=== evt_counter_bank ===
**evt_counter_bank: cell classes on the final placement**

Fill, decap, tap and diode cells in grey.
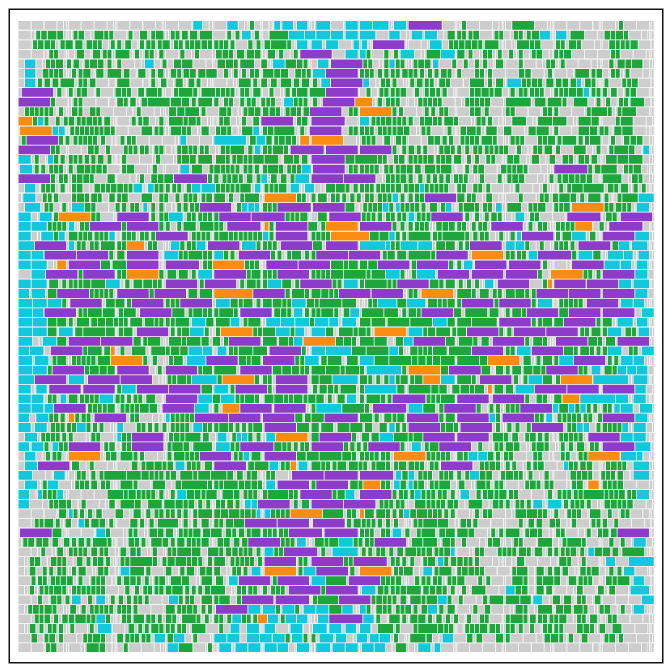

<file path="config.mk">
export PLATFORM = sky130hd
export DESIGN_NAME = evt_counter_bank
export DESIGN_NICKNAME = d
export VERILOG_FILES = /design/src/rtl/evt_counter_pkg.sv /design/src/rtl/evt_counter_ch.sv /design/src/rtl/evt_counter_bank.sv
export SDC_FILE = /design/constraint.sdc
export NUM_CORES = 1
export LEC_CHECK = 0
export ABC_AREA = 1
export CAP_MARGIN = 20
export CORE_MARGIN = 2
export CORE_UTILIZATION = 59
export CTS_CLUSTER_SIZE = 20
export DETAILED_ROUTE_END_ITERATION = 10
export GPL_TIMING_DRIVEN = 0
export MAX_ROUTING_LAYER = met4
export PLACE_DENSITY = 0.82
export SLEW_MARGIN = 20
export SYNTH_ARGS = -nofsm -noshare
export SYNTH_HDL_FRONTEND = slang
export SYNTH_HIERARCHICAL = 1
export SYNTH_SLANG_ARGS = --single-unit
</file>
<file path="constraint.sdc">
create_clock -name clk_in -period 2.1 [get_ports clk_in]
set_input_delay 0.42 -clock clk_in [delete_from_list [all_inputs] [get_ports clk_in]]
set_output_delay 0.42 -clock clk_in [all_outputs]
set_load 0.03 [all_outputs]
</file>
<file path="src/rtl/evt_counter_pkg.sv">
// Shared types and helpers for the multi-channel event counter bank.
package evt_counter_pkg;

    typedef enum logic {
        SNAP_IDLE   = 1'b0,
        SNAP_STREAM = 1'b1
    } snap_state_t;

    // Channel-index width, never narrower than one bit.
    function automatic int ch_idx_w(input int num_ch);
        return (num_ch > 2) ? $clog2(num_ch) : 1;
    endfunction

endpackage

</file>
<file path="src/rtl/evt_counter_ch.sv">
// One modulo up/down event counter with load, clear and a registered terminal-count pulse.
module evt_counter_ch #(
    parameter int WIDTH     = 27,
    parameter int MAX_COUNT = 134217728,
    parameter int SATURATE  = 0
) (
    input  logic             clk_in,
    input  logic             rst_n_in,
    input  logic             clr_in,
    input  logic             load_in,
    input  logic             evt_in,
    input  logic             dir_in,
    input  logic [WIDTH-1:0] load_val_in,
    output logic [WIDTH-1:0] count_out,
    output logic             tc_out
);

    localparam logic [WIDTH-1:0] LIMIT = WIDTH'(MAX_COUNT - 1);
    localparam bit               SAT   = (SATURATE != 0);

    logic [WIDTH-1:0] count_q, count_d;
    logic             tc_q, tc_d;

    always_comb begin
        count_d = count_q;
        tc_d    = 1'b0;
        if (clr_in) begin
            count_d = '0;
        end else if (load_in) begin
            count_d = (load_val_in > LIMIT) ? LIMIT : load_val_in;
        end else if (evt_in) begin
            if (!dir_in) begin
                if (count_q == LIMIT) begin
                    tc_d    = 1'b1;
                    count_d = SAT ? LIMIT : '0;
                end else begin
                    count_d = count_q + WIDTH'(1);
                end
            end else begin
                // Underflow mirrors overflow: wrap to the top or stick at zero.
                if (count_q == '0) begin
                    tc_d    = 1'b1;
                    count_d = SAT ? '0 : LIMIT;
                end else begin
                    count_d = count_q - WIDTH'(1);
                end
            end
        end
    end

    always_ff @(posedge clk_in or negedge rst_n_in) begin
        if (!rst_n_in) begin
            count_q <= '0;
            tc_q    <= 1'b0;
        end else begin
            count_q <= count_d;
            tc_q    <= tc_d;
        end
    end

    assign count_out = count_q;
    assign tc_out    = tc_q;

endmodule

</file>
<file path="src/rtl/evt_counter_bank.sv">
// Bank of NUM_CH event counters with an atomic snapshot streamed out one channel per handshake.
module evt_counter_bank
    import evt_counter_pkg::*;
#(
    parameter int NUM_CH    = 4,
    parameter int WIDTH     = 27,
    parameter int MAX_COUNT = 134217728,
    parameter int SATURATE  = 0
) (
    input  logic                          clk_in,
    input  logic                          rst_n_in,
    input  logic                          clr_in,
    input  logic [NUM_CH-1:0]             evt_in,
    input  logic [NUM_CH-1:0]             dir_in,
    input  logic                          load_in,
    input  logic [ch_idx_w(NUM_CH)-1:0]   load_ch_in,
    input  logic [WIDTH-1:0]              load_val_in,
    output logic [NUM_CH*WIDTH-1:0]       count_out,
    output logic [NUM_CH-1:0]             tc_out,
    input  logic                          snap_in,
    output logic                          snap_valid_out,
    input  logic                          snap_ready_in,
    output logic [ch_idx_w(NUM_CH)-1:0]   snap_ch_out,
    output logic [WIDTH-1:0]              snap_data_out,
    output logic                          snap_busy_out,
    output logic                          snap_overrun_out,
    output snap_state_t                   snap_state_out
);

    localparam int                CH_W     = ch_idx_w(NUM_CH);
    localparam logic [CH_W-1:0]   LAST_IDX = CH_W'(NUM_CH - 1);

    logic [WIDTH-1:0] cnt [NUM_CH];

    for (genvar i = 0; i < NUM_CH; i++) begin : g_ch
        evt_counter_ch #(
            .WIDTH     (WIDTH),
            .MAX_COUNT (MAX_COUNT),
            .SATURATE  (SATURATE)
        ) u_ch (
            .clk_in      (clk_in),
            .rst_n_in    (rst_n_in),
            .clr_in      (clr_in),
            .load_in     (load_in && (load_ch_in == CH_W'(i))),
            .evt_in      (evt_in[i]),
            .dir_in      (dir_in[i]),
            .load_val_in (load_val_in),
            .count_out   (cnt[i]),
            .tc_out      (tc_out[i])
        );
        assign count_out[i*WIDTH +: WIDTH] = cnt[i];
    end

    snap_state_t      state_q, state_d;
    logic [CH_W-1:0]  idx_q, idx_d;
    logic             overrun_q, overrun_d;
    logic [WIDTH-1:0] shadow_q [NUM_CH];
    logic [WIDTH-1:0] shadow_d [NUM_CH];

    // Stream handshake: a word transfers in any cycle where snap_valid_out and
    // snap_ready_in are both high; while valid is high and ready is low the
    // word (snap_ch_out, snap_data_out) holds, and valid never drops before
    // its transfer except through reset.
    always_comb begin
        state_d   = state_q;
        idx_d     = idx_q;
        overrun_d = overrun_q;
        shadow_d  = shadow_q;
        if (clr_in) begin
            overrun_d = 1'b0;
        end
        case (state_q)
            SNAP_IDLE: begin
                if (snap_in) begin
                    for (int i = 0; i < NUM_CH; i++) begin
                        shadow_d[i] = cnt[i];
                    end
                    idx_d   = '0;
                    state_d = SNAP_STREAM;
                end
            end
            SNAP_STREAM: begin
                if (snap_in) begin
                    overrun_d = 1'b1;
                end
                if (snap_ready_in) begin
                    if (idx_q == LAST_IDX) begin
                        state_d = SNAP_IDLE;
                    end else begin
                        idx_d = idx_q + CH_W'(1);
                    end
                end
            end
            default: state_d = SNAP_IDLE;
        endcase
    end

    always_ff @(posedge clk_in or negedge rst_n_in) begin
        if (!rst_n_in) begin
            state_q   <= SNAP_IDLE;
            idx_q     <= '0;
            overrun_q <= 1'b0;
            shadow_q  <= '{default: '0};
        end else begin
            state_q   <= state_d;
            idx_q     <= idx_d;
            overrun_q <= overrun_d;
            shadow_q  <= shadow_d;
        end
    end

    assign snap_valid_out   = (state_q == SNAP_STREAM);
    assign snap_busy_out    = (state_q == SNAP_STREAM);
    assign snap_ch_out      = idx_q;
    assign snap_data_out    = shadow_q[idx_q];
    assign snap_overrun_out = overrun_q;
    assign snap_state_out   = state_q;

endmodule

</file>
=== jzjpcc_memory_stage ===
<file path="src/rtl/jzjpcc_pkg.sv">
// Shared types for the jzjpcc memory stage.
// memOp encodings, FSM states, wait-counter width and lane helpers.
package jzjpcc_pkg;

  localparam logic [2:0] MEM_B  = 3'b000;
  localparam logic [2:0] MEM_H  = 3'b001;
  localparam logic [2:0] MEM_W  = 3'b010;
  localparam logic [2:0] MEM_BU = 3'b100;
  localparam logic [2:0] MEM_HU = 3'b101;

  localparam int CNT_W = 8;

  typedef enum logic {
    ST_IDLE = 1'b0,
    ST_BUSY = 1'b1
  } state_e;

  function automatic logic is_aligned(
    input logic [2:0] op,
    input logic [1:0] a
  );
    logic ok;
    case (op)
      MEM_B, MEM_BU: ok = 1'b1;
      MEM_H, MEM_HU: ok = ~a[0];
      MEM_W:         ok = (a == 2'b00);
      default:       ok = 1'b0;
    endcase
    return ok;
  endfunction

  function automatic logic [3:0] byte_en(
    input logic [2:0] op,
    input logic [1:0] a
  );
    logic [3:0] be;
    case (op)
      MEM_B, MEM_BU: be = 4'b0001 << a;
      MEM_H, MEM_HU: be = 4'b0011 << a;
      default:       be = 4'b1111;
    endcase
    return be;
  endfunction

  function automatic logic [31:0] lane_data(
    input logic [2:0]  op,
    input logic [31:0] d
  );
    logic [31:0] r;
    case (op)
      MEM_B, MEM_BU: r = {4{d[7:0]}};
      MEM_H, MEM_HU: r = {2{d[15:0]}};
      default:       r = d;
    endcase
    return r;
  endfunction

endpackage

</file>
<file path="src/rtl/jzjpcc_load_align.sv">
// Load lane extraction: picks byte/half from the read word and extends it.
// Ports: i_rdata, i_addr (byte offset), i_memOp -> o_result.
module jzjpcc_load_align
  import jzjpcc_pkg::*;
(
  input  logic [31:0] i_rdata,
  input  logic [1:0]  i_addr,
  input  logic [2:0]  i_memOp,
  output logic [31:0] o_result
);

  logic [31:0] w_sh;

  assign w_sh = i_rdata >> {i_addr, 3'b000};

  always_comb begin
    o_result = i_rdata;
    case (i_memOp)
      MEM_B:  o_result = {{24{w_sh[7]}}, w_sh[7:0]};
      MEM_H:  o_result = {{16{w_sh[15]}}, w_sh[15:0]};
      MEM_BU: o_result = {24'h0, w_sh[7:0]};
      MEM_HU: o_result = {16'h0, w_sh[15:0]};
      default: o_result = i_rdata;
    endcase
  end

endmodule

</file>
<file path="src/rtl/jzjpcc_memory_stage.sv">
// Memory stage: one data-bus transaction per load/store with timeout.
// Ports: *_execute inputs, dmem* bus, stall_memory, *_memory writeback/faults.
module jzjpcc_memory_stage
  import jzjpcc_pkg::*;
#(
  parameter int BUS_TIMEOUT = 255
) (
  input  logic        clock,
  input  logic        reset_n,
  input  logic        memLoad_execute,
  input  logic        memStore_execute,
  input  logic [2:0]  memOp_execute,
  input  logic [31:0] aluResult_execute,
  input  logic [31:0] rs2Data_execute,
  input  logic [4:0]  rdAddr_execute,
  input  logic        regWrite_execute,
  output logic        dmemReq,
  output logic        dmemWe,
  output logic [29:0] dmemAddr,
  output logic [3:0]  dmemByteEnable,
  output logic [31:0] dmemWData,
  input  logic [31:0] dmemRData,
  input  logic        dmemAck,
  output logic        stall_memory,
  output logic [31:0] rdData_memory,
  output logic [4:0]  rdAddr_memory,
  output logic        regWrite_memory,
  output logic        misaligned_memory,
  output logic        busError_memory
);

  localparam logic [CNT_W-1:0] TMO_LAST = CNT_W'(BUS_TIMEOUT - 1);

  state_e r_state;
  state_e w_next;

  logic [CNT_W-1:0] r_cnt;
  logic [29:0]      r_addr;
  logic [1:0]       r_lane;
  logic [3:0]       r_be;
  logic [31:0]      r_wdata;
  logic [2:0]       r_op;
  logic [4:0]       r_rd;
  logic             r_regw;
  logic             r_store;

  logic [31:0] r_rdData;
  logic [4:0]  r_rdAddr;
  logic        r_regWrite;
  logic        r_mis;
  logic        r_berr;

  logic        w_memop;
  logic        w_aligned;
  logic        w_busy;
  logic        w_timeout;
  logic        w_stall;
  logic [31:0] w_ld;

  assign w_memop   = memLoad_execute | memStore_execute;
  assign w_aligned = is_aligned(memOp_execute, aluResult_execute[1:0]);
  assign w_busy    = (r_state == ST_BUSY);
  // Ack in the final wait cycle takes priority over the timeout.
  assign w_timeout = w_busy & ~dmemAck & (r_cnt == TMO_LAST);

  jzjpcc_load_align u_align (
    .i_rdata  (dmemRData),
    .i_addr   (r_lane),
    .i_memOp  (r_op),
    .o_result (w_ld)
  );

  always_ff @(posedge clock or negedge reset_n) begin
    if (!reset_n) r_state <= ST_IDLE;
    else          r_state <= w_next;
  end

  always_comb begin
    w_next  = r_state;
    w_stall = 1'b0;
    case (r_state)
      ST_IDLE: begin
        if (w_memop && w_aligned) begin
          w_next  = ST_BUSY;
          w_stall = 1'b1;
        end
      end
      ST_BUSY: begin
        if (dmemAck || w_timeout) w_next = ST_IDLE;
        else                      w_stall = 1'b1;
      end
      default: w_next = ST_IDLE;
    endcase
  end

  always_ff @(posedge clock or negedge reset_n) begin
    if (!reset_n) begin
      r_cnt      <= '0;
      r_addr     <= '0;
      r_lane     <= '0;
      r_be       <= '0;
      r_wdata    <= '0;
      r_op       <= '0;
      r_rd       <= '0;
      r_regw     <= 1'b0;
      r_store    <= 1'b0;
      r_rdData   <= '0;
      r_rdAddr   <= '0;
      r_regWrite <= 1'b0;
      r_mis      <= 1'b0;
      r_berr     <= 1'b0;
    end else begin
      r_mis  <= 1'b0;
      r_berr <= 1'b0;
      if (!w_busy) begin
        if (!w_memop) begin
          r_rdData   <= aluResult_execute;
          r_rdAddr   <= rdAddr_execute;
          r_regWrite <= regWrite_execute;
        end else if (w_aligned) begin
          r_cnt      <= '0;
          r_addr     <= aluResult_execute[31:2];
          r_lane     <= aluResult_execute[1:0];
          r_be       <= byte_en(memOp_execute,
                                aluResult_execute[1:0]);
          r_wdata    <= lane_data(memOp_execute,
                                  rs2Data_execute);
          r_op       <= memOp_execute;
          r_rd       <= rdAddr_execute;
          r_regw     <= regWrite_execute;
          r_store    <= memStore_execute;
          r_regWrite <= 1'b0;
        end else begin
          r_mis      <= 1'b1;
          r_regWrite <= 1'b0;
        end
      end else if (dmemAck) begin
        if (!r_store) begin
          r_rdData   <= w_ld;
          r_rdAddr   <= r_rd;
          r_regWrite <= r_regw;
        end else begin
          r_regWrite <= 1'b0;
        end
      end else if (w_timeout) begin
        r_berr     <= 1'b1;
        r_regWrite <= 1'b0;
      end else begin
        r_cnt <= r_cnt + 1'b1;
      end
    end
  end

  assign dmemReq           = w_busy;
  assign dmemWe            = w_busy & r_store;
  assign dmemAddr          = r_addr;
  assign dmemByteEnable    = r_be;
  assign dmemWData         = r_wdata;
  assign stall_memory      = w_stall;
  assign rdData_memory     = r_rdData;
  assign rdAddr_memory     = r_rdAddr;
  assign regWrite_memory   = r_regWrite;
  assign misaligned_memory = r_mis;
  assign busError_memory   = r_berr;

endmodule

</file>
<file path="config.mk">
export PLATFORM = sky130hd
export DESIGN_NAME = jzjpcc_memory_stage
export DESIGN_NICKNAME = d
export VERILOG_FILES = /design/src/rtl/jzjpcc_pkg.sv /design/src/rtl/jzjpcc_load_align.sv /design/src/rtl/jzjpcc_memory_stage.sv
export SDC_FILE = /design/constraint.sdc
export NUM_CORES = 1
export LEC_CHECK = 0
export ABC_AREA = 1
export CAP_MARGIN = 30
export CELL_PAD_IN_SITES_DETAIL_PLACEMENT = 1
export CELL_PAD_IN_SITES_GLOBAL_PLACEMENT = 1
export CORE_ASPECT_RATIO = 1.2
export CORE_UTILIZATION = 32
export CTS_CLUSTER_SIZE = 16
export DETAILED_ROUTE_END_ITERATION = 12
export PLACE_DENSITY = 0.81
export REMOVE_ABC_BUFFERS = 1
export SYNTH_ARGS = -nofsm -noshare
export SYNTH_HDL_FRONTEND = slang
export SYNTH_SLANG_ARGS = --single-unit
</file>
<file path="constraint.sdc">
create_clock -name clock -period 2.58 [get_ports clock]
set_input_delay 0.774 -clock clock [delete_from_list [all_inputs] [get_ports clock]]
set_output_delay 0.774 -clock clock [all_outputs]
set_load 0.02 [all_outputs]
</file>
=== mem_arbiter ===
$ cat config.mk
export PLATFORM = sky130hd
export DESIGN_NAME = mem_arbiter
export DESIGN_NICKNAME = d
export VERILOG_FILES = /design/src/rtl/mem_arb_pkg.sv /design/src/rtl/arb_timer.sv /design/src/rtl/mem_arbiter.sv
export SDC_FILE = /design/constraint.sdc
export NUM_CORES = 1
export LEC_CHECK = 0
export ABC_AREA = 1
export CAP_MARGIN = 20
export CORE_MARGIN = 4
export CORE_UTILIZATION = 44
export CTS_CLUSTER_SIZE = 24
export DETAILED_ROUTE_END_ITERATION = 8
export GPL_TIMING_DRIVEN = 1
export PLACE_DENSITY = 0.83
export REMOVE_ABC_BUFFERS = 1
export SETUP_SLACK_MARGIN = 0.15
export SLEW_MARGIN = 20
export SYNTH_ARGS = -nofsm -noshare
export SYNTH_HDL_FRONTEND = slang
export SYNTH_SLANG_ARGS = --single-unit
$ cat constraint.sdc
create_clock -name clk -period 1.7 [get_ports clk]
set_input_delay 0.255 -clock clk [delete_from_list [all_inputs] [get_ports clk]]
set_output_delay 0.255 -clock clk [all_outputs]
set_load 0.03 [all_outputs]
$ cat src/rtl/mem_arb_pkg.sv
`default_nettype none
// ============================================================================
//  Module      : mem_arb_pkg
//  Description : Shared definitions for the memory-port arbiter. Holds the
//                3-bit state encoding, the default widths and limits, the
//                requester IDs and the arbitration helper.
//  Revision    : 1.0 - initial release
// ============================================================================
package mem_arb_pkg;

  // Default parameter values
  localparam int DEF_ADDR_W     = 16;
  localparam int DEF_DATA_W     = 16;
  localparam int DEF_TIMEOUT    = 64;
  localparam int DEF_STARVE_LIM = 3;

  // State encoding
  localparam logic [2:0] ST_IDLE    = 3'd0;
  localparam logic [2:0] ST_BUSY_IF = 3'd1;
  localparam logic [2:0] ST_BUSY_DM = 3'd2;
  localparam logic [2:0] ST_RESP_IF = 3'd3;
  localparam logic [2:0] ST_RESP_DM = 3'd4;
  localparam logic [2:0] ST_ERR     = 3'd5;

  typedef enum logic [2:0] {
    S_IDLE    = ST_IDLE,
    S_BUSY_IF = ST_BUSY_IF,
    S_BUSY_DM = ST_BUSY_DM,
    S_RESP_IF = ST_RESP_IF,
    S_RESP_DM = ST_RESP_DM,
    S_ERR     = ST_ERR
  } arb_state_t;

  // Requester IDs
  localparam logic REQ_IF = 1'b0;
  localparam logic REQ_DM = 1'b1;

  // DM has priority unless IF has been passed over the maximum number of
  // times and is still waiting. Only meaningful when some request is high.
  function automatic logic pick_requester(input logic dm_req,
                                          input logic if_req,
                                          input logic at_lim);
    return (dm_req && !(at_lim && if_req)) ? REQ_DM : REQ_IF;
  endfunction

endpackage
`default_nettype wire

$ cat src/rtl/arb_timer.sv
`default_nettype none
// ============================================================================
//  Module      : arb_timer
//  Description : Access watchdog. Down-counter loaded with TIMEOUT-1 and
//                decremented while enabled; 'expired' is high during the
//                TIMEOUT-th enabled cycle after a load.
//  Ports       : clk, rst (async, active-low), load, en -> expired
//  Revision    : 1.0 - initial release
// ============================================================================
module arb_timer #(
  parameter int TIMEOUT = 64
) (
  input  logic clk,
  input  logic rst,
  input  logic load,
  input  logic en,
  output logic expired
);

  localparam int CW = $clog2(TIMEOUT + 1);
  localparam logic [CW-1:0] c_load_val = CW'(TIMEOUT - 1);

  logic [CW-1:0] r_cnt;

  always_ff @(posedge clk or negedge rst) begin
    if (!rst) begin
      r_cnt <= '0;
    end else if (load) begin
      r_cnt <= c_load_val;
    end else if (en && (r_cnt != '0)) begin
      r_cnt <= r_cnt - 1'b1;
    end
  end

  assign expired = en && (r_cnt == '0);

endmodule
`default_nettype wire

$ cat src/rtl/mem_arbiter.sv
`default_nettype none
// ============================================================================
//  Module      : mem_arbiter
//  Description : Shares one multi-cycle memory port between instruction fetch
//                (IF, read-only) and the memory stage (DM, read/write).
//                Each access: grant in IDLE, one-cycle mem_en, wait for
//                mem_done, then a one-cycle registered done pulse. Produces
//                per-requester stalls, drops flushed fetches and raises a
//                sticky error if memory never answers.
//  Ports       : clk, rst (async active-low)
//                IF side : if_req, if_addr, if_flush -> if_done, if_rdata
//                DM side : dm_req, dm_wr, dm_addr, dm_wdata -> dm_done, dm_rdata
//                Memory  : mem_done, mem_rdata -> mem_en, mem_wr, mem_addr,
//                          mem_wdata
//                Status  : stall_if, stall_dm, err
//  Revision    : 1.0 - initial release
// ============================================================================
module mem_arbiter
  import mem_arb_pkg::*;
#(
  parameter int ADDR_W     = DEF_ADDR_W,
  parameter int DATA_W     = DEF_DATA_W,
  parameter int TIMEOUT    = DEF_TIMEOUT,
  parameter int STARVE_LIM = DEF_STARVE_LIM
) (
  input  logic              clk,
  input  logic              rst,
  input  logic              if_req,
  input  logic [ADDR_W-1:0] if_addr,
  input  logic              if_flush,
  input  logic              dm_req,
  input  logic              dm_wr,
  input  logic [ADDR_W-1:0] dm_addr,
  input  logic [DATA_W-1:0] dm_wdata,
  input  logic              mem_done,
  input  logic [DATA_W-1:0] mem_rdata,
  output logic              mem_en,
  output logic              mem_wr,
  output logic [ADDR_W-1:0] mem_addr,
  output logic [DATA_W-1:0] mem_wdata,
  output logic              if_done,
  output logic [DATA_W-1:0] if_rdata,
  output logic              dm_done,
  output logic [DATA_W-1:0] dm_rdata,
  output logic              stall_if,
  output logic              stall_dm,
  output logic              err
);

  localparam int SW = $clog2(STARVE_LIM + 1);
  localparam logic [SW-1:0] c_starve_max = SW'(STARVE_LIM);

  arb_state_t    r_state;
  logic [SW-1:0] r_starve;
  logic          r_discard;
  logic          r_acc_wr;   // current DM access is a write
  logic          r_if_done;

  logic w_busy;
  logic w_expired;
  logic w_grant_id;
  logic w_discard;

  assign w_busy     = (r_state == S_BUSY_IF) || (r_state == S_BUSY_DM);
  assign w_grant_id = pick_requester(dm_req, if_req, r_starve == c_starve_max);
  // A flush arriving in the same cycle as mem_done must already drop the result.
  assign w_discard  = r_discard || if_flush;

  arb_timer #(
    .TIMEOUT (TIMEOUT)
  ) u_timer (
    .clk     (clk),
    .rst     (rst),
    .load    (r_state == S_IDLE),
    .en      (w_busy),
    .expired (w_expired)
  );

  always_ff @(posedge clk or negedge rst) begin
    if (!rst) begin
      r_state   <= S_IDLE;
      r_starve  <= '0;
      r_discard <= 1'b0;
      r_acc_wr  <= 1'b0;
      r_if_done <= 1'b0;
      mem_en    <= 1'b0;
      mem_wr    <= 1'b0;
      mem_addr  <= '0;
      mem_wdata <= '0;
      if_rdata  <= '0;
      dm_done   <= 1'b0;
      dm_rdata  <= '0;
      err       <= 1'b0;
    end else begin
      // Strobes are single-cycle by default
      mem_en    <= 1'b0;
      mem_wr    <= 1'b0;
      r_if_done <= 1'b0;
      dm_done   <= 1'b0;

      case (r_state)
        S_IDLE: begin
          if (dm_req || if_req) begin
            mem_en <= 1'b1;
            if (w_grant_id == REQ_DM) begin
              r_state   <= S_BUSY_DM;
              mem_wr    <= dm_wr;
              r_acc_wr  <= dm_wr;
              mem_addr  <= dm_addr;
              mem_wdata <= dm_wdata;
              if (if_req && (r_starve != c_starve_max)) begin
                r_starve <= r_starve + 1'b1;
              end
            end else begin
              r_state   <= S_BUSY_IF;
              r_acc_wr  <= 1'b0;
              mem_addr  <= if_addr;
              mem_wdata <= '0;
              r_starve  <= '0;
            end
          end
        end

        S_BUSY_IF: begin
          if (if_flush) begin
            r_discard <= 1'b1;
          end
          if (mem_done) begin
            r_state <= S_RESP_IF;
            if (!w_discard) begin
              if_rdata  <= mem_rdata;
              r_if_done <= 1'b1;
            end
          end else if (w_expired) begin
            r_state <= S_ERR;
            err     <= 1'b1;
          end
        end

        S_BUSY_DM: begin
          if (mem_done) begin
            r_state <= S_RESP_DM;
            dm_done <= 1'b1;
            if (!r_acc_wr) begin
              dm_rdata <= mem_rdata;
            end
          end else if (w_expired) begin
            r_state <= S_ERR;
            err     <= 1'b1;
          end
        end

        S_RESP_IF: begin
          r_state   <= S_IDLE;
          r_discard <= 1'b0;
        end

        S_RESP_DM: begin
          r_state <= S_IDLE;
        end

        S_ERR: begin
          // Locked until reset; no further memory traffic.
          err <= 1'b1;
        end

        default: begin
          r_state <= S_IDLE;
        end
      endcase
    end
  end

  // A flush during the response cycle withdraws the done pulse immediately.
  assign if_done  = r_if_done && !if_flush;

  // Stalls follow the request combinationally; gated by rst so every output
  // reads 0 while reset is held.
  assign stall_if = rst && if_req && !if_done;
  assign stall_dm = rst && dm_req && !dm_done;

endmodule
`default_nettype wire

**jzjpcc_memory_stage: clock wiring as the flow saved it**

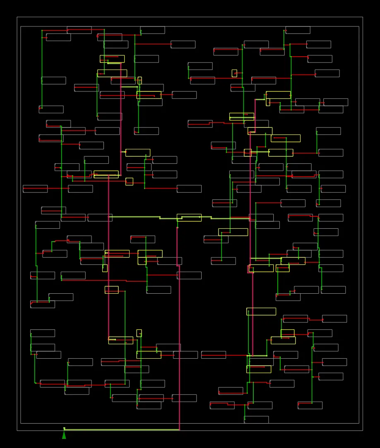
P_clk: 2.63 mW
# clk buffers: 22
total CTS buffers: 17

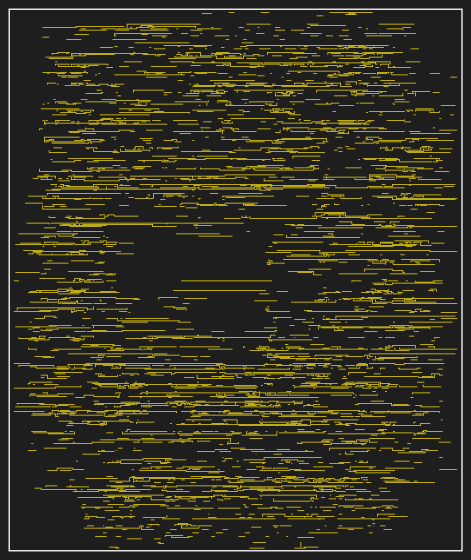
**Above:** jzjpcc_memory_stage (metal 1).
share of all routed wire: 42%
nets with wire on the layer: 1,028
longest straight run: 55.7 um
wire length on this layer: 9,720 um
main direction: horizontal

==> CHANGELOG.md, jzjpcc_memory_stage <==
### Metrics

- Outcome: finished, final reports clean
- Antenna violations before repair: 0
- ANT nets after route: 0
- Tot GR Track Use: 23.7%
- Max-slew violation count: 0
- Clock Latency Late Sink: 0.42 ns
- Switching Power: 3.33 mW
- Die ar.: 20,300 um^2
- Post-CTS resize count: 24
- Vias after detailed routing: 6,559
- Syn Area/Cell: 7.57 um^2
- Final net count: 1,171
- DRT met1 WL: 9.72 mm
- Sequential Power Share: 32.2%
- Port Buffers: 218
- Reg2reg path depth: 7
- Post CTS Setup Buffer Count: 3
- Grt met2 use: 41.0%
- Floorplan Utilization: between 30 and 40%
- Largest cell class by area: registers
- Met3 GRT Util: 4.12%
- DRC Markers: 0
- Cells after Synth: around 830
- Peak Freq: 393 MHz
- Combinational cell power: 3.56 mW
- RR Endpoint: rdData_memory[0]
- Number of global-route vias before repair: 7,007
- Total Power: 9.13 mW
- Multi-input gates: 600
- Clk root buf: clkbuf_16
- GR peak layer: met2
- Maxcap violations: 0
- Top Ports: 219
- Placed cells: 1,291
- Peak supply drop: between 0.4 and 0.5 mV
- Via/cell ratio: 4.94
- Critical Path RT: 1.81 ns
- Gr ovfl total: 0
- Fin crit period: 2.54 ns
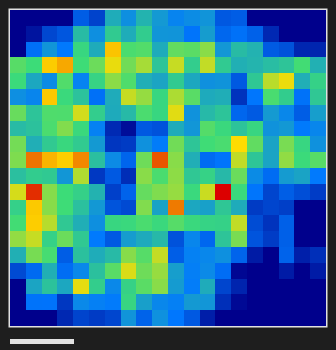
**Above:** mem_arbiter (signal metal coverage by tile).
The bar under the picture is 20 um long. The die is cut into 20 by 20 equal tiles; dark blue is low, red is high, scaled to the fullest tile. Values are wire area over tile area, all layers added.
fullest tile: 0.43
emptiest ninth of the die: bottom right
densest ninth of the die: left middle
mean over tiles: 0.15

==> CHANGELOG.md, mem_arbiter <==
### Metrics

- Setup TNS: 0 ns
- Fin. Hold Viols: 0
- Crit path kind: reg -> reg
- Fin crit period: about 1.5 ns
- Clock Latency Late Sink: about 0.36 ns
- H-tree levels: 3
- Power Internal: 5.59 mW
- DRT met1 WL: about 4.0 mm
- Sw frac: 44.8%
- Final core area utilization: roughly two thirds
- Flop share of the area: 38.6%
- Tool warnings: 25
- Yosys warnings: 0
- Outcome: finished, final reports clean
- Flip-flop and latch count: approximately 83
- Total Power: 10.1 mW
- Reg2reg path depth: 6
- Clock sinks: just over 80
- Hpwl dp: about 6.6 mm
- Worst path bufs/invs: 2
- Via/cell ratio: 4.95
- Top Consumer: combinational cells
- Critical path's top delay family: flip-flops
- Dominant cell area share: between 50% and 60%
- Die height: a little under 100 um
- Post-synth EDFFs: 0
- Core Area: a little under 8000 um^2
- Gpl congestion: 0.816
- Flop area: 2080 um^2
- Synth unique cells: 28
- Final net count: slightly below 600
- Critical Path RT: 1.95 ns
- Die extent in x: 98.6 um
- Final setup fails: 0
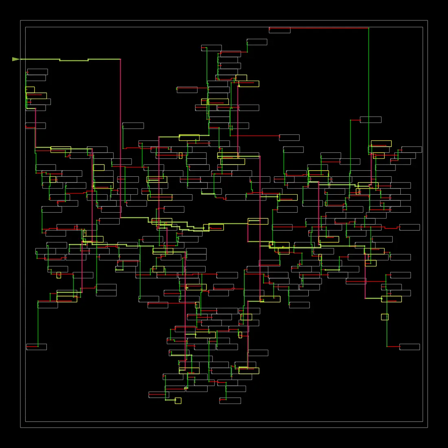
**Above:** evt_counter_bank (clock wiring as the flow saved it).
Clock Latency Late Sink: 0.55 ns
flip-flop and latch count: 224
clock sinks: 224
P_clk: 4.83 mW
Worst Skew: 0.0135 ns

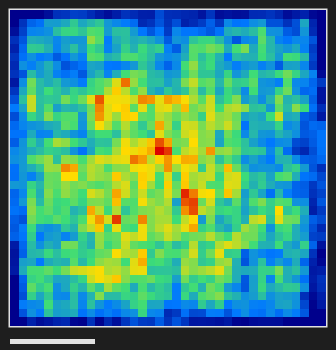
**Above:** evt_counter_bank (signal metal coverage by tile).
The bar under the picture is 50 um long. The die is cut into 37 by 37 equal tiles; dark blue is low, red is high, scaled to the fullest tile. Values are wire area over tile area, all layers added.
fullest tile: 1.1
mean over tiles: 0.44
densest ninth of the die: middle
tiles over half the peak: 36%

About 'cell classes on the final placement' of evt_counter_bank:
| colour | class | cells | share of their area |
|---|---|---|---|
| orange | clock drivers and dummy loads | 48 | 3.7% |
| green | remaining logic cells | 2,782 | 57% |
| cyan | remaining buffers and delay cells | 408 | 16% |
| purple | registers | 224 | 23% |
final core area utilization: 76.1%
post-route cell area: 24,700 um^2
flop share of the area: 22.8%

==> CHANGELOG.md, evt_counter_bank <==
### Metrics

- Tool warnings: 36
- Setup TNS: -4.61 ns
- Gr ovfl total: 0
- Failing checks: negative setup slack
- Final setup fails: 40
- Port Buffers: 184
- Top Consumer: combinational cells
- N_diodes: 9
- Final worst-path setup slack: -0.237 ns
- Most used cell along the critical path: buf_12
- Power Internal: roughly 14 mW
- Syn-to-layout area delta: 27.4%
- Met3 Wirelength: 11.8 mm
- Outcome: finished, violations left
- Switching Power: approximately 14 mW
- Cell Rows: between 60 and 70
- Largest net degree at the start of global routing: about 100

=== memory_access_stage ===
**memory_access_stage: the metal 3 layer**

The bar under the picture is 50 um long.
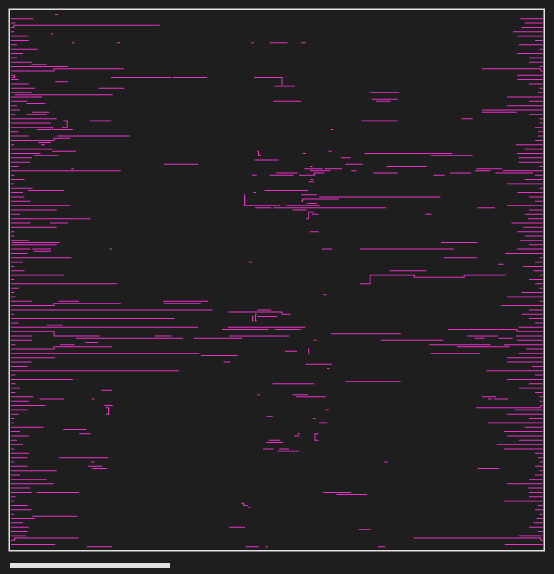

File: src/rtl/mem_access_pkg.sv
// Shared definitions for the memory access stage: width codes, load
// zero-extend bit position, FSM state type and an alignment helper.
package mem_access_pkg;

  localparam logic [1:0] MEM_WIDTH_BYTE  = 2'b00;
  localparam logic [1:0] MEM_WIDTH_HALF  = 2'b01;
  localparam logic [1:0] MEM_WIDTH_WORD  = 2'b10;
  localparam logic [1:0] MEM_WIDTH_DWORD = 2'b11;

  localparam int ZERO_EXT = 2;

  typedef enum logic {
    IDLE = 1'b0,
    BUSY = 1'b1
  } state_e;

  // Low address bits that must be zero for an access of the given size.
  function automatic logic [2:0] size_mask(input logic [1:0] size);
    case (size)
      MEM_WIDTH_BYTE: size_mask = 3'b000;
      MEM_WIDTH_HALF: size_mask = 3'b001;
      MEM_WIDTH_WORD: size_mask = 3'b011;
      default:        size_mask = 3'b111;
    endcase
  endfunction

endpackage

File: src/rtl/load_store_aligner.sv
// Combinational byte-lane steering: store strobes/data shifted to the
// addressed lane, load data shifted down, truncated and extended.
// Lanes past byte 7 fall off the doubleword; accesses are never split.
module load_store_aligner
  import mem_access_pkg::*;
(
  input  logic [2:0]  off_i,
  input  logic [2:0]  width_i,
  input  logic [63:0] rs2_i,
  input  logic [63:0] rdata_i,
  output logic [7:0]  wstrb_o,
  output logic [63:0] wdata_o,
  output logic [63:0] load_o
);

  logic [7:0]  base_strb;
  logic [63:0] shifted;
  logic        sext;

  // Lane select for stores and extraction/extension for loads.
  always_comb begin
    case (width_i[1:0])
      MEM_WIDTH_BYTE: base_strb = 8'h01;
      MEM_WIDTH_HALF: base_strb = 8'h03;
      MEM_WIDTH_WORD: base_strb = 8'h0F;
      default:        base_strb = 8'hFF;
    endcase
    wstrb_o = base_strb << off_i;
    wdata_o = rs2_i << {off_i, 3'b000};
    shifted = rdata_i >> {off_i, 3'b000};
    sext    = ~width_i[ZERO_EXT];
    case (width_i[1:0])
      MEM_WIDTH_BYTE: load_o = {{56{sext & shifted[7]}},  shifted[7:0]};
      MEM_WIDTH_HALF: load_o = {{48{sext & shifted[15]}}, shifted[15:0]};
      MEM_WIDTH_WORD: load_o = {{32{sext & shifted[31]}}, shifted[31:0]};
      default:        load_o = shifted;
    endcase
  end

endmodule

File: src/rtl/memory_access_stage.sv
// Memory access stage: performs the data-memory access for EX results over
// a req/ack bus, stalls upstream while a request is outstanding, and
// registers the result toward write-back. Non-memory ops pass in 1 cycle.
// Optional feature: MISALIGN_TRAP_EN adds misaligned_trap_out and turns
// misaligned accesses into a 1-cycle trap with no bus request.
module memory_access_stage
  import mem_access_pkg::*;
#(
  parameter int TIMEOUT_CYCLES = 16,
  parameter int CNT_W          = 5
) (
  input  logic        clk_in,
  input  logic        rst_in,
  input  logic [63:0] alu_result_in,
  input  logic [63:0] rs2_value_in,
  input  logic [4:0]  rd_in,
  input  logic [2:0]  width_signal_in,
  input  logic        rd_write_signal_in,
  input  logic        read_signal_in,
  input  logic        write_signal_in,
  input  logic        wb_src_signal_in,
  input  logic        valid_instr_signal_in,
  input  logic        flush_signal_in,
  input  logic [63:0] mem_rdata_in,
  input  logic        mem_ack_in,
  output logic [63:0] mem_addr_out,
  output logic [63:0] mem_wdata_out,
  output logic [7:0]  mem_wstrb_out,
  output logic        mem_req_out,
  output logic        mem_we_out,
  output logic        stall_signal_out,
  output logic [63:0] wb_data_out,
  output logic [4:0]  rd_out,
  output logic        rd_write_signal_out,
  output logic        valid_instr_signal_out,
  output logic        flush_signal_out,
`ifdef MISALIGN_TRAP_EN
  output logic        misaligned_trap_out,
`endif
  output logic        bus_error_out
);

  localparam logic [CNT_W-1:0] CNT_LAST = CNT_W'(TIMEOUT_CYCLES - 1);

  state_e           state_q, state_d;
  logic [CNT_W-1:0] cnt_q, cnt_d;
  logic [63:0]      wb_data_q, wb_data_d;
  logic [4:0]       rd_q, rd_d;
  logic             rd_write_q, rd_write_d;
  logic             valid_q, valid_d;
  logic             flush_q, bus_err_q;
  logic             mem_op, misalign, complete, timeout, trap, stall;
  logic [7:0]       lane_strb;
  logic [63:0]      load_data;

  assign mem_op = read_signal_in | write_signal_in;

`ifdef MISALIGN_TRAP_EN
  assign misalign = mem_op &&
                    ((alu_result_in[2:0] & size_mask(width_signal_in[1:0])) != 3'b000);
`else
  assign misalign = 1'b0;
`endif

  load_store_aligner u_aligner (
    .off_i   (alu_result_in[2:0]),
    .width_i (width_signal_in),
    .rs2_i   (rs2_value_in),
    .rdata_i (mem_rdata_in),
    .wstrb_o (lane_strb),
    .wdata_o (mem_wdata_out),
    .load_o  (load_data)
  );

  // Access FSM: next state, stall, request and completion/timeout events.
  always_comb begin
    state_d     = state_q;
    cnt_d       = '0;
    stall       = 1'b0;
    mem_req_out = 1'b0;
    complete    = 1'b0;
    timeout     = 1'b0;
    trap        = 1'b0;
    case (state_q)
      IDLE: begin
        if (mem_op && !misalign) begin
          stall   = 1'b1;
          state_d = BUSY;
        end else begin
          complete = 1'b1;
          trap     = misalign;
        end
      end
      BUSY: begin
        mem_req_out = 1'b1;
        if (mem_ack_in) begin
          complete = 1'b1;
          state_d  = IDLE;
        end else if (cnt_q == CNT_LAST) begin
          timeout = 1'b1;
          state_d = IDLE;
        end else begin
          stall = 1'b1;
          cnt_d = cnt_q + CNT_W'(1);
        end
      end
      default: state_d = IDLE;
    endcase
  end

  // Write-back next values: result on completion, zero on timeout, bubble otherwise.
  always_comb begin
    wb_data_d  = wb_data_q;
    rd_d       = rd_q;
    rd_write_d = 1'b0;
    valid_d    = 1'b0;
    if (complete) begin
      wb_data_d  = (wb_src_signal_in && state_q == BUSY) ? load_data : alu_result_in;
      rd_d       = rd_in;
      rd_write_d = rd_write_signal_in & ~trap;
      valid_d    = valid_instr_signal_in;
    end else if (timeout) begin
      wb_data_d = '0;
    end
  end

  // State, timeout counter and write-back registers.
  always_ff @(posedge clk_in) begin
    if (rst_in) begin
      state_q    <= IDLE;
      cnt_q      <= '0;
      wb_data_q  <= '0;
      rd_q       <= '0;
      rd_write_q <= 1'b0;
      valid_q    <= 1'b0;
      flush_q    <= 1'b0;
      bus_err_q  <= 1'b0;
    end else begin
      state_q    <= state_d;
      cnt_q      <= cnt_d;
      wb_data_q  <= wb_data_d;
      rd_q       <= rd_d;
      rd_write_q <= rd_write_d;
      valid_q    <= valid_d;
      flush_q    <= flush_signal_in;
      bus_err_q  <= timeout;
    end
  end

`ifdef MISALIGN_TRAP_EN
  logic trap_q;

  // One-cycle trap flag for a rejected misaligned access.
  always_ff @(posedge clk_in) begin
    if (rst_in) trap_q <= 1'b0;
    else        trap_q <= trap;
  end

  assign misaligned_trap_out = trap_q;
`endif

  assign stall_signal_out       = stall;
  assign mem_addr_out           = {alu_result_in[63:3], 3'b000};
  assign mem_wstrb_out          = write_signal_in ? lane_strb : 8'h00;
  assign mem_we_out             = mem_req_out & write_signal_in;
  assign wb_data_out            = wb_data_q;
  assign rd_out                 = rd_q;
  assign rd_write_signal_out    = rd_write_q;
  assign valid_instr_signal_out = valid_q;
  assign flush_signal_out       = flush_q;
  assign bus_error_out          = bus_err_q;

endmodule
File: config.mk
export PLATFORM = sky130hd
export DESIGN_NAME = memory_access_stage
export DESIGN_NICKNAME = d
export VERILOG_FILES = /design/src/rtl/mem_access_pkg.sv /design/src/rtl/load_store_aligner.sv /design/src/rtl/memory_access_stage.sv
export SDC_FILE = /design/constraint.sdc
export NUM_CORES = 1
export LEC_CHECK = 0
export CORE_AREA = 2 2 165 167
export DETAILED_ROUTE_END_ITERATION = 10
export DIE_AREA = 0 0 167 169
export PLACE_DENSITY = 0.75
export SYNTH_ARGS = -nofsm -noshare
export SYNTH_HDL_FRONTEND = slang
export SYNTH_HIERARCHICAL = 1
export SYNTH_SLANG_ARGS = --single-unit
File: constraint.sdc
create_clock -name clk_in -period 3.1 [get_ports clk_in]
set_input_delay 0.775 -clock clk_in [delete_from_list [all_inputs] [get_ports clk_in]]
set_output_delay 0.775 -clock clk_in [all_outputs]
set_load 0.01 [all_outputs]
=== food_spawner ===
### src/rtl/food_spawner.sv
`default_nettype none
// ============================================================================
//  Module      : food_spawner
//  Description : Food placement and eat detection for the snake game.
//                A free-running 8-bit LFSR proposes food cells. In PLACE a
//                candidate is accepted when it lies inside the grid and is not
//                under the snake head. In ACTIVE a tick with the head on the
//                food pulses eaten, bumps the saturating score and returns to
//                PLACE.
//  Ports       : clk, reset (sync, active-high)
//                tick           - game-step strobe, head valid this cycle
//                headX, headY   - snake head coordinates
//                foodX, foodY   - registered food coordinates
//                foodValid      - food currently placed
//                eaten          - one-cycle pulse on consumption
//                score          - foods eaten, saturating at 255
//  Revision    : 1.0 - initial release
// ============================================================================
module food_spawner #(
   parameter logic [7:0] SEED   = 8'hA5,
   parameter int         GRID_W = 16,
   parameter int         GRID_H = 16
) (
   input  logic       clk,
   input  logic       reset,
   input  logic       tick,
   input  logic [3:0] headX,
   input  logic [3:0] headY,
   output logic [3:0] foodX,
   output logic [3:0] foodY,
   output logic       foodValid,
   output logic       eaten,
   output logic [7:0] score
);

   // An all-zero LFSR would lock up, so a zero seed is forced to 1.
   localparam logic [7:0] c_seedLoad = (SEED == 8'h00) ? 8'h01 : SEED;
   // Grid sizes may be 16, so compare in 5 bits.
   localparam logic [4:0] c_gridW    = 5'(GRID_W);
   localparam logic [4:0] c_gridH    = 5'(GRID_H);

   typedef enum logic [0:0] {
      PLACE  = 1'b0,
      ACTIVE = 1'b1
   } state_t;

   state_t     r_state;
   logic [7:0] r_lfsr;

   logic       w_feedback;
   logic [3:0] w_candX;
   logic [3:0] w_candY;
   logic       w_inGrid;
   logic       w_onHead;
   logic       w_candOk;
   logic       w_hitFood;

   // Taps 8,6,5,4 give a maximal-length (255-state) sequence.
   assign w_feedback = r_lfsr[7] ^ r_lfsr[5] ^ r_lfsr[4] ^ r_lfsr[3];

   // Candidate comes from the pre-advance LFSR value.
   assign w_candX   = r_lfsr[7:4];
   assign w_candY   = r_lfsr[3:0];
   assign w_inGrid  = ({1'b0, w_candX} < c_gridW) && ({1'b0, w_candY} < c_gridH);
   // Same-cycle head compare: a head stepping onto the candidate blocks it.
   assign w_onHead  = (w_candX == headX) && (w_candY == headY);
   assign w_candOk  = w_inGrid && !w_onHead;
   assign w_hitFood = tick && (headX == foodX) && (headY == foodY);

   always_ff @(posedge clk) begin
      if (reset) begin
         r_lfsr    <= c_seedLoad;
         r_state   <= PLACE;
         foodX     <= 4'd0;
         foodY     <= 4'd0;
         foodValid <= 1'b0;
         eaten     <= 1'b0;
         score     <= 8'd0;
      end else begin
         // Free-running so player timing perturbs the placement sequence.
         r_lfsr <= {r_lfsr[6:0], w_feedback};
         eaten  <= 1'b0;
         case (r_state)
            PLACE: begin
               // tick is ignored here: there is no valid food to eat yet.
               if (w_candOk) begin
                  foodX     <= w_candX;
                  foodY     <= w_candY;
                  foodValid <= 1'b1;
                  r_state   <= ACTIVE;
               end
            end
            ACTIVE: begin
               // foodX/foodY keep their stale values until the next accept.
               if (w_hitFood) begin
                  eaten     <= 1'b1;
                  foodValid <= 1'b0;
                  r_state   <= PLACE;
                  if (score != 8'hFF) begin
                     score <= score + 8'd1;
                  end
               end
            end
            default: begin
               r_state <= PLACE;
            end
         endcase
      end
   end

endmodule
`default_nettype wire

### config.mk
export PLATFORM = sky130hd
export DESIGN_NAME = food_spawner
export DESIGN_NICKNAME = d
export VERILOG_FILES = /design/src/rtl/food_spawner.sv
export SDC_FILE = /design/constraint.sdc
export NUM_CORES = 1
export LEC_CHECK = 0
export ABC_CLOCK_PERIOD_IN_PS = 1800
export CELL_PAD_IN_SITES_DETAIL_PLACEMENT = 1
export CELL_PAD_IN_SITES_GLOBAL_PLACEMENT = 2
export CORE_ASPECT_RATIO = 0.75
export CORE_MARGIN = 4
export CORE_UTILIZATION = 33
export DETAILED_ROUTE_END_ITERATION = 8
export DONT_BUFFER_PORTS = 1
export PLACE_DENSITY = 0.71
export SLEW_MARGIN = 20
export SYNTH_ARGS = -nofsm -noshare
export SYNTH_HDL_FRONTEND = slang
export SYNTH_SLANG_ARGS = --single-unit
export TNS_END_PERCENT = 10
### constraint.sdc
create_clock -name clk -period 1.8 [get_ports clk]
set_input_delay 0.18 -clock clk [delete_from_list [all_inputs] [get_ports clk]]
set_output_delay 0.18 -clock clk [all_outputs]
set_load 0.03 [all_outputs]
**memory_access_stage: metal 1**

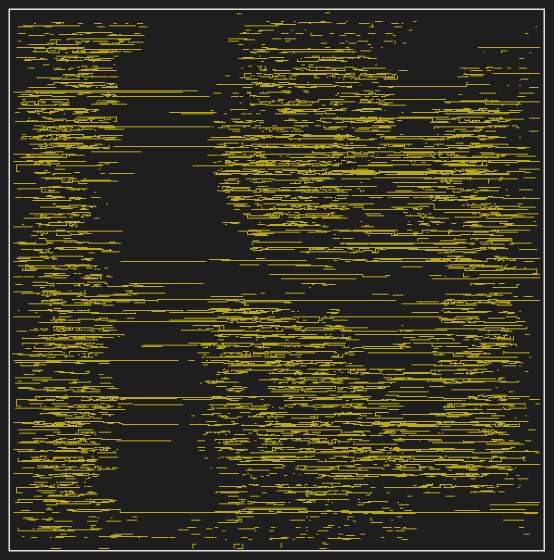
longest straight run: 61.6 um
share of all routed wire: 38%
nets with wire on the layer: 1,488
main direction: horizontal

Notes on 'the metal 3 layer' of memory_access_stage above:
nets with wire on the layer: 351
share of all routed wire: 8.1%
met3 GRT Util: 5.89%
final WL: 39.8 mm
vias after detailed routing: 10,398

==> CHANGELOG.md, memory_access_stage <==
### Metrics

- Buffer share of cell area: about two fifths
- Clock Latency Late Sink: 0.34 ns
- Sequential Power Share: 26.7%
- Met3 Wirelength: 3.21 mm
- Fin crit share: between 90% and 100%
- Combinational Power Share: 45.1%
- Clk root buf: clkbuf_16
- P_clk: 1.18 mW
- Cells along the critical path: clkdlybuf4s50_1, or3_4, and2_1, clkdlybuf4s50_1
- Final worst-path setup slack: 0.0427 ns
- Synth top cells by count: 116 x mux2i_1, 89 x buf_4, 85 x a21oi_1
- DR pass1 iterations: 5
- Sw frac: between 30 and 40%
- Logic area: 6100 um^2
- Post-synth EDFFs: 0
- Cell area after synthesis: between 8000 and 9000 um^2
- Max-slew violation count: 0
- Met2 Routed Length: 20.2 mm
- Max reg flops: 64
- TritonCTS clock tree: yes
- GR peak layer: met2
- Register area share after synthesis: 17.9%
- Port Buffers: 417
- Flop share of the area: ~12%
- Outcome: finished, final reports clean
- Hold WC Path Type: reg -> reg
- Flop area: 1590 um^2
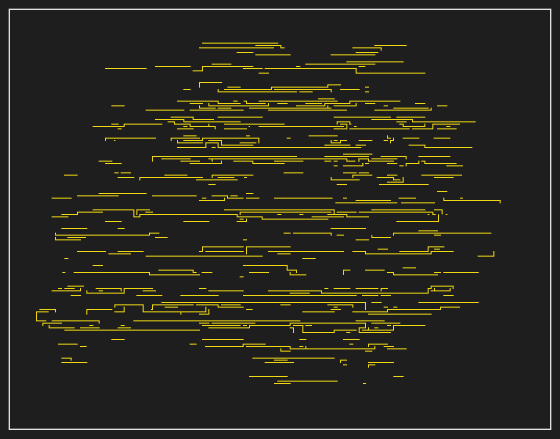
**Above:** food_spawner (metal 1).
share of all routed wire: 46%
main direction: horizontal
met1 Use GR: 18.6%
final WL: 3.57 mm

==> CHANGELOG.md, food_spawner <==
### Metrics

- Outcome: finished, violations left
- Failing checks: negative setup slack
- Worst setup path start: foodY[3]
- Reg2reg path depth: 7
- Final worst-path setup slack: -0.0490 ns
- Final setup fails: 2
- Maxcap violations: 0
- Peak Freq: approximately 540 MHz
- Worst Tran Pin Value: about 0.95 ns
- Logic area: slightly above 700 um^2
- Seq. pwr: 0.667 mW
- Buffers excl. clock: 27
- Largest cell class by area: logic gates
- Tot GR Track Use: 15.3%
- Hold path endpoint: r_lfsr[0]
- Syn-to-layout area delta: 26.5%
- Clock-cell share: 2.99%
- Syn nets: 145

## Gallery

Cell classes on the final placement.
Fill, decap, tap and diode cells in grey.
panel A
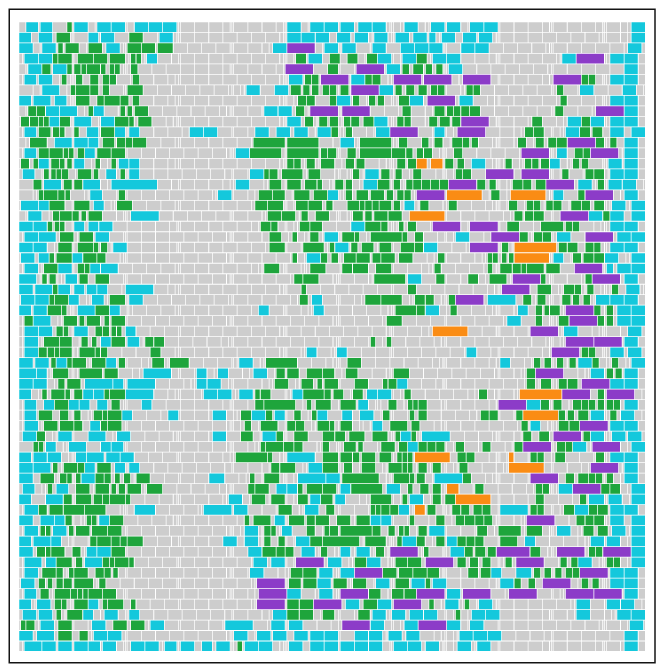
panel B
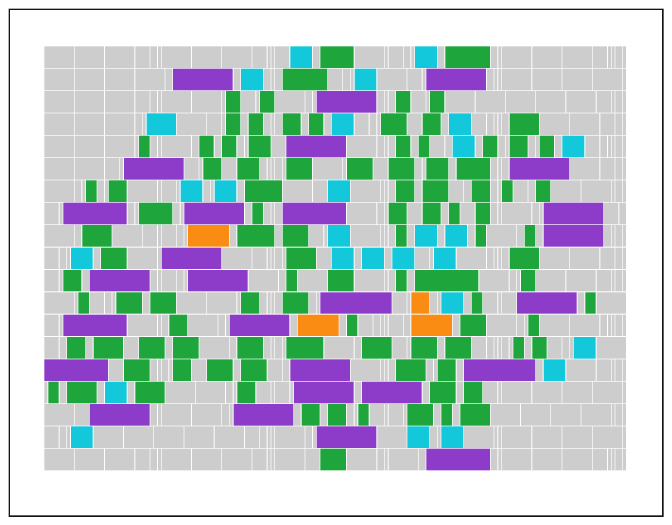
food_spawner -> panel B
memory_access_stage -> panel A
The one with the most cells is panel A.
The one with the highest utilization is panel A.


=== line_buf_ctrl ===
**line_buf_ctrl: metal 1**

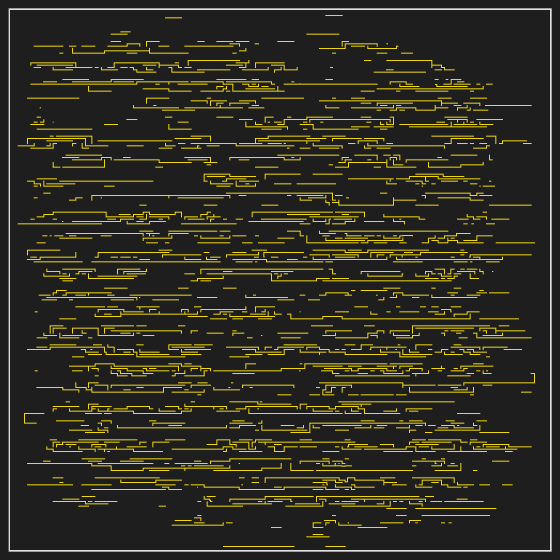

--- config.mk ---
export PLATFORM = sky130hd
export DESIGN_NAME = line_buf_ctrl
export DESIGN_NICKNAME = d
export VERILOG_FILES = /design/src/rtl/line_buf_ctrl.sv
export SDC_FILE = /design/constraint.sdc
export NUM_CORES = 1
export LEC_CHECK = 0
export ABC_AREA = 1
export CORE_MARGIN = 2
export CORE_UTILIZATION = 68
export DETAILED_ROUTE_END_ITERATION = 10
export DONT_BUFFER_PORTS = 1
export PLACE_DENSITY = 0.84
export SKIP_LAST_GASP = 1
export SYNTH_ARGS = -nofsm -noshare
export SYNTH_HDL_FRONTEND = slang
export SYNTH_SLANG_ARGS = --single-unit
--- constraint.sdc ---
create_clock -name clk -period 4.7 [get_ports clk]
set_input_delay 0.705 -clock clk [delete_from_list [all_inputs] [get_ports clk]]
set_output_delay 0.705 -clock clk [all_outputs]
set_load 0.1 [all_outputs]
--- src/rtl/line_buf_ctrl.sv ---
// line_buf_ctrl: steers camera pixels into two line FIFOs (ping-pong) and tracks committed lines.
// Ports:
//   clk, rst_n                     rising-edge clock, synchronous active-low reset
//   i_vsync, i_href                frame sync and line-valid from the sensor
//   i_pix_valid, i_pix_data        pixel strobe and pixel word
//   o_fifo1_wr_en, o_fifo2_wr_en   write strobes into line FIFO 1 / 2 (one cycle after the pixel)
//   o_fifo_wr_data                 word written alongside the strobe
//   i_fifo1_full, i_fifo2_full     FIFO backpressure; pixels hitting a full FIFO are dropped
//   i_rd_en, i_rd_choose           pop from the read side, 0 = FIFO 1, 1 = FIFO 2
//   o_line_rdy                     bit b set while FIFO b+1 holds a complete line
//   o_line_len1, o_line_len2       remaining words of the committed line in each FIFO
//   o_irq_line, i_irq_clr          line-committed interrupt and its clear (set wins)
//   o_fifo_flush                   one-cycle pulse at frame start
//   o_ovf_err, o_rd_err            sticky: pixel discarded / pop from a buffer with no line
//   o_line_cnt                     lines committed since frame start
module line_buf_ctrl #(
    parameter int DATA_WIDTH = 16,
    parameter int LINE_PIX   = 640,
    parameter int CNT_W      = 10
) (
    input  logic                  clk,
    input  logic                  rst_n,
    input  logic                  i_vsync,
    input  logic                  i_href,
    input  logic                  i_pix_valid,
    input  logic [DATA_WIDTH-1:0] i_pix_data,
    output logic                  o_fifo1_wr_en,
    output logic                  o_fifo2_wr_en,
    output logic [DATA_WIDTH-1:0] o_fifo_wr_data,
    input  logic                  i_fifo1_full,
    input  logic                  i_fifo2_full,
    input  logic                  i_rd_en,
    input  logic                  i_rd_choose,
    output logic [1:0]            o_line_rdy,
    output logic [CNT_W-1:0]      o_line_len1,
    output logic [CNT_W-1:0]      o_line_len2,
    output logic                  o_irq_line,
    input  logic                  i_irq_clr,
    output logic                  o_fifo_flush,
    output logic                  o_ovf_err,
    output logic                  o_rd_err,
    output logic [CNT_W-1:0]      o_line_cnt
);
    typedef enum logic [1:0] {S_IDLE, S_WAIT_LINE, S_WR_LINE, S_LINE_DONE} state_t;

    state_t                    state_q, state_d;
    logic                      vsync_q, href_q;
    // sel/tgt: 0 = FIFO 1, 1 = FIFO 2
    logic                      sel_q, sel_d, tgt_q, tgt_d, drop_q, drop_d;
    logic [CNT_W-1:0]          pix_cnt_q, pix_cnt_d, line_cnt_q, line_cnt_d;
    logic [1:0]                wr_q, wr_d, rdy_q, rdy_d;
    logic [DATA_WIDTH-1:0]     wdata_q, wdata_d;
    logic [1:0][CNT_W-1:0]     len_q, len_d;
    logic                      irq_q, irq_d, flush_q, flush_d, ovf_q, ovf_d, rd_err_q, rd_err_d;
    logic                      frame_start, line_end, pix_ok;

    assign frame_start = i_vsync & ~vsync_q;
    assign line_end    = href_q & ~i_href;
    assign pix_ok      = ~drop_q & (pix_cnt_q < CNT_W'(LINE_PIX)) & ~(tgt_q ? i_fifo2_full : i_fifo1_full);

    always_comb begin
        state_d    = state_q;
        sel_d      = sel_q;
        tgt_d      = tgt_q;
        drop_d     = drop_q;
        pix_cnt_d  = pix_cnt_q;
        line_cnt_d = line_cnt_q;
        wr_d       = 2'b00;
        wdata_d    = wdata_q;
        rdy_d      = rdy_q;
        len_d      = len_q;
        irq_d      = irq_q & ~i_irq_clr;
        flush_d    = frame_start;
        ovf_d      = ovf_q;
        rd_err_d   = rd_err_q;
        // A committed line can only land in a buffer whose rdy bit is clear, so a pop
        // never races a commit on the same buffer.
        if (i_rd_en) begin
            if (rdy_q[i_rd_choose]) begin
                len_d[i_rd_choose] = len_q[i_rd_choose] - CNT_W'(1);
                if (len_q[i_rd_choose] == CNT_W'(1))
                    rdy_d[i_rd_choose] = 1'b0;
            end else begin
                rd_err_d = 1'b1;
            end
        end
        case (state_q)
            S_WAIT_LINE: begin
                if (i_href) begin
                    state_d   = S_WR_LINE;
                    tgt_d     = sel_q;
                    drop_d    = rdy_q[sel_q];
                    pix_cnt_d = '0;
                end
            end
            S_WR_LINE: begin
                if (line_end)
                    state_d = S_LINE_DONE;
                if (i_href && i_pix_valid) begin
                    if (pix_ok) begin
                        wr_d[tgt_q] = 1'b1;
                        wdata_d     = i_pix_data;
                        pix_cnt_d   = pix_cnt_q + CNT_W'(1);
                    end else begin
                        ovf_d = 1'b1;
                    end
                end
            end
            S_LINE_DONE: begin
                state_d = S_WAIT_LINE;
                if (pix_cnt_q != '0 && !drop_q) begin
                    rdy_d[tgt_q] = 1'b1;
                    len_d[tgt_q] = pix_cnt_q;
                    line_cnt_d   = line_cnt_q + CNT_W'(1);
                    irq_d        = 1'b1;
                    sel_d        = ~sel_q;
                end
            end
            default: ;
        endcase
        // Frame start overrides everything, including a line ending in the same cycle.
        if (frame_start) begin
            state_d    = S_WAIT_LINE;
            sel_d      = 1'b0;
            line_cnt_d = '0;
            rdy_d      = '0;
            len_d      = '0;
            wr_d       = 2'b00;
        end
    end

    always_ff @(posedge clk) begin
        if (!rst_n) begin
            state_q    <= S_IDLE;
            vsync_q    <= 1'b0;
            href_q     <= 1'b0;
            sel_q      <= 1'b0;
            tgt_q      <= 1'b0;
            drop_q     <= 1'b0;
            pix_cnt_q  <= '0;
            line_cnt_q <= '0;
            wr_q       <= 2'b00;
            wdata_q    <= '0;
            rdy_q      <= 2'b00;
            len_q      <= '0;
            irq_q      <= 1'b0;
            flush_q    <= 1'b0;
            ovf_q      <= 1'b0;
            rd_err_q   <= 1'b0;
        end else begin
            state_q    <= state_d;
            vsync_q    <= i_vsync;
            href_q     <= i_href;
            sel_q      <= sel_d;
            tgt_q      <= tgt_d;
            drop_q     <= drop_d;
            pix_cnt_q  <= pix_cnt_d;
            line_cnt_q <= line_cnt_d;
            wr_q       <= wr_d;
            wdata_q    <= wdata_d;
            rdy_q      <= rdy_d;
            len_q      <= len_d;
            irq_q      <= irq_d;
            flush_q    <= flush_d;
            ovf_q      <= ovf_d;
            rd_err_q   <= rd_err_d;
        end
    end

    assign o_fifo1_wr_en  = wr_q[0];
    assign o_fifo2_wr_en  = wr_q[1];
    assign o_fifo_wr_data = wdata_q;
    assign o_line_rdy     = rdy_q;
    assign o_line_len1    = len_q[0];
    assign o_line_len2    = len_q[1];
    assign o_irq_line     = irq_q;
    assign o_fifo_flush   = flush_q;
    assign o_ovf_err      = ovf_q;
    assign o_rd_err       = rd_err_q;
    assign o_line_cnt     = line_cnt_q;
endmodule

=== min_hour_day_chain_flat ===
--- src/rtl/min_hour_day_chain_if.sv ---
// Control and read-back bundle for the minute/hour/day-of-week stage.
// The master side (seconds stage / host) drives strobes and bus data; the slave side reports counts and carries.
interface min_hour_day_chain_if;
    logic       load;
    logic [1:0] load_sel;
    logic       enable;
    logic [5:0] data_in;
    logic       sec_carry;
    logic [5:0] minute;
    logic [4:0] hour;
    logic [2:0] day;
    logic [5:0] data_out;
    logic       min_carry;
    logic       hour_carry;
    logic       day_carry;

    modport master (
        output load, load_sel, enable, data_in, sec_carry,
        input  minute, hour, day, data_out, min_carry, hour_carry, day_carry
    );

    modport slave (
        input  load, load_sel, enable, data_in, sec_carry,
        output minute, hour, day, data_out, min_carry, hour_carry, day_carry
    );
endinterface

--- src/rtl/min_hour_day_chain.sv ---
// Cascaded minute / hour / day-of-week counter driven by the seconds-stage carry.
// Supports per-field preset from the shared data bus and combinational read-back of one field.
module min_hour_day_chain #(
    parameter int MIN_MOD  = 60,
    parameter int HOUR_MOD = 24,
    parameter int DAY_MOD  = 7
) (
    input logic            clk,
    input logic            clear,
    min_hour_day_chain_if.slave bus
);

    typedef enum logic [1:0] {
        SEL_MIN  = 2'd0,
        SEL_HOUR = 2'd1,
        SEL_DAY  = 2'd2,
        SEL_NONE = 2'd3
    } field_sel_e;

    localparam logic [5:0] MIN_LAST   = 6'(MIN_MOD - 1);
    localparam logic [4:0] HOUR_LAST  = 5'(HOUR_MOD - 1);
    localparam logic [2:0] DAY_LAST   = 3'(DAY_MOD - 1);
    // Limits are one bit wider than the field so a full power-of-two modulus still compares correctly.
    localparam logic [6:0] MIN_LIMIT  = 7'(MIN_MOD);
    localparam logic [5:0] HOUR_LIMIT = 6'(HOUR_MOD);
    localparam logic [3:0] DAY_LIMIT  = 4'(DAY_MOD);

    logic [5:0] minute_q;
    logic [4:0] hour_q;
    logic [2:0] day_q;
    logic       min_carry;
    logic       hour_carry;
    logic       day_carry;
    logic       min_load_ok;
    logic       hour_load_ok;
    logic       day_load_ok;

    assign min_carry  = clear & bus.enable & ~bus.load & bus.sec_carry & (minute_q == MIN_LAST);
    assign hour_carry = min_carry & (hour_q == HOUR_LAST);
    assign day_carry  = hour_carry & (day_q == DAY_LAST);

    assign min_load_ok  = ({1'b0, bus.data_in}      < MIN_LIMIT);
    assign hour_load_ok = ({1'b0, bus.data_in[4:0]} < HOUR_LIMIT);
    assign day_load_ok  = ({1'b0, bus.data_in[2:0]} < DAY_LIMIT);

    always_ff @(posedge clk or negedge clear) begin
        if (!clear) begin
            minute_q <= '0;
            hour_q   <= '0;
            day_q    <= '0;
        end else if (bus.load) begin
            // Out-of-range presets are dropped so a field never holds a value at or above its modulus.
            case (field_sel_e'(bus.load_sel))
                SEL_MIN:  if (min_load_ok)  minute_q <= bus.data_in;
                SEL_HOUR: if (hour_load_ok) hour_q   <= bus.data_in[4:0];
                SEL_DAY:  if (day_load_ok)  day_q    <= bus.data_in[2:0];
                default:  ;
            endcase
        end else if (bus.enable) begin
            if (bus.sec_carry) begin
                minute_q <= (minute_q == MIN_LAST) ? 6'd0 : minute_q + 6'd1;
            end
            if (min_carry) begin
                hour_q <= (hour_q == HOUR_LAST) ? 5'd0 : hour_q + 5'd1;
            end
            if (hour_carry) begin
                day_q <= (day_q == DAY_LAST) ? 3'd0 : day_q + 3'd1;
            end
        end
    end

    always_comb begin
        bus.data_out = 6'd0;
        case (field_sel_e'(bus.load_sel))
            SEL_MIN:  bus.data_out = minute_q;
            SEL_HOUR: bus.data_out = {1'b0, hour_q};
            SEL_DAY:  bus.data_out = {3'b000, day_q};
            default:  bus.data_out = 6'd0;
        endcase
    end

    assign bus.minute     = minute_q;
    assign bus.hour       = hour_q;
    assign bus.day        = day_q;
    assign bus.min_carry  = min_carry;
    assign bus.hour_carry = hour_carry;
    assign bus.day_carry  = day_carry;

endmodule

--- src/flat_wrapper.sv ---
// flat-port wrapper written by rule: the top's interface ports become plain ports
module min_hour_day_chain_flat 
#(
    parameter int MIN_MOD  = 60,
    parameter int HOUR_MOD = 24,
    parameter int DAY_MOD  = 7
)
  (clk, clear, bus_load, bus_load_sel, bus_enable, bus_data_in, bus_sec_carry, bus_minute, bus_hour, bus_day, bus_data_out, bus_min_carry, bus_hour_carry, bus_day_carry);
  min_hour_day_chain_if bus_i ();
  input logic clk;
  input logic clear;
  input wire logic [$bits(bus_i.load)-1:0] bus_load;
  input wire logic [$bits(bus_i.load_sel)-1:0] bus_load_sel;
  input wire logic [$bits(bus_i.enable)-1:0] bus_enable;
  input wire logic [$bits(bus_i.data_in)-1:0] bus_data_in;
  input wire logic [$bits(bus_i.sec_carry)-1:0] bus_sec_carry;
  output wire logic [$bits(bus_i.minute)-1:0] bus_minute;
  output wire logic [$bits(bus_i.hour)-1:0] bus_hour;
  output wire logic [$bits(bus_i.day)-1:0] bus_day;
  output wire logic [$bits(bus_i.data_out)-1:0] bus_data_out;
  output wire logic [$bits(bus_i.min_carry)-1:0] bus_min_carry;
  output wire logic [$bits(bus_i.hour_carry)-1:0] bus_hour_carry;
  output wire logic [$bits(bus_i.day_carry)-1:0] bus_day_carry;
  assign bus_i.load = bus_load;
  assign bus_i.load_sel = bus_load_sel;
  assign bus_i.enable = bus_enable;
  assign bus_i.data_in = bus_data_in;
  assign bus_i.sec_carry = bus_sec_carry;
  assign bus_minute = bus_i.minute;
  assign bus_hour = bus_i.hour;
  assign bus_day = bus_i.day;
  assign bus_data_out = bus_i.data_out;
  assign bus_min_carry = bus_i.min_carry;
  assign bus_hour_carry = bus_i.hour_carry;
  assign bus_day_carry = bus_i.day_carry;
  min_hour_day_chain #(.MIN_MOD(MIN_MOD), .HOUR_MOD(HOUR_MOD), .DAY_MOD(DAY_MOD)) u_core (.clk(clk), .clear(clear), .bus(bus_i));
endmodule
--- config.mk ---
export PLATFORM = sky130hd
export DESIGN_NAME = min_hour_day_chain_flat
export DESIGN_NICKNAME = d
export VERILOG_FILES = /design/src/rtl/min_hour_day_chain_if.sv /design/src/rtl/min_hour_day_chain.sv /design/src/flat_wrapper.sv
export SDC_FILE = /design/constraint.sdc
export NUM_CORES = 1
export LEC_CHECK = 0
export ABC_CLOCK_PERIOD_IN_PS = 2820
export CAP_MARGIN = 40
export CORE_MARGIN = 3
export CORE_UTILIZATION = 51
export CTS_BUF_LIST = sky130_fd_sc_hd__clkbuf_8
export DETAILED_ROUTE_END_ITERATION = 7
export PLACE_DENSITY = 0.88
export SLEW_MARGIN = 20
export SYNTH_ARGS = -nofsm -noshare
export SYNTH_HDL_FRONTEND = slang
export SYNTH_SLANG_ARGS = --single-unit
--- constraint.sdc ---
create_clock -name clk -period 2.82 [get_ports clk]
set_clock_uncertainty 0.2 [all_clocks]
set_input_delay 0.282 -clock clk [delete_from_list [all_inputs] [get_ports clk]]
set_output_delay 0.282 -clock clk [all_outputs]
set_load 0.01 [all_outputs]

## Gallery

Signal metal coverage by tile.
Plate I
The bar under the picture is 20 um long. The die is cut into 10 by 10 equal tiles; dark blue is low, red is high, scaled to the fullest tile. Values are wire area over tile area, all layers added.
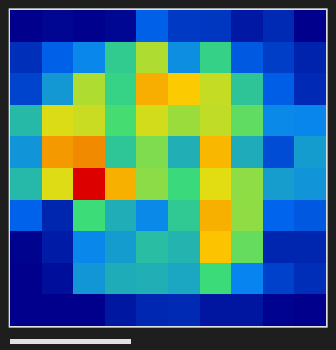
Plate II
The bar under the picture is 20 um long. The die is cut into 15 by 15 equal tiles; dark blue is low, red is high, scaled to the fullest tile. Values are wire area over tile area, all layers added.
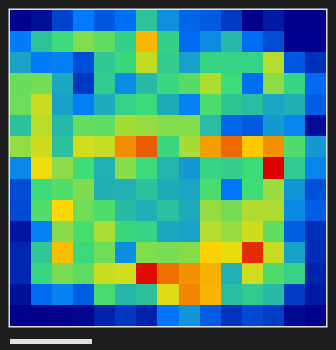
The one with the largest die is Plate II.
Plate II -> line_buf_ctrl
Plate I -> min_hour_day_chain_flat

Key to Plate I:
emptiest ninth of the die: bottom left
tiles over half the peak: 27%
mean over tiles: 0.21

**line_buf_ctrl: the metal 3 layer**

The bar under the picture is 20 um long.
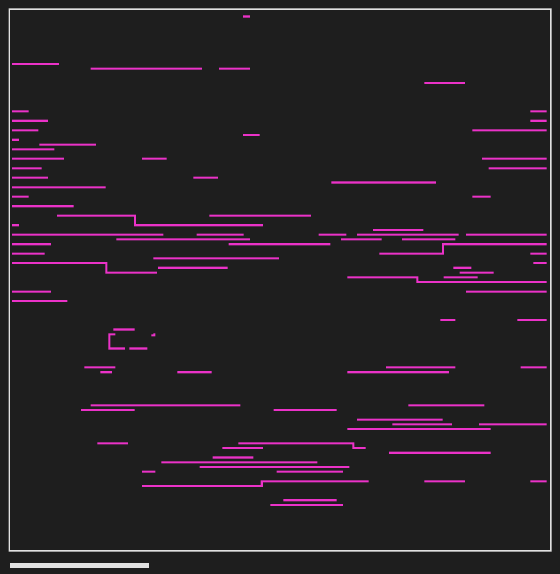
longest straight run: 22.1 um
nets with wire on the layer: 68
wire length on this layer: 772 um
main direction: horizontal
share of all routed wire: 9.2%
final WL: 8.37 mm
met3 GRT Util: 9.30%

About 'metal 1' of line_buf_ctrl:
longest straight run: 19.8 um
nets with wire on the layer: 524

==> CHANGELOG.md, line_buf_ctrl <==
### Metrics

- Pre-CTS setup slack: 2.08 ns
- Worst setup path start: o_line_rdy[0]
- Fillers: 443
- Die ar.: 6000 um^2
- Top cell excl fill/tap: nand2_1
- Switching Power: 0.320 mW
- Synth Area in Simple Gates: 29.7%
- Die height: 77.4 um
- WP data arrival: 2.87 ns
- Syn nets: ~560
- Yosys xor share: under 10%
- Outcome: finished, final reports clean
- Clock sinks: 71
- Cell Rows: 26
- Syn-to-layout area delta: 4.98%
- Register area share after synthesis: 38.8%
- H-tree levels: 3
- Main area contributors: dfxtp_1 39%, nand2_1 11%, inv_1 7.4%
- Reg-to-Reg Start: o_line_rdy[0]
- Gr ovfl total: 0
- Synth area leader: dfxtp_1
- Combinational cell power: 0.0653 mW
- Grt met2 use: 47.0%
- Placed cells: 587
- Slowest cell on the critical path: dfxtp_1
- Max reg flops: 16
- Max-slew violation count: 0
- Cells after Synth: 532
- Dominant cell area share: 38.8%
- # clk buffers: 9
- Tool warnings: 28
- Slowest stage delay, CP: between 1 and 1.5 ns
- Met3 Wirelength: 772 um
- Final core area utilization: 74.9%
- RR Endpoint: o_line_len1[1]
- Commonest flop: dfxtp_1
- Clock transition at the registers of the reported paths: 0.08 ns
- Critical path's top delay family: flip-flops
- Met1 Use GR: 37.4%
- Flop share of the area: 36.9%
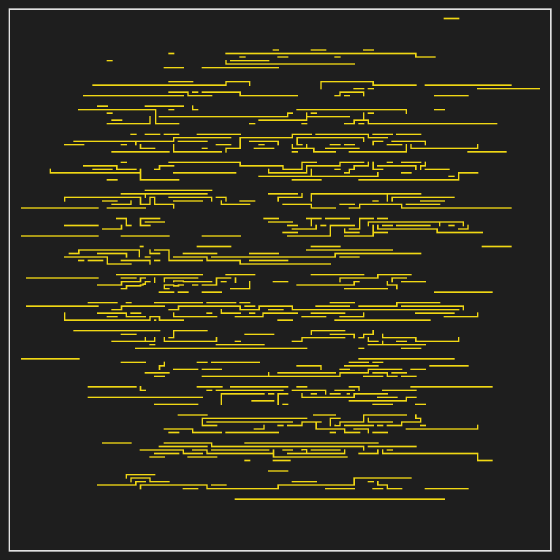
**Above:** min_hour_day_chain_flat (metal 1).
wire length on this layer: 1,440 um
longest straight run: 20.2 um
share of all routed wire: 42%
final WL: 3.42 mm
vias after detailed routing: 1,200
met1 Use GR: 32.3%

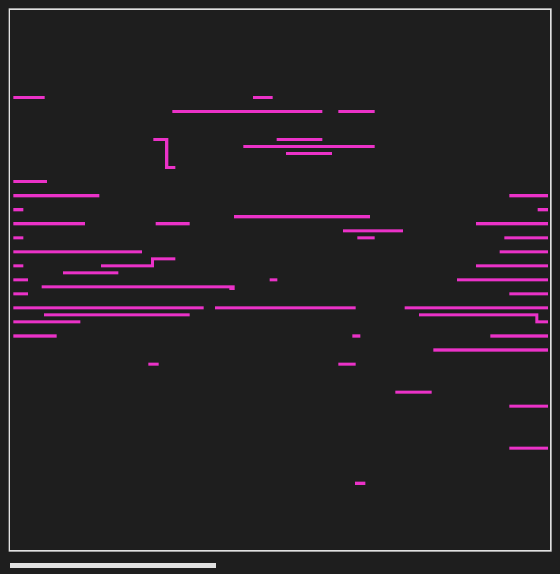
**Above:** min_hour_day_chain_flat (the metal 3 layer).
The bar under the picture is 20 um long.
main direction: horizontal
share of all routed wire: 8.3%
nets with wire on the layer: 45
longest straight run: 18.4 um
wire length on this layer: 285 um

==> CHANGELOG.md, min_hour_day_chain_flat <==
### Metrics

- Crit path kind: reg -> out
- Main logic family: simple AND/OR/NAND/NOR gates
- Comb area share: 46.6%
- Worst path bufs/invs: 2
- Power Internal: 0.634 mW
- Logic area: 728 um^2
- Syn-to-layout area delta: 42.6%
- Synth area leader: dfrtp_1
- CP endpoint kind: primary output
- Leak: around 0.63 nW
- Dominant cell area share: 32.0%
- Reg-to-Reg Start: u_core.bus.minute[1]
- Max-Slew Margin vs Limit: about two thirds
- Ratio of cells with drive above 1 in the final layout: around 14%
- Routed len/inst: 17.9 um
- Outcome: finished, final reports clean
- Sw frac: around 37%
- Final setup fails: 0
- P_clk: 0.196 mW

=== mem_access_unit ===
### config.mk
export PLATFORM = sky130hd
export DESIGN_NAME = mem_access_unit
export DESIGN_NICKNAME = d
export VERILOG_FILES = /design/src/rtl/mem_access_pkg.sv /design/src/rtl/mem_lane_align.sv /design/src/rtl/mem_access_unit.sv
export SDC_FILE = /design/constraint.sdc
export NUM_CORES = 1
export LEC_CHECK = 0
export ABC_AREA = 0
export CAP_MARGIN = 20
export CORE_ASPECT_RATIO = 0.8
export CORE_MARGIN = 3
export CORE_UTILIZATION = 47
export DETAILED_ROUTE_END_ITERATION = 16
export MAX_ROUTING_LAYER = met4
export PLACE_DENSITY = 0.76
export SLEW_MARGIN = 15
export SYNTH_ARGS = -nofsm -noshare
export SYNTH_HDL_FRONTEND = slang
export SYNTH_HIERARCHICAL = 1
export SYNTH_SLANG_ARGS = --single-unit
### constraint.sdc
create_clock -name clock -period 4.15 [get_ports clock]
set_clock_uncertainty 0.2 [all_clocks]
set_input_delay 0.6225 -clock clock [delete_from_list [all_inputs] [get_ports clock]]
set_output_delay 0.6225 -clock clock [all_outputs]
set_load 0.05 [all_outputs]
### src/rtl/mem_access_pkg.sv
// Shared encodings and the alignment rule for the load/store unit.
package mem_access_pkg;

  localparam logic [1:0] SZ_BYTE = 2'b00;
  localparam logic [1:0] SZ_HALF = 2'b01;
  localparam logic [1:0] SZ_WORD = 2'b10;
  localparam logic [1:0] SZ_ILL  = 2'b11;

  typedef enum logic [2:0] {
    IDLE,
    ISSUE_RD,
    WAIT_RD,
    ISSUE_WR,
    RESP
  } state_e;

  // True for requests that must be rejected without touching the RAM.
  function automatic logic is_bad_req(input logic [1:0] size, input logic [1:0] lo);
    logic bad;
    case (size)
      SZ_BYTE: bad = 1'b0;
      SZ_HALF: bad = lo[0];
      SZ_WORD: bad = (lo != 2'b00);
      default: bad = 1'b1;
    endcase
    return bad;
  endfunction

endpackage

### src/rtl/mem_lane_align.sv
// Lane merge for sub-word stores and lane extract/extend for loads.
// Purely combinational, no latency; no flow control.
// Backpressure: none, outputs follow inputs in the same cycle.
module mem_lane_align
  import mem_access_pkg::*;
(
  input  logic [1:0]  size,
  input  logic        is_unsigned,
  input  logic [1:0]  byte_off,
  input  logic [31:0] rd_word,
  input  logic [31:0] wdata,
  output logic [31:0] merged,
  output logic [31:0] load_data
);

  logic [7:0]  lane_b;
  logic [15:0] lane_h;

  always_comb begin
    lane_b    = rd_word[{byte_off, 3'b000} +: 8];
    lane_h    = rd_word[{byte_off[1], 4'b0000} +: 16];
    merged    = rd_word;
    load_data = rd_word;
    case (size)
      SZ_BYTE: begin
        merged[{byte_off, 3'b000} +: 8] = wdata[7:0];
        load_data = is_unsigned ? {24'b0, lane_b} : {{24{lane_b[7]}}, lane_b};
      end
      SZ_HALF: begin
        merged[{byte_off[1], 4'b0000} +: 16] = wdata[15:0];
        load_data = is_unsigned ? {16'b0, lane_h} : {{16{lane_h[15]}}, lane_h};
      end
      SZ_WORD: merged = wdata;
      default: ;
    endcase
  end

endmodule

### src/rtl/mem_access_unit.sv
// Byte/half/word load-store front end for a 32-bit synchronous RAM (RMW for sub-word stores).
// Latency from acceptance: error 1, word store 2, load 3, sub-word store 4 cycles.
// Backpressure: one request in flight; req_ready only in IDLE, response held until resp_ready.
module mem_access_unit #(
  parameter int ADDR_W = 9
) (
  input  logic              clock,
  input  logic              reset_n,
  input  logic              req_valid,
  output logic              req_ready,
  input  logic              req_write,
  input  logic [1:0]        req_size,
  input  logic              req_unsigned,
  input  logic [ADDR_W+1:0] req_addr,
  input  logic [31:0]       req_wdata,
  output logic              resp_valid,
  input  logic              resp_ready,
  output logic [31:0]       resp_rdata,
  output logic              resp_error,
  output logic              memRead,
  output logic              memWrite,
  output logic [ADDR_W-1:0] memAddress,
  output logic [31:0]       memDataIn,
  input  logic [31:0]       memDataOut
);
  import mem_access_pkg::*;

  state_e              state_q, state_d;
  logic                write_q, write_d;
  logic [1:0]          size_q, size_d;
  logic                unsigned_q, unsigned_d;
  logic [ADDR_W+1:0]   addr_q, addr_d;
  logic [31:0]         wdata_q, wdata_d;
  logic [31:0]         wr_word_q, wr_word_d;
  logic [31:0]         rdata_q, rdata_d;
  logic                error_q, error_d;
  logic [31:0]         merged;
  logic [31:0]         load_data;

  // Lane logic always looks at the RAM output; it is only consumed in WAIT_RD.
  mem_lane_align u_align (
    .size        (size_q),
    .is_unsigned (unsigned_q),
    .byte_off    (addr_q[1:0]),
    .rd_word     (memDataOut),
    .wdata       (wdata_q),
    .merged      (merged),
    .load_data   (load_data)
  );

  always_comb begin
    state_d    = state_q;
    write_d    = write_q;
    size_d     = size_q;
    unsigned_d = unsigned_q;
    addr_d     = addr_q;
    wdata_d    = wdata_q;
    wr_word_d  = wr_word_q;
    rdata_d    = rdata_q;
    error_d    = error_q;
    req_ready  = 1'b0;
    unique case (state_q)
      IDLE: begin
        req_ready = 1'b1;
        if (req_valid) begin
          write_d    = req_write;
          size_d     = req_size;
          unsigned_d = req_unsigned;
          addr_d     = req_addr;
          wdata_d    = req_wdata;
          if (is_bad_req(req_size, req_addr[1:0])) begin
            state_d = RESP;
            rdata_d = 32'b0;
            error_d = 1'b1;
          end else if (req_write && (req_size == SZ_WORD)) begin
            state_d   = ISSUE_WR;
            wr_word_d = req_wdata;
          end else begin
            state_d = ISSUE_RD;
          end
        end
      end
      ISSUE_RD: state_d = WAIT_RD;
      WAIT_RD: begin
        if (write_q) begin
          state_d   = ISSUE_WR;
          wr_word_d = merged;
        end else begin
          state_d = RESP;
          rdata_d = load_data;
          error_d = 1'b0;
        end
      end
      ISSUE_WR: begin
        state_d = RESP;
        rdata_d = 32'b0;
        error_d = 1'b0;
      end
      RESP: if (resp_ready) state_d = IDLE;
      default: state_d = IDLE;
    endcase
  end

  always_ff @(posedge clock) begin
    if (!reset_n) begin
      state_q    <= IDLE;
      write_q    <= 1'b0;
      size_q     <= SZ_BYTE;
      unsigned_q <= 1'b0;
      addr_q     <= '0;
      wdata_q    <= 32'b0;
      wr_word_q  <= 32'b0;
      rdata_q    <= 32'b0;
      error_q    <= 1'b0;
    end else begin
      state_q    <= state_d;
      write_q    <= write_d;
      size_q     <= size_d;
      unsigned_q <= unsigned_d;
      addr_q     <= addr_d;
      wdata_q    <= wdata_d;
      wr_word_q  <= wr_word_d;
      rdata_q    <= rdata_d;
      error_q    <= error_d;
    end
  end

  assign resp_valid = (state_q == RESP);
  assign resp_rdata = rdata_q;
  assign resp_error = error_q;
  assign memRead    = (state_q == ISSUE_RD);
  assign memWrite   = (state_q == ISSUE_WR);
  assign memAddress = addr_q[ADDR_W+1:2];
  assign memDataIn  = wr_word_q;

endmodule

=== seq_detector_multi ===
==> src/rtl/seq_detector_multi_pkg.sv <==
// Shared types and constants for the multi-pattern serial detector.
package seq_det_pkg;

  // Detector state: FILL while the history still holds stale or too few bits,
  // ARMED once every qualified bit completes a full comparison window.
  typedef enum logic {
    FILL  = 1'b0,
    ARMED = 1'b1
  } detState_e;

  // Encodings of the overlap input.
  localparam logic MODE_NONOVERLAP = 1'b0;
  localparam logic MODE_OVERLAP    = 1'b1;

  localparam int DEFAULT_NUM_PAT = 4;

  // Width of a slot index; a single slot still gets a one-bit index port.
  function automatic int idx_width(input int numPat);
    return (numPat > 1) ? $clog2(numPat) : 1;
  endfunction

  localparam int DEFAULT_IDX_W = idx_width(DEFAULT_NUM_PAT);

endpackage

==> src/rtl/seq_detector_multi_sat_counter.sv <==
// Saturating event counter with a sticky saturation flag.
// A clear beats a simultaneous increment and also drops the sticky flag.
module sat_counter #(
  parameter int CNT_W = 8
) (
  input  logic             clk_i,
  input  logic             reset_i,
  input  logic             inc_i,
  input  logic             clr_i,
  output logic [CNT_W-1:0] count_o,
  output logic             sat_o
);

  localparam logic [CNT_W-1:0] CNT_MAX = '1;

  logic [CNT_W-1:0] count_q;
  logic [CNT_W-1:0] count_d;
  logic             sat_q;
  logic             sat_d;

  // Next count: clear first, otherwise step until all-ones and latch the flag there.
  always_comb begin
    count_d = count_q;
    sat_d   = sat_q;
    if (clr_i) begin
      count_d = '0;
      sat_d   = 1'b0;
    end else begin
      if (inc_i && (count_q != CNT_MAX)) begin
        count_d = count_q + CNT_W'(1);
      end
      if (count_d == CNT_MAX) begin
        sat_d = 1'b1;
      end
    end
  end

  // Counter and flag registers with synchronous reset.
  always_ff @(posedge clk_i) begin
    if (reset_i) begin
      count_q <= '0;
      sat_q   <= 1'b0;
    end else begin
      count_q <= count_d;
      sat_q   <= sat_d;
    end
  end

  assign count_o = count_q;
  assign sat_o   = sat_q;

endmodule

==> src/rtl/seq_detector_multi.sv <==
// Multi-pattern serial sequence detector.
// Shifts qualified serial bits into a short history and compares the newest
// PAT_W-bit window against NUM_PAT programmable, individually enabled slots.
module seq_detector_multi
  import seq_det_pkg::*;
#(
  parameter int PAT_W   = 4,
  parameter int NUM_PAT = 4,
  parameter int CNT_W   = 8
) (
  input  logic                             clk,
  input  logic                             reset,
  input  logic                             x,
  input  logic                             x_valid,
  input  logic                             cfg_we,
  input  logic [idx_width(NUM_PAT)-1:0]    cfg_idx,
  input  logic [PAT_W-1:0]                 cfg_pattern,
  input  logic [NUM_PAT-1:0]               cfg_en_mask,
  input  logic                             overlap,
  input  logic                             count_clr,
  output logic                             z,
  output logic [NUM_PAT-1:0]               match_vec,
  output logic [CNT_W-1:0]                 match_count,
  output logic                             count_sat
);

  localparam int IDX_W  = idx_width(NUM_PAT);
  localparam int FILL_W = $clog2(PAT_W + 1);

  // Only the PAT_W-1 most recent bits are stored; the incoming bit completes the window.
  logic [PAT_W-2:0]   hist_q;
  logic [PAT_W-2:0]   hist_d;
  logic [FILL_W-1:0]  fillCnt_q;
  logic [FILL_W-1:0]  fillCnt_d;
  detState_e          state_q;
  detState_e          state_d;
  logic               z_q;
  logic [NUM_PAT-1:0] matchVec_q;

  logic [PAT_W-1:0]   window;
  logic               windowValid;
  logic               cmpEnable;
  logic [NUM_PAT-1:0] hitVec;
  logic               anyHit;

  assign window      = {hist_q, x};
  assign windowValid = (state_q == ARMED) ||
                       ((state_q == FILL) && (fillCnt_q == FILL_W'(PAT_W - 1)));
  assign cmpEnable   = x_valid & windowValid;
  assign anyHit      = |hitVec;

  // One storage register and one comparator per slot. The compare uses the
  // stored value, so a write on the same edge only affects later bits.
  for (genvar i = 0; i < NUM_PAT; i++) begin : gSlot
    logic [PAT_W-1:0] pattern_q;

    // Capture a new pattern when this slot is addressed by a config write.
    always_ff @(posedge clk) begin
      if (reset) begin
        pattern_q <= '0;
      end else if (cfg_we && (cfg_idx == IDX_W'(i))) begin
        pattern_q <= cfg_pattern;
      end
    end

    assign hitVec[i] = cmpEnable & cfg_en_mask[i] & (window == pattern_q);
  end

  // Next-state logic: shift on qualified bits, count fill progress, and in
  // non-overlap mode drop back to FILL after a hit so the next match needs fresh bits.
  always_comb begin
    state_d   = state_q;
    fillCnt_d = fillCnt_q;
    hist_d    = hist_q;
    if (x_valid) begin
      hist_d = window[PAT_W-2:0];
      if (anyHit && (overlap == MODE_NONOVERLAP)) begin
        state_d   = FILL;
        fillCnt_d = '0;
      end else if (state_q == FILL) begin
        if (fillCnt_q == FILL_W'(PAT_W - 1)) begin
          state_d   = ARMED;
          fillCnt_d = FILL_W'(PAT_W);
        end else begin
          fillCnt_d = fillCnt_q + FILL_W'(1);
        end
      end
    end
  end

  // State, fill counter and history registers.
  always_ff @(posedge clk) begin
    if (reset) begin
      state_q   <= FILL;
      fillCnt_q <= '0;
      hist_q    <= '0;
    end else begin
      state_q   <= state_d;
      fillCnt_q <= fillCnt_d;
      hist_q    <= hist_d;
    end
  end

  // Registered match outputs: one-cycle pulses following the completing bit.
  always_ff @(posedge clk) begin
    if (reset) begin
      z_q        <= 1'b0;
      matchVec_q <= '0;
    end else begin
      z_q        <= anyHit;
      matchVec_q <= hitVec;
    end
  end

  // Counts match cycles, so several slots hitting together add only one.
  sat_counter #(
    .CNT_W (CNT_W)
  ) uMatchCounter (
    .clk_i   (clk),
    .reset_i (reset),
    .inc_i   (anyHit),
    .clr_i   (count_clr),
    .count_o (match_count),
    .sat_o   (count_sat)
  );

  assign z         = z_q;
  assign match_vec = matchVec_q;

endmodule
==> config.mk <==
export PLATFORM = sky130hd
export DESIGN_NAME = seq_detector_multi
export DESIGN_NICKNAME = d
export VERILOG_FILES = /design/src/rtl/seq_detector_multi_pkg.sv /design/src/rtl/seq_detector_multi_sat_counter.sv /design/src/rtl/seq_detector_multi.sv
export SDC_FILE = /design/constraint.sdc
export NUM_CORES = 1
export LEC_CHECK = 0
export CORE_MARGIN = 4
export CORE_UTILIZATION = 58
export CTS_BUF_LIST = sky130_fd_sc_hd__clkbuf_4 sky130_fd_sc_hd__clkbuf_8
export DETAILED_ROUTE_END_ITERATION = 10
export GPL_TIMING_DRIVEN = 0
export PLACE_DENSITY = 0.87
export SLEW_MARGIN = 20
export SYNTH_ARGS = -nofsm -noshare
export SYNTH_HDL_FRONTEND = slang
export SYNTH_SLANG_ARGS = --single-unit
export TNS_END_PERCENT = 5
==> constraint.sdc <==
create_clock -name clk -period 4.5 [get_ports clk]
set_input_delay 0.9 -clock clk [delete_from_list [all_inputs] [get_ports clk]]
set_output_delay 0.9 -clock clk [all_outputs]
set_load 0.01 [all_outputs]
=== instr_encoder ===
==> config.mk <==
export PLATFORM = sky130hd
export DESIGN_NAME = instr_encoder
export DESIGN_NICKNAME = d
export VERILOG_FILES = /design/src/rtl/decoder_pkg.sv /design/src/rtl/instr_format.sv /design/src/rtl/instr_encoder.sv
export SDC_FILE = /design/constraint.sdc
export NUM_CORES = 1
export LEC_CHECK = 0
export CORE_UTILIZATION = 54
export DETAILED_ROUTE_END_ITERATION = 6
export GPL_TIMING_DRIVEN = 0
export PLACE_DENSITY = 0.86
export SLEW_MARGIN = 20
export SYNTH_ARGS = -nofsm -noshare
export SYNTH_HDL_FRONTEND = slang
export SYNTH_SLANG_ARGS = --single-unit
==> constraint.sdc <==
create_clock -name clk -period 3.9 [get_ports clk]
set_input_delay 0.78 -clock clk [delete_from_list [all_inputs] [get_ports clk]]
set_output_delay 0.78 -clock clk [all_outputs]
set_load 0.01 [all_outputs]
==> src/rtl/decoder_pkg.sv <==
// Shared RV32I definitions used by both the instruction decoder and the streaming encoder.
// Holds the opcode set, the encoder request kinds and a signed-range helper.
package decoder_pkg;

    typedef logic [31:0] word;
    typedef logic [4:0]  r;

    typedef enum logic [6:0] {
        OP_LUI    = 7'b0110111,
        OP_AUIPC  = 7'b0010111,
        OP_JAL    = 7'b1101111,
        OP_JALR   = 7'b1100111,
        OP_BRANCH = 7'b1100011,
        OP_ALUI   = 7'b0010011,
        OP_SYSTEM = 7'b1110011
    } op_t;

    typedef enum logic [3:0] {
        ENC_LUI,
        ENC_AUIPC,
        ENC_JAL,
        ENC_JALR,
        ENC_BRANCH,
        ENC_ALUI,
        ENC_SYSTEM,
        ENC_LI
    } enc_kind_t;

    // True when v survives truncation to a two's-complement field of the given width.
    function automatic logic fits_signed(input logic [31:0] v, input int unsigned bits);
        logic [31:0] top;
        top = 32'($signed(v) >>> (bits - 1));
        return (top == '0) || (top == '1);
    endfunction

endpackage

==> src/rtl/instr_format.sv <==
// Combinational RV32I field packer: lays out one instruction word from its fields and
// flags immediates that do not fit (or are misaligned for) the chosen format.
module instr_format
    import decoder_pkg::*;
(
    input  op_t        op_i,
    input  r           rd_i,
    input  r           rs1_i,
    input  r           rs2_i,
    input  logic [2:0] funct3_i,
    input  word        imm_i,
    output word        instr_o,
    output logic       range_err_o
);

    always_comb begin
        instr_o     = '0;
        range_err_o = 1'b0;
        unique case (op_i)
            OP_LUI, OP_AUIPC: begin
                instr_o     = {imm_i[31:12], rd_i, op_i};
                range_err_o = (imm_i[11:0] != 12'h000);
            end
            OP_JAL: begin
                instr_o     = {imm_i[20], imm_i[10:1], imm_i[11], imm_i[19:12], rd_i, op_i};
                range_err_o = !fits_signed(imm_i, 21) || imm_i[0];
            end
            OP_JALR: begin
                instr_o     = {imm_i[11:0], rs1_i, 3'b000, rd_i, op_i};
                range_err_o = !fits_signed(imm_i, 12);
            end
            OP_BRANCH: begin
                instr_o     = {imm_i[12], imm_i[10:5], rs2_i, rs1_i, funct3_i,
                               imm_i[4:1], imm_i[11], op_i};
                range_err_o = !fits_signed(imm_i, 13) || imm_i[0];
            end
            OP_ALUI, OP_SYSTEM: begin
                instr_o     = {imm_i[11:0], rs1_i, funct3_i, rd_i, op_i};
                range_err_o = !fits_signed(imm_i, 12);
            end
            default: ;
        endcase
    end

endmodule

==> src/rtl/instr_encoder.sv <==
// Streaming RV32I encoder: accepts instruction fields, emits registered instruction words with
// sequential addresses, and expands the li pseudo-instruction into lui (+ addi).
module instr_encoder
    import decoder_pkg::*;
#(
    parameter int unsigned ADDR_WIDTH = 10,
    parameter int unsigned BASE_ADDR  = 0
) (
    input  logic                  clk,
    input  logic                  reset,
    input  logic                  in_valid,
    output logic                  in_ready,
    input  enc_kind_t             in_kind,
    input  r                      in_rd,
    input  r                      in_rs1,
    input  r                      in_rs2,
    input  logic [2:0]            in_funct3,
    input  word                   in_imm,
    output logic                  out_valid,
    input  logic                  out_ready,
    output word                   out_instr,
    output logic [ADDR_WIDTH-1:0] out_addr,
    output logic                  err
);

    localparam logic [0:0] S_ONE = 1'b0;
    localparam logic [0:0] S_LI2 = 1'b1;

    localparam logic [ADDR_WIDTH-1:0] BaseAddr = ADDR_WIDTH'(BASE_ADDR);

    logic [0:0]            state_q, state_d;
    r                      hold_rd_q, hold_rd_d;
    logic [11:0]           hold_imm_q, hold_imm_d;
    logic                  out_valid_q, out_valid_d;
    word                   out_instr_q, out_instr_d;
    logic [ADDR_WIDTH-1:0] addr_q, addr_d;
    logic                  err_q, err_d;

    logic        in_fire, out_fire;
    logic        li_fits, li_two;
    logic [19:0] li_upper;

    op_t        fmt_op;
    r           fmt_rd, fmt_rs1, fmt_rs2;
    logic [2:0] fmt_f3;
    word        fmt_imm, fmt_word;
    logic       fmt_err;

    assign in_ready = !reset && (state_q == S_ONE) && (!out_valid_q || out_ready);
    assign in_fire  = in_valid && in_ready;
    assign out_fire = out_valid_q && out_ready;

    // Rounded upper part so that the sign-extended addi of imm[11:0] lands on the full value.
    assign li_fits  = fits_signed(in_imm, 12);
    assign li_upper = in_imm[31:12] + {19'b0, in_imm[11]};
    assign li_two   = !li_fits && (in_imm[11:0] != 12'h000);

    always_comb begin
        fmt_op  = OP_ALUI;
        fmt_rd  = in_rd;
        fmt_rs1 = in_rs1;
        fmt_rs2 = '0;
        fmt_f3  = in_funct3;
        fmt_imm = in_imm;
        if (state_q == S_LI2) begin
            fmt_rs1 = hold_rd_q;
            fmt_rd  = hold_rd_q;
            fmt_f3  = 3'b000;
            fmt_imm = {{20{hold_imm_q[11]}}, hold_imm_q};
        end else begin
            unique case (in_kind)
                ENC_LUI:    fmt_op = OP_LUI;
                ENC_AUIPC:  fmt_op = OP_AUIPC;
                ENC_JAL:    fmt_op = OP_JAL;
                ENC_JALR:   fmt_op = OP_JALR;
                ENC_BRANCH: begin
                    fmt_op  = OP_BRANCH;
                    fmt_rs2 = in_rs2;
                end
                ENC_ALUI:   fmt_op = OP_ALUI;
                ENC_SYSTEM: fmt_op = OP_SYSTEM;
                ENC_LI: begin
                    fmt_f3 = 3'b000;
                    if (li_fits) begin
                        fmt_op  = OP_ALUI;
                        fmt_rs1 = '0;
                    end else begin
                        fmt_op  = OP_LUI;
                        fmt_imm = {li_upper, 12'h000};
                    end
                end
                default: ;
            endcase
        end
    end

    instr_format u_format (
        .op_i        (fmt_op),
        .rd_i        (fmt_rd),
        .rs1_i       (fmt_rs1),
        .rs2_i       (fmt_rs2),
        .funct3_i    (fmt_f3),
        .imm_i       (fmt_imm),
        .instr_o     (fmt_word),
        .range_err_o (fmt_err)
    );

    always_comb begin
        state_d     = state_q;
        hold_rd_d   = hold_rd_q;
        hold_imm_d  = hold_imm_q;
        out_valid_d = out_valid_q;
        out_instr_d = out_instr_q;
        addr_d      = addr_q;
        err_d       = err_q;

        if (out_fire) begin
            out_valid_d = 1'b0;
            addr_d      = addr_q + ADDR_WIDTH'(1);
        end

        if (state_q == S_LI2) begin
            if (out_fire) begin
                out_valid_d = 1'b1;
                out_instr_d = fmt_word;
                state_d     = S_ONE;
            end
        end else if (in_fire) begin
            out_valid_d = 1'b1;
            out_instr_d = fmt_word;
            err_d       = err_q | fmt_err;
            if ((in_kind == ENC_LI) && li_two) begin
                state_d    = S_LI2;
                hold_rd_d  = in_rd;
                hold_imm_d = in_imm[11:0];
            end
        end
    end

    always_ff @(posedge clk or posedge reset) begin
        if (reset) begin
            state_q     <= S_ONE;
            hold_rd_q   <= '0;
            hold_imm_q  <= '0;
            out_valid_q <= 1'b0;
            out_instr_q <= '0;
            addr_q      <= BaseAddr;
            err_q       <= 1'b0;
        end else begin
            state_q     <= state_d;
            hold_rd_q   <= hold_rd_d;
            hold_imm_q  <= hold_imm_d;
            out_valid_q <= out_valid_d;
            out_instr_q <= out_instr_d;
            addr_q      <= addr_d;
            err_q       <= err_d;
        end
    end

    assign out_valid = out_valid_q;
    assign out_instr = out_instr_q;
    assign out_addr  = addr_q;
    assign err       = err_q;

endmodule

=== mult_seq ===
**src/rtl/mult_seq_pkg.sv**
```systemverilog
// mult_seq_pkg: shared state encodings for the sequential multiplier
package mult_seq_pkg;
    localparam logic [1:0] MULT_IDLE = 2'd0;
    localparam logic [1:0] MULT_CALC = 2'd1;
    localparam logic [1:0] MULT_FIX  = 2'd2;
    localparam logic [1:0] MULT_DONE = 2'd3;
endpackage

```
**src/rtl/mult_seq_cla.sv**
```systemverilog
// mult_seq_cla: N-bit carry-look-ahead adder (4-bit lookahead groups), mode 1 subtracts
module mult_seq_cla #(
    parameter int N = 32
) (
    input  logic [N-1:0] a,
    input  logic [N-1:0] b,
    input  logic         mode,
    output logic [N-1:0] sum,
    output logic         carry
);
    logic [N-1:0] bv, g, p;
    logic [N:0]   c;
    if (N != 4 && N != 16 && N != 32) begin : g_bad_n
        $error("mult_seq_cla: unsupported width N=%0d (legal: 4, 16, 32)", N);
    end
    assign bv = b ^ {N{mode}};
    assign g = a & bv;
    assign p = a ^ bv;
    // carries expanded within each 4-bit group, group carry chained to the next group
    always_comb begin
        c = '0;
        c[0] = mode;
        for (int j = 0; j < N / 4; j++) begin
            c[4*j+1] = g[4*j] | (p[4*j] & c[4*j]);
            c[4*j+2] = g[4*j+1] | (p[4*j+1] & g[4*j]) | (p[4*j+1] & p[4*j] & c[4*j]);
            c[4*j+3] = g[4*j+2] | (p[4*j+2] & g[4*j+1]) | (p[4*j+2] & p[4*j+1] & g[4*j])
                     | (p[4*j+2] & p[4*j+1] & p[4*j] & c[4*j]);
            c[4*j+4] = g[4*j+3] | (p[4*j+3] & g[4*j+2]) | (p[4*j+3] & p[4*j+2] & g[4*j+1])
                     | (p[4*j+3] & p[4*j+2] & p[4*j+1] & g[4*j])
                     | (p[4*j+3] & p[4*j+2] & p[4*j+1] & p[4*j] & c[4*j]);
        end
    end
    assign sum = p ^ c[N-1:0];
    assign carry = c[N];
endmodule

```
**src/rtl/mult_seq.sv**
```systemverilog
// mult_seq: iterative shift-and-add multiplier, signed/unsigned, valid/ready on both sides
module mult_seq
    import mult_seq_pkg::*;
#(
    parameter int N = 32
) (
    input  logic           clk,
    input  logic           rst,
    input  logic           in_valid,
    output logic           in_ready,
    input  logic [N-1:0]   a,
    input  logic [N-1:0]   b,
    input  logic           sign_mode,
    output logic           out_valid,
    input  logic           out_ready,
    output logic [2*N-1:0] product,
    output logic           busy
);
    localparam int CW = $clog2(N);
    localparam logic [CW-1:0] LAST = CW'(N - 1);
    logic [1:0]    state;
    logic [N-1:0]  acc_hi, mplier, mcand, sum;
    logic [CW-1:0] cnt;
    logic          neg, c;
    if (N != 4 && N != 16 && N != 32) begin : g_bad_n
        $error("mult_seq: unsupported width N=%0d (legal: 4, 16, 32)", N);
    end
    assign in_ready = state == MULT_IDLE;
    assign out_valid = state == MULT_DONE;
    assign busy = state == MULT_CALC || state == MULT_FIX;
    mult_seq_cla #(.N(N)) u_cla (
        .a(acc_hi),
        .b(mplier[0] ? mcand : '0),
        .mode(1'b0),
        .sum(sum),
        .carry(c)
    );
    // operand capture on accept, one partial sum per CALC cycle, sign fix-up, output hold
    always_ff @(posedge clk or posedge rst) begin
        if (rst) begin
            state <= MULT_IDLE;
            acc_hi <= '0;
            mplier <= '0;
            mcand <= '0;
            cnt <= '0;
            neg <= 1'b0;
            product <= '0;
        end else if (state == MULT_IDLE) begin
            if (in_valid) begin
                neg <= sign_mode & (a[N-1] ^ b[N-1]);
                mcand <= (sign_mode && a[N-1]) ? ~a + 1'b1 : a;
                mplier <= (sign_mode && b[N-1]) ? ~b + 1'b1 : b;
                acc_hi <= '0;
                cnt <= '0;
                state <= MULT_CALC;
            end
        end else if (state == MULT_CALC) begin
            {acc_hi, mplier} <= {c, sum, mplier[N-1:1]};
            cnt <= cnt + 1'b1;
            state <= cnt == LAST ? MULT_FIX : MULT_CALC;
        end else if (state == MULT_FIX) begin
            product <= neg ? ~{acc_hi, mplier} + 1'b1 : {acc_hi, mplier};
            state <= MULT_DONE;
        end else if (out_ready) begin
            state <= MULT_IDLE;
        end
    end
endmodule

```
**config.mk**
```make
export PLATFORM = sky130hd
export DESIGN_NAME = mult_seq
export DESIGN_NICKNAME = d
export VERILOG_FILES = /design/src/rtl/mult_seq_pkg.sv /design/src/rtl/mult_seq_cla.sv /design/src/rtl/mult_seq.sv
export SDC_FILE = /design/constraint.sdc
export NUM_CORES = 1
export LEC_CHECK = 0
export ABC_AREA = 0
export CAP_MARGIN = 20
export CORE_UTILIZATION = 45
export CTS_CLUSTER_DIAMETER = 30
export DETAILED_ROUTE_END_ITERATION = 10
export GPL_ROUTABILITY_DRIVEN = 0
export GPL_TIMING_DRIVEN = 0
export PLACE_DENSITY = 0.68
export SKIP_LAST_GASP = 1
export SLEW_MARGIN = 20
export SYNTH_ARGS = -nofsm -noshare
export SYNTH_HDL_FRONTEND = slang
export SYNTH_SLANG_ARGS = --single-unit
```
**constraint.sdc**
```tcl
create_clock -name clk -period 4.8 [get_ports clk]
set_input_delay 0.72 -clock clk [delete_from_list [all_inputs] [get_ports clk]]
set_output_delay 0.72 -clock clk [all_outputs]
set_load 0.1 [all_outputs]
```
**mult_seq: the metal 3 layer**

The bar under the picture is 50 um long.
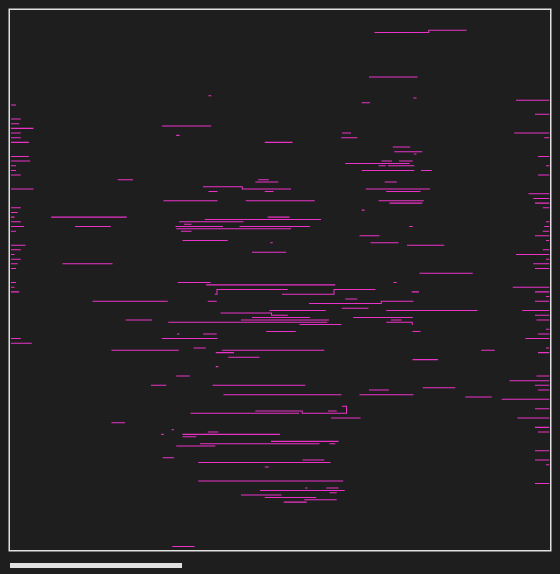
nets with wire on the layer: 170
main direction: horizontal
met3 GRT Util: 3.44%
final WL: 30.3 mm
vias after detailed routing: 9,745

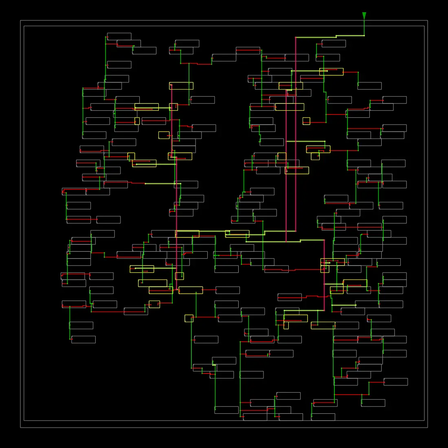
**Above:** mult_seq (clock wiring as the flow saved it).
Clock Latency Late Sink: 0.44 ns
Worst Skew: 0.0112 ns
# clk buffers: 18
total CTS buffers: 17
P_clk: 1.41 mW

==> CHANGELOG.md, mult_seq <==
### Metrics

- Worst setup path start: mplier[0]
- Yosys xor share: 10.7%
- Syn-to-layout area delta: 22.6%
- Pre-CTS setup slack: slightly above 0.8 ns
- Max reg flops: approximately 64
- Post-CTS resize count: 0
- DR pass1 iterations: 7
- Final core area utilization: 56.5%
- GR peak layer: met2
- Flop share of the area: approximately a third
- Outcome: finished, final reports clean
- Combinational Power Share: 46.6%
- Fin crit period: roughly 4.0 ns
- Sw frac: 44.9%
- Post-synth EDFFs: 0
- Hpwl dp: 23.8 mm
- Yosys warnings: 0
- Top Layout Cells: 168 x dfrtp_1, 134 x clkdlybuf4s50_1, 124 x nand2_1, 119 x o21ai_0
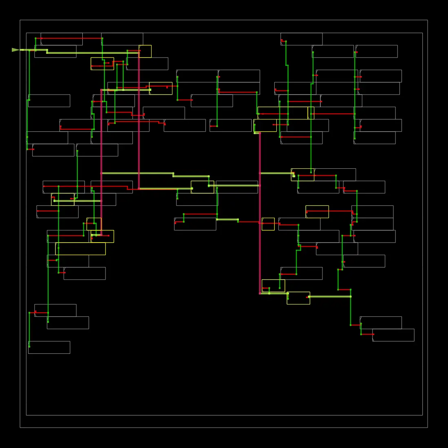
**Above:** instr_encoder (clock wiring as the flow saved it).
flip-flop and latch count: 61
# clk buffers: 11

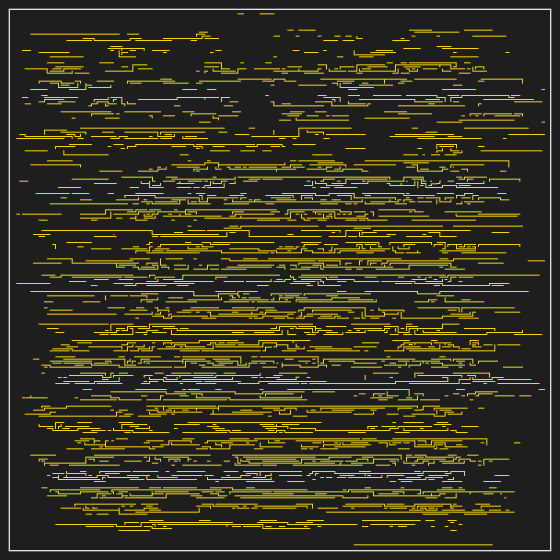
**Above:** instr_encoder (metal 1).
longest straight run: 33.1 um
main direction: horizontal
share of all routed wire: 39%

==> CHANGELOG.md, instr_encoder <==
### Metrics

- Slowest stage delay, CP: 0.62 ns
- Clock Latency Late Sink: 0.35 ns
- Total CTS buffers: 9
- N_diodes: 0
- Sequential Power Share: 32.6%
- Critical path depth: 11
- Final worst-path setup slack: 0.0579 ns
- Post-CTS Hold Buffers: 0
- Final WL: around 15 mm
- Critical path launch point type: input pin
- Outcome: finished, final reports clean
- Top Layout Cells: 89 x clkdlybuf4s50_1, 72 x nand2_1, 61 x dfrtp_1, 45 x nor2_1, 33 x o21ai_0
- Final net count: 683
- Logic area: 2620 um^2
- Top cell excl fill/tap: clkdlybuf4s50_1
- ANT nets after route: 0
- Die extent in x: about 90 um
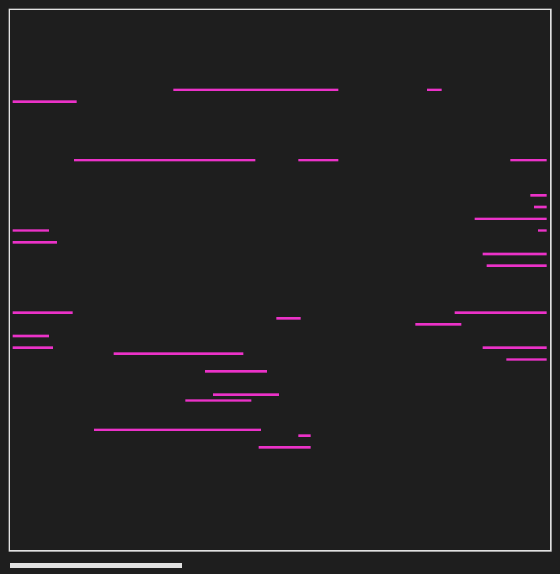
**Above:** seq_detector_multi (the metal 3 layer).
The bar under the picture is 20 um long.
wire length on this layer: 197 um
share of all routed wire: 5.5%

==> CHANGELOG.md, seq_detector_multi <==
### Metrics

- Gpl congestion: ~0.88
- Post-synth EDFFs: 0
- Placed cells: 242
- Largest net degree at the start of global routing: 12
- Flip-flop and latch count: 37
- Final net count: 238
- Slowest cell on the critical path: or4b_1
- Buffer share of cell area: 16.8%
- Die height: 62.6 um
- Main area contributors: dfxtp_1 43%, mux2i_1 11%, xnor2_1 8.6%
- Core Area: 2810 um^2
- Cell area after synthesis: 1730 um^2
- Well tap count: 31
- Yosys warnings: 0
- Tot GR Track Use: 19.9%
- RSZ-0062 raised after global routing: false
- Outcome: finished, final reports clean
- Post CTS Setup Buffer Count: 0
- Tool warnings: 26
- Largest cell class by area: logic gates
- Aoi share: slightly below 9%
- Fin. Hold Viols: 0
- Post-CTS Hold Buffers: 0
- Worst Path Max Fanout: 8
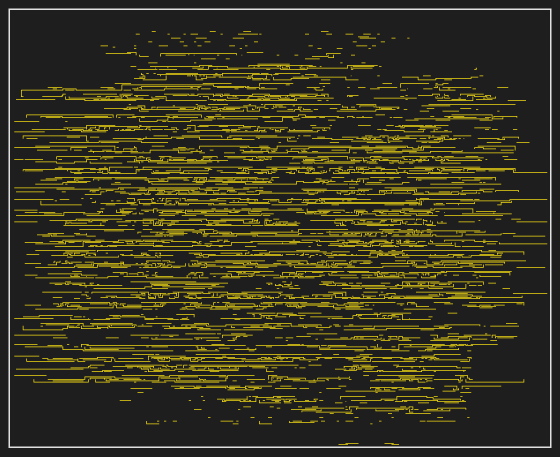
**Above:** mem_access_unit (metal 1).
longest straight run: 41.4 um
nets with wire on the layer: 900
met1 Use GR: 39.4%
final WL: 22.2 mm
vias after detailed routing: 6,879

==> CHANGELOG.md, mem_access_unit <==
### Metrics

- Grt met2 use: 39.7%
- Hold path cells: 2
- Fillers: around 1,200
- Cell area after synthesis: 6840 um^2
- Hold Path Origin: addr_q[8]
- Signal inverters: 11
- Sw frac: 30.0%
- Hold path endpoint: addr_q[8]
- Clk network pwr share: between 40% and 50%
- Yosys warnings: 6
- Floorplan Utilization: 49.3%
- Core Area: between 10,000 and 15,000 um^2
- DR pass1 iterations: 6
- Pre-CTS setup slack: 1.11 ns
- Final setup fails: 0
- Worst setup path start: state_q[2]
- Reg2reg path depth: 8
- Critical Path RT: 3.33 ns
- Die height: ~110 um
- Final net count: 1,003
- Reg-to-Reg Start: addr_q[0]
- RR Endpoint: memDataIn[9]
- DRC Markers: 0
- Crit path kind: reg -> out
- Combinational cell power: 0.830 mW
- Largest net degree at the start of global routing: 49
- Post-CTS resize count: 0
- Outcome: finished, final reports clean
- Die extent in x: 141 um
- Buffer share of cell area: between 10% and 20%
- Worst Path Max Fanout: 8
- Synth area leader: dfxtp_1
- Sequential Power Share: a little over a third
- Commonest flop: dfxtp_1
- Setup TNS: 0 ns
- GR peak layer: met2
- TritonCTS clock tree: yes
- Aoi share: 24.7%
- Well tap count: 180
- Routed len/inst: 20.1 um
- Leak: between 3 and 4 nW

==> notes/layouts.md <==
Pictures saved along the way, in no particular order.

Cell classes on the final placement.
Fill, decap, tap and diode cells in grey.
picture 1
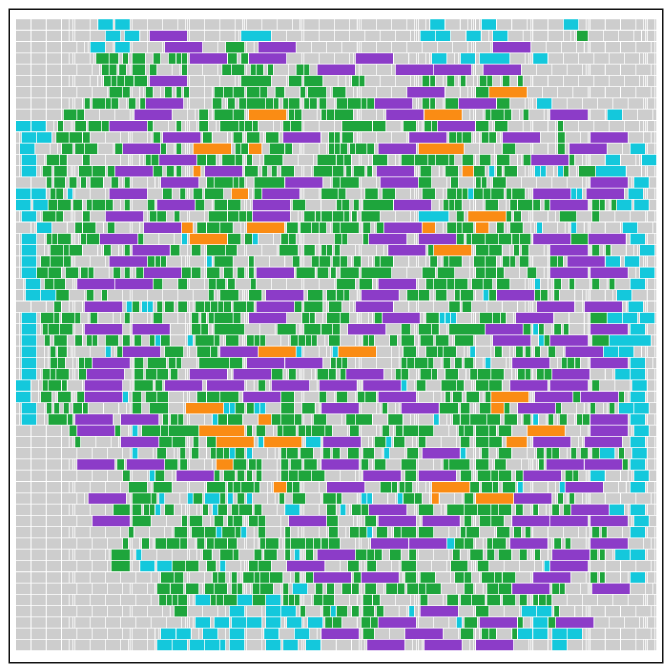
picture 2
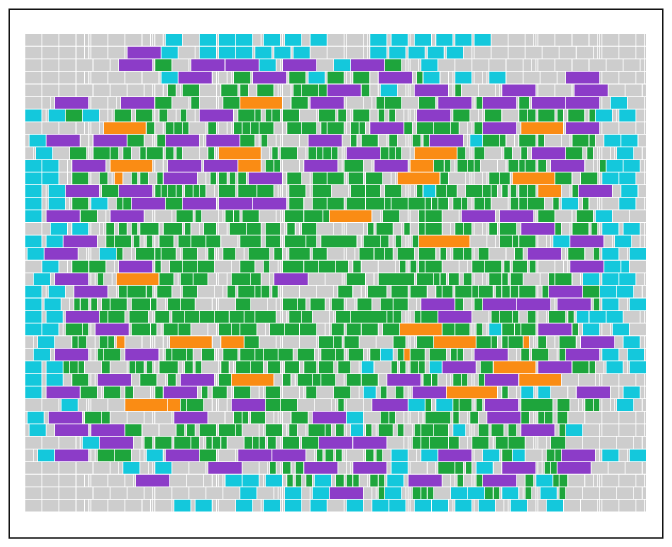
picture 3
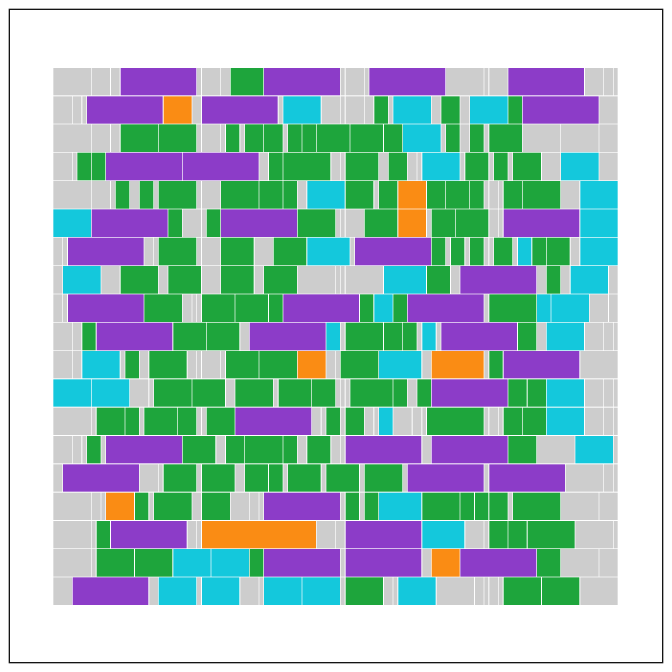
picture 4
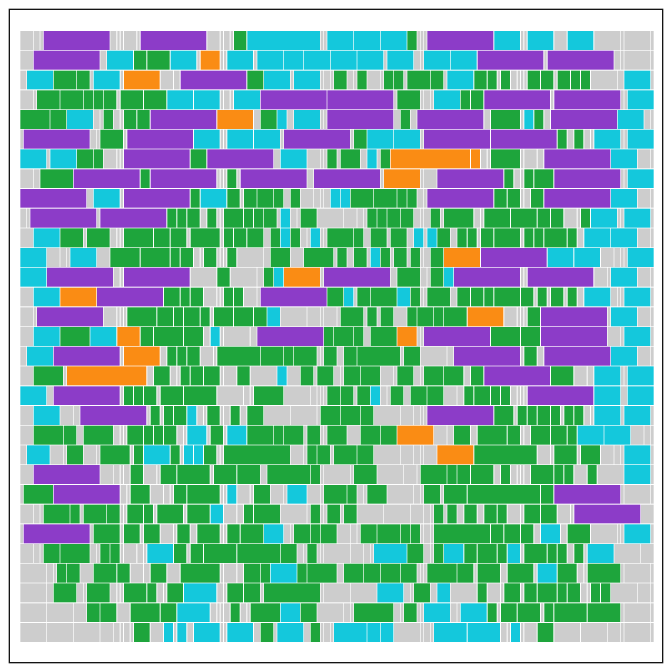
- most cells: picture 1
- fewest cells: picture 3
seq_detector_multi -> picture 3
mult_seq -> picture 1
mem_access_unit -> picture 2
instr_encoder -> picture 4



## Gallery

Cell classes on the final placement.
Fill, decap, tap and diode cells in grey.
shot_01.png
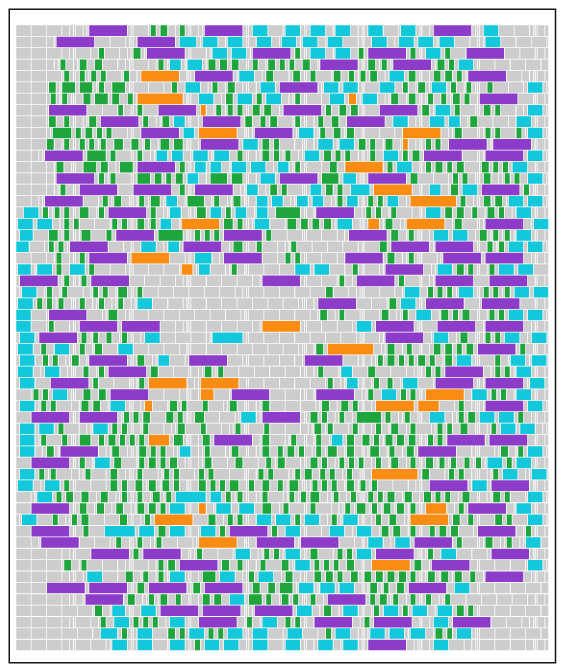
shot_02.png
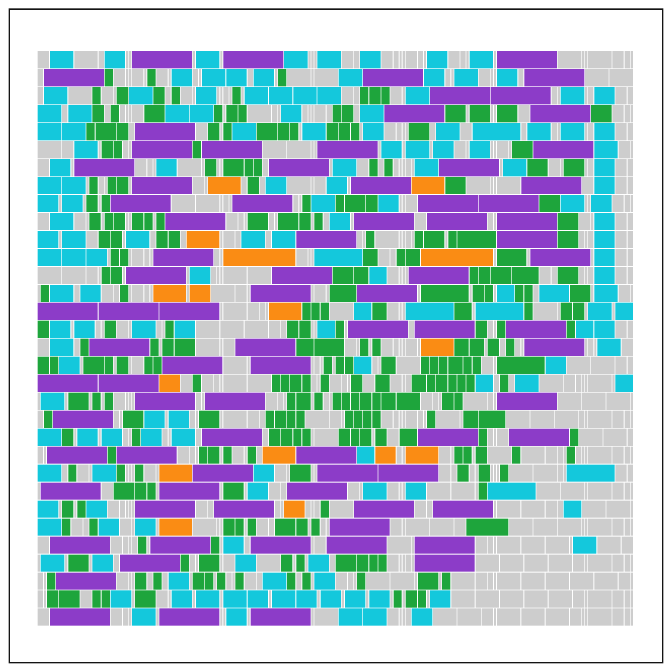
shot_03.png
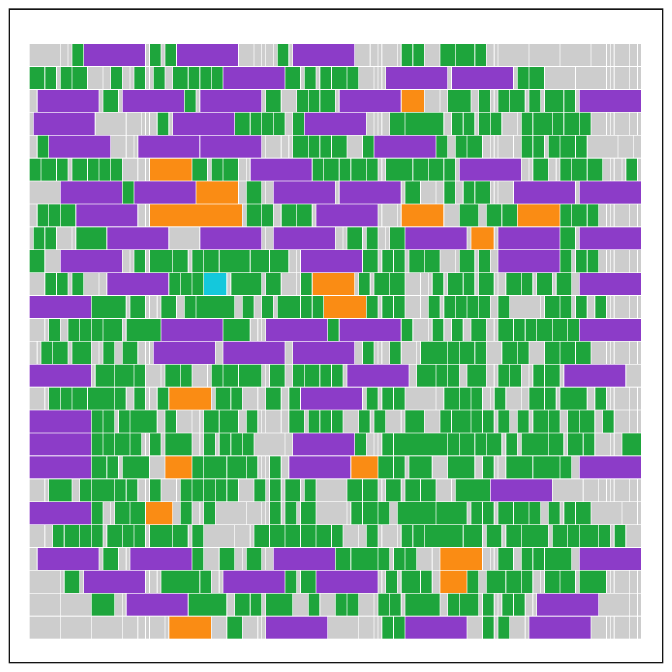
shot_04.png
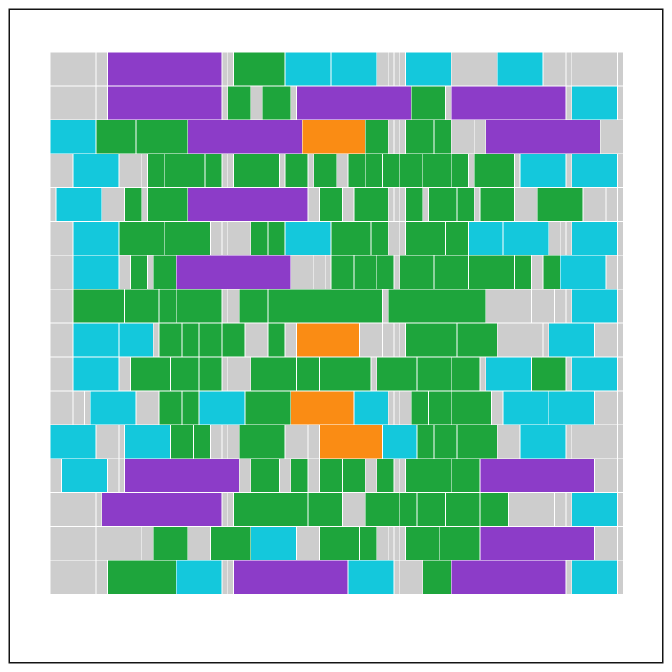
The one with the most cells is shot_01.png.
- mem_arbiter = shot_02.png
- line_buf_ctrl = shot_03.png
- min_hour_day_chain_flat = shot_04.png
- jzjpcc_memory_stage = shot_01.png

Key to shot_02.png:
| colour | class | cells | share of their area |
|---|---|---|---|
| purple | registers | 83 | 39% |
| green | remaining logic cells | 273 | 28% |
| cyan | remaining buffers and delay cells | 155 | 29% |
| orange | clock drivers and dummy loads | 16 | 4.4% |


==> gallery <==
The metal 3 layer.
image #1
The bar under the picture is 50 um long.
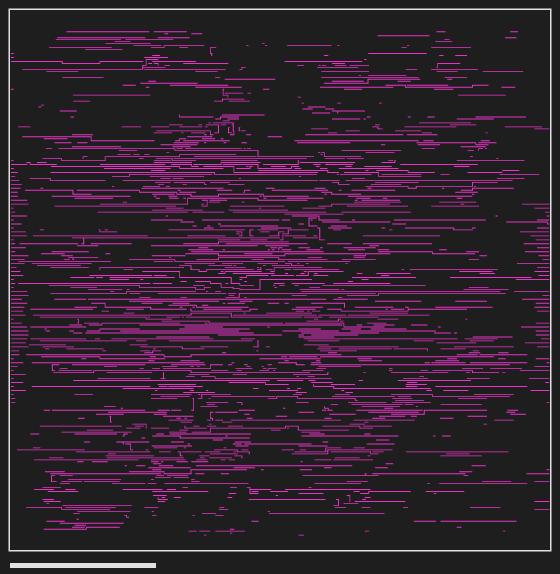
image #2
The bar under the picture is 50 um long.
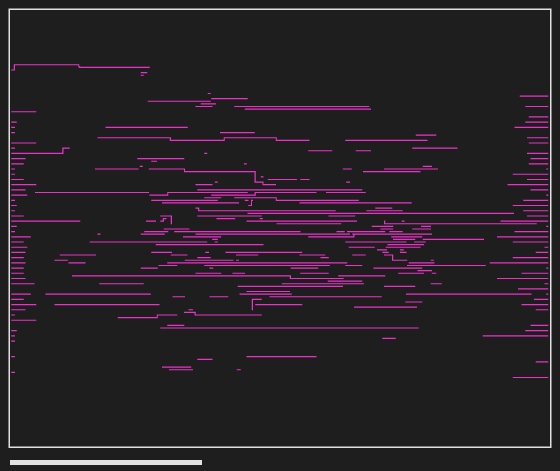
image #3
The bar under the picture is 20 um long.
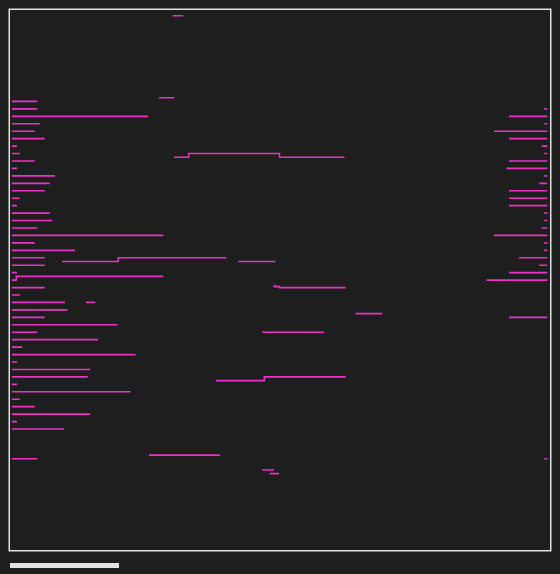
image #4
The bar under the picture is 20 um long.
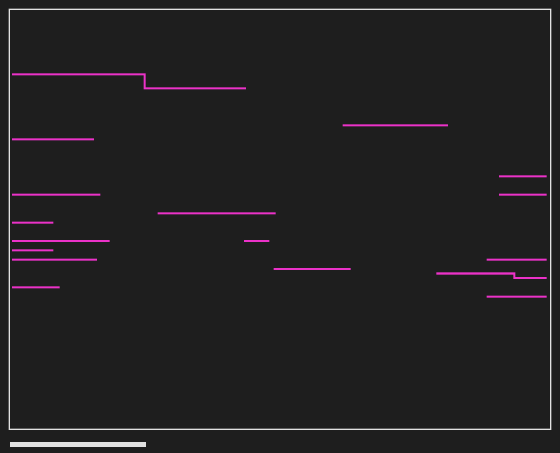
image #5
The bar under the picture is 20 um long.
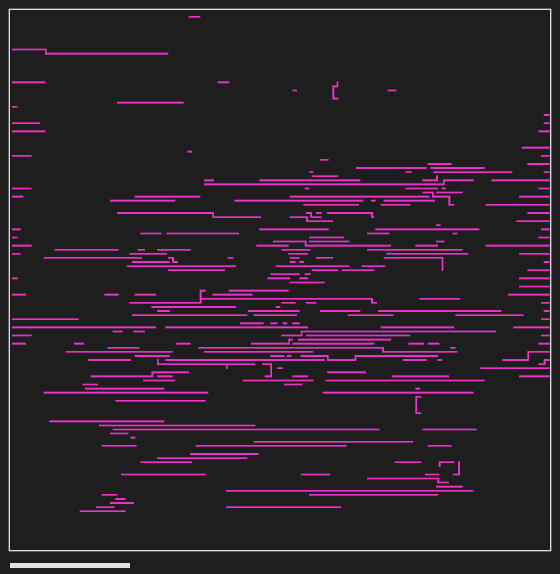
image #6
The bar under the picture is 50 um long.
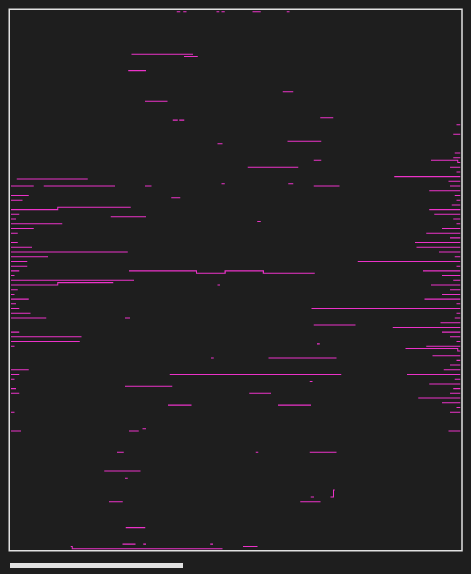
evt_counter_bank -> image #1
food_spawner -> image #4
jzjpcc_memory_stage -> image #6
instr_encoder -> image #5
mem_arbiter -> image #3
mem_access_unit -> image #2
- smallest die: image #4

Power is estimated from default activity; no workload was simulated.
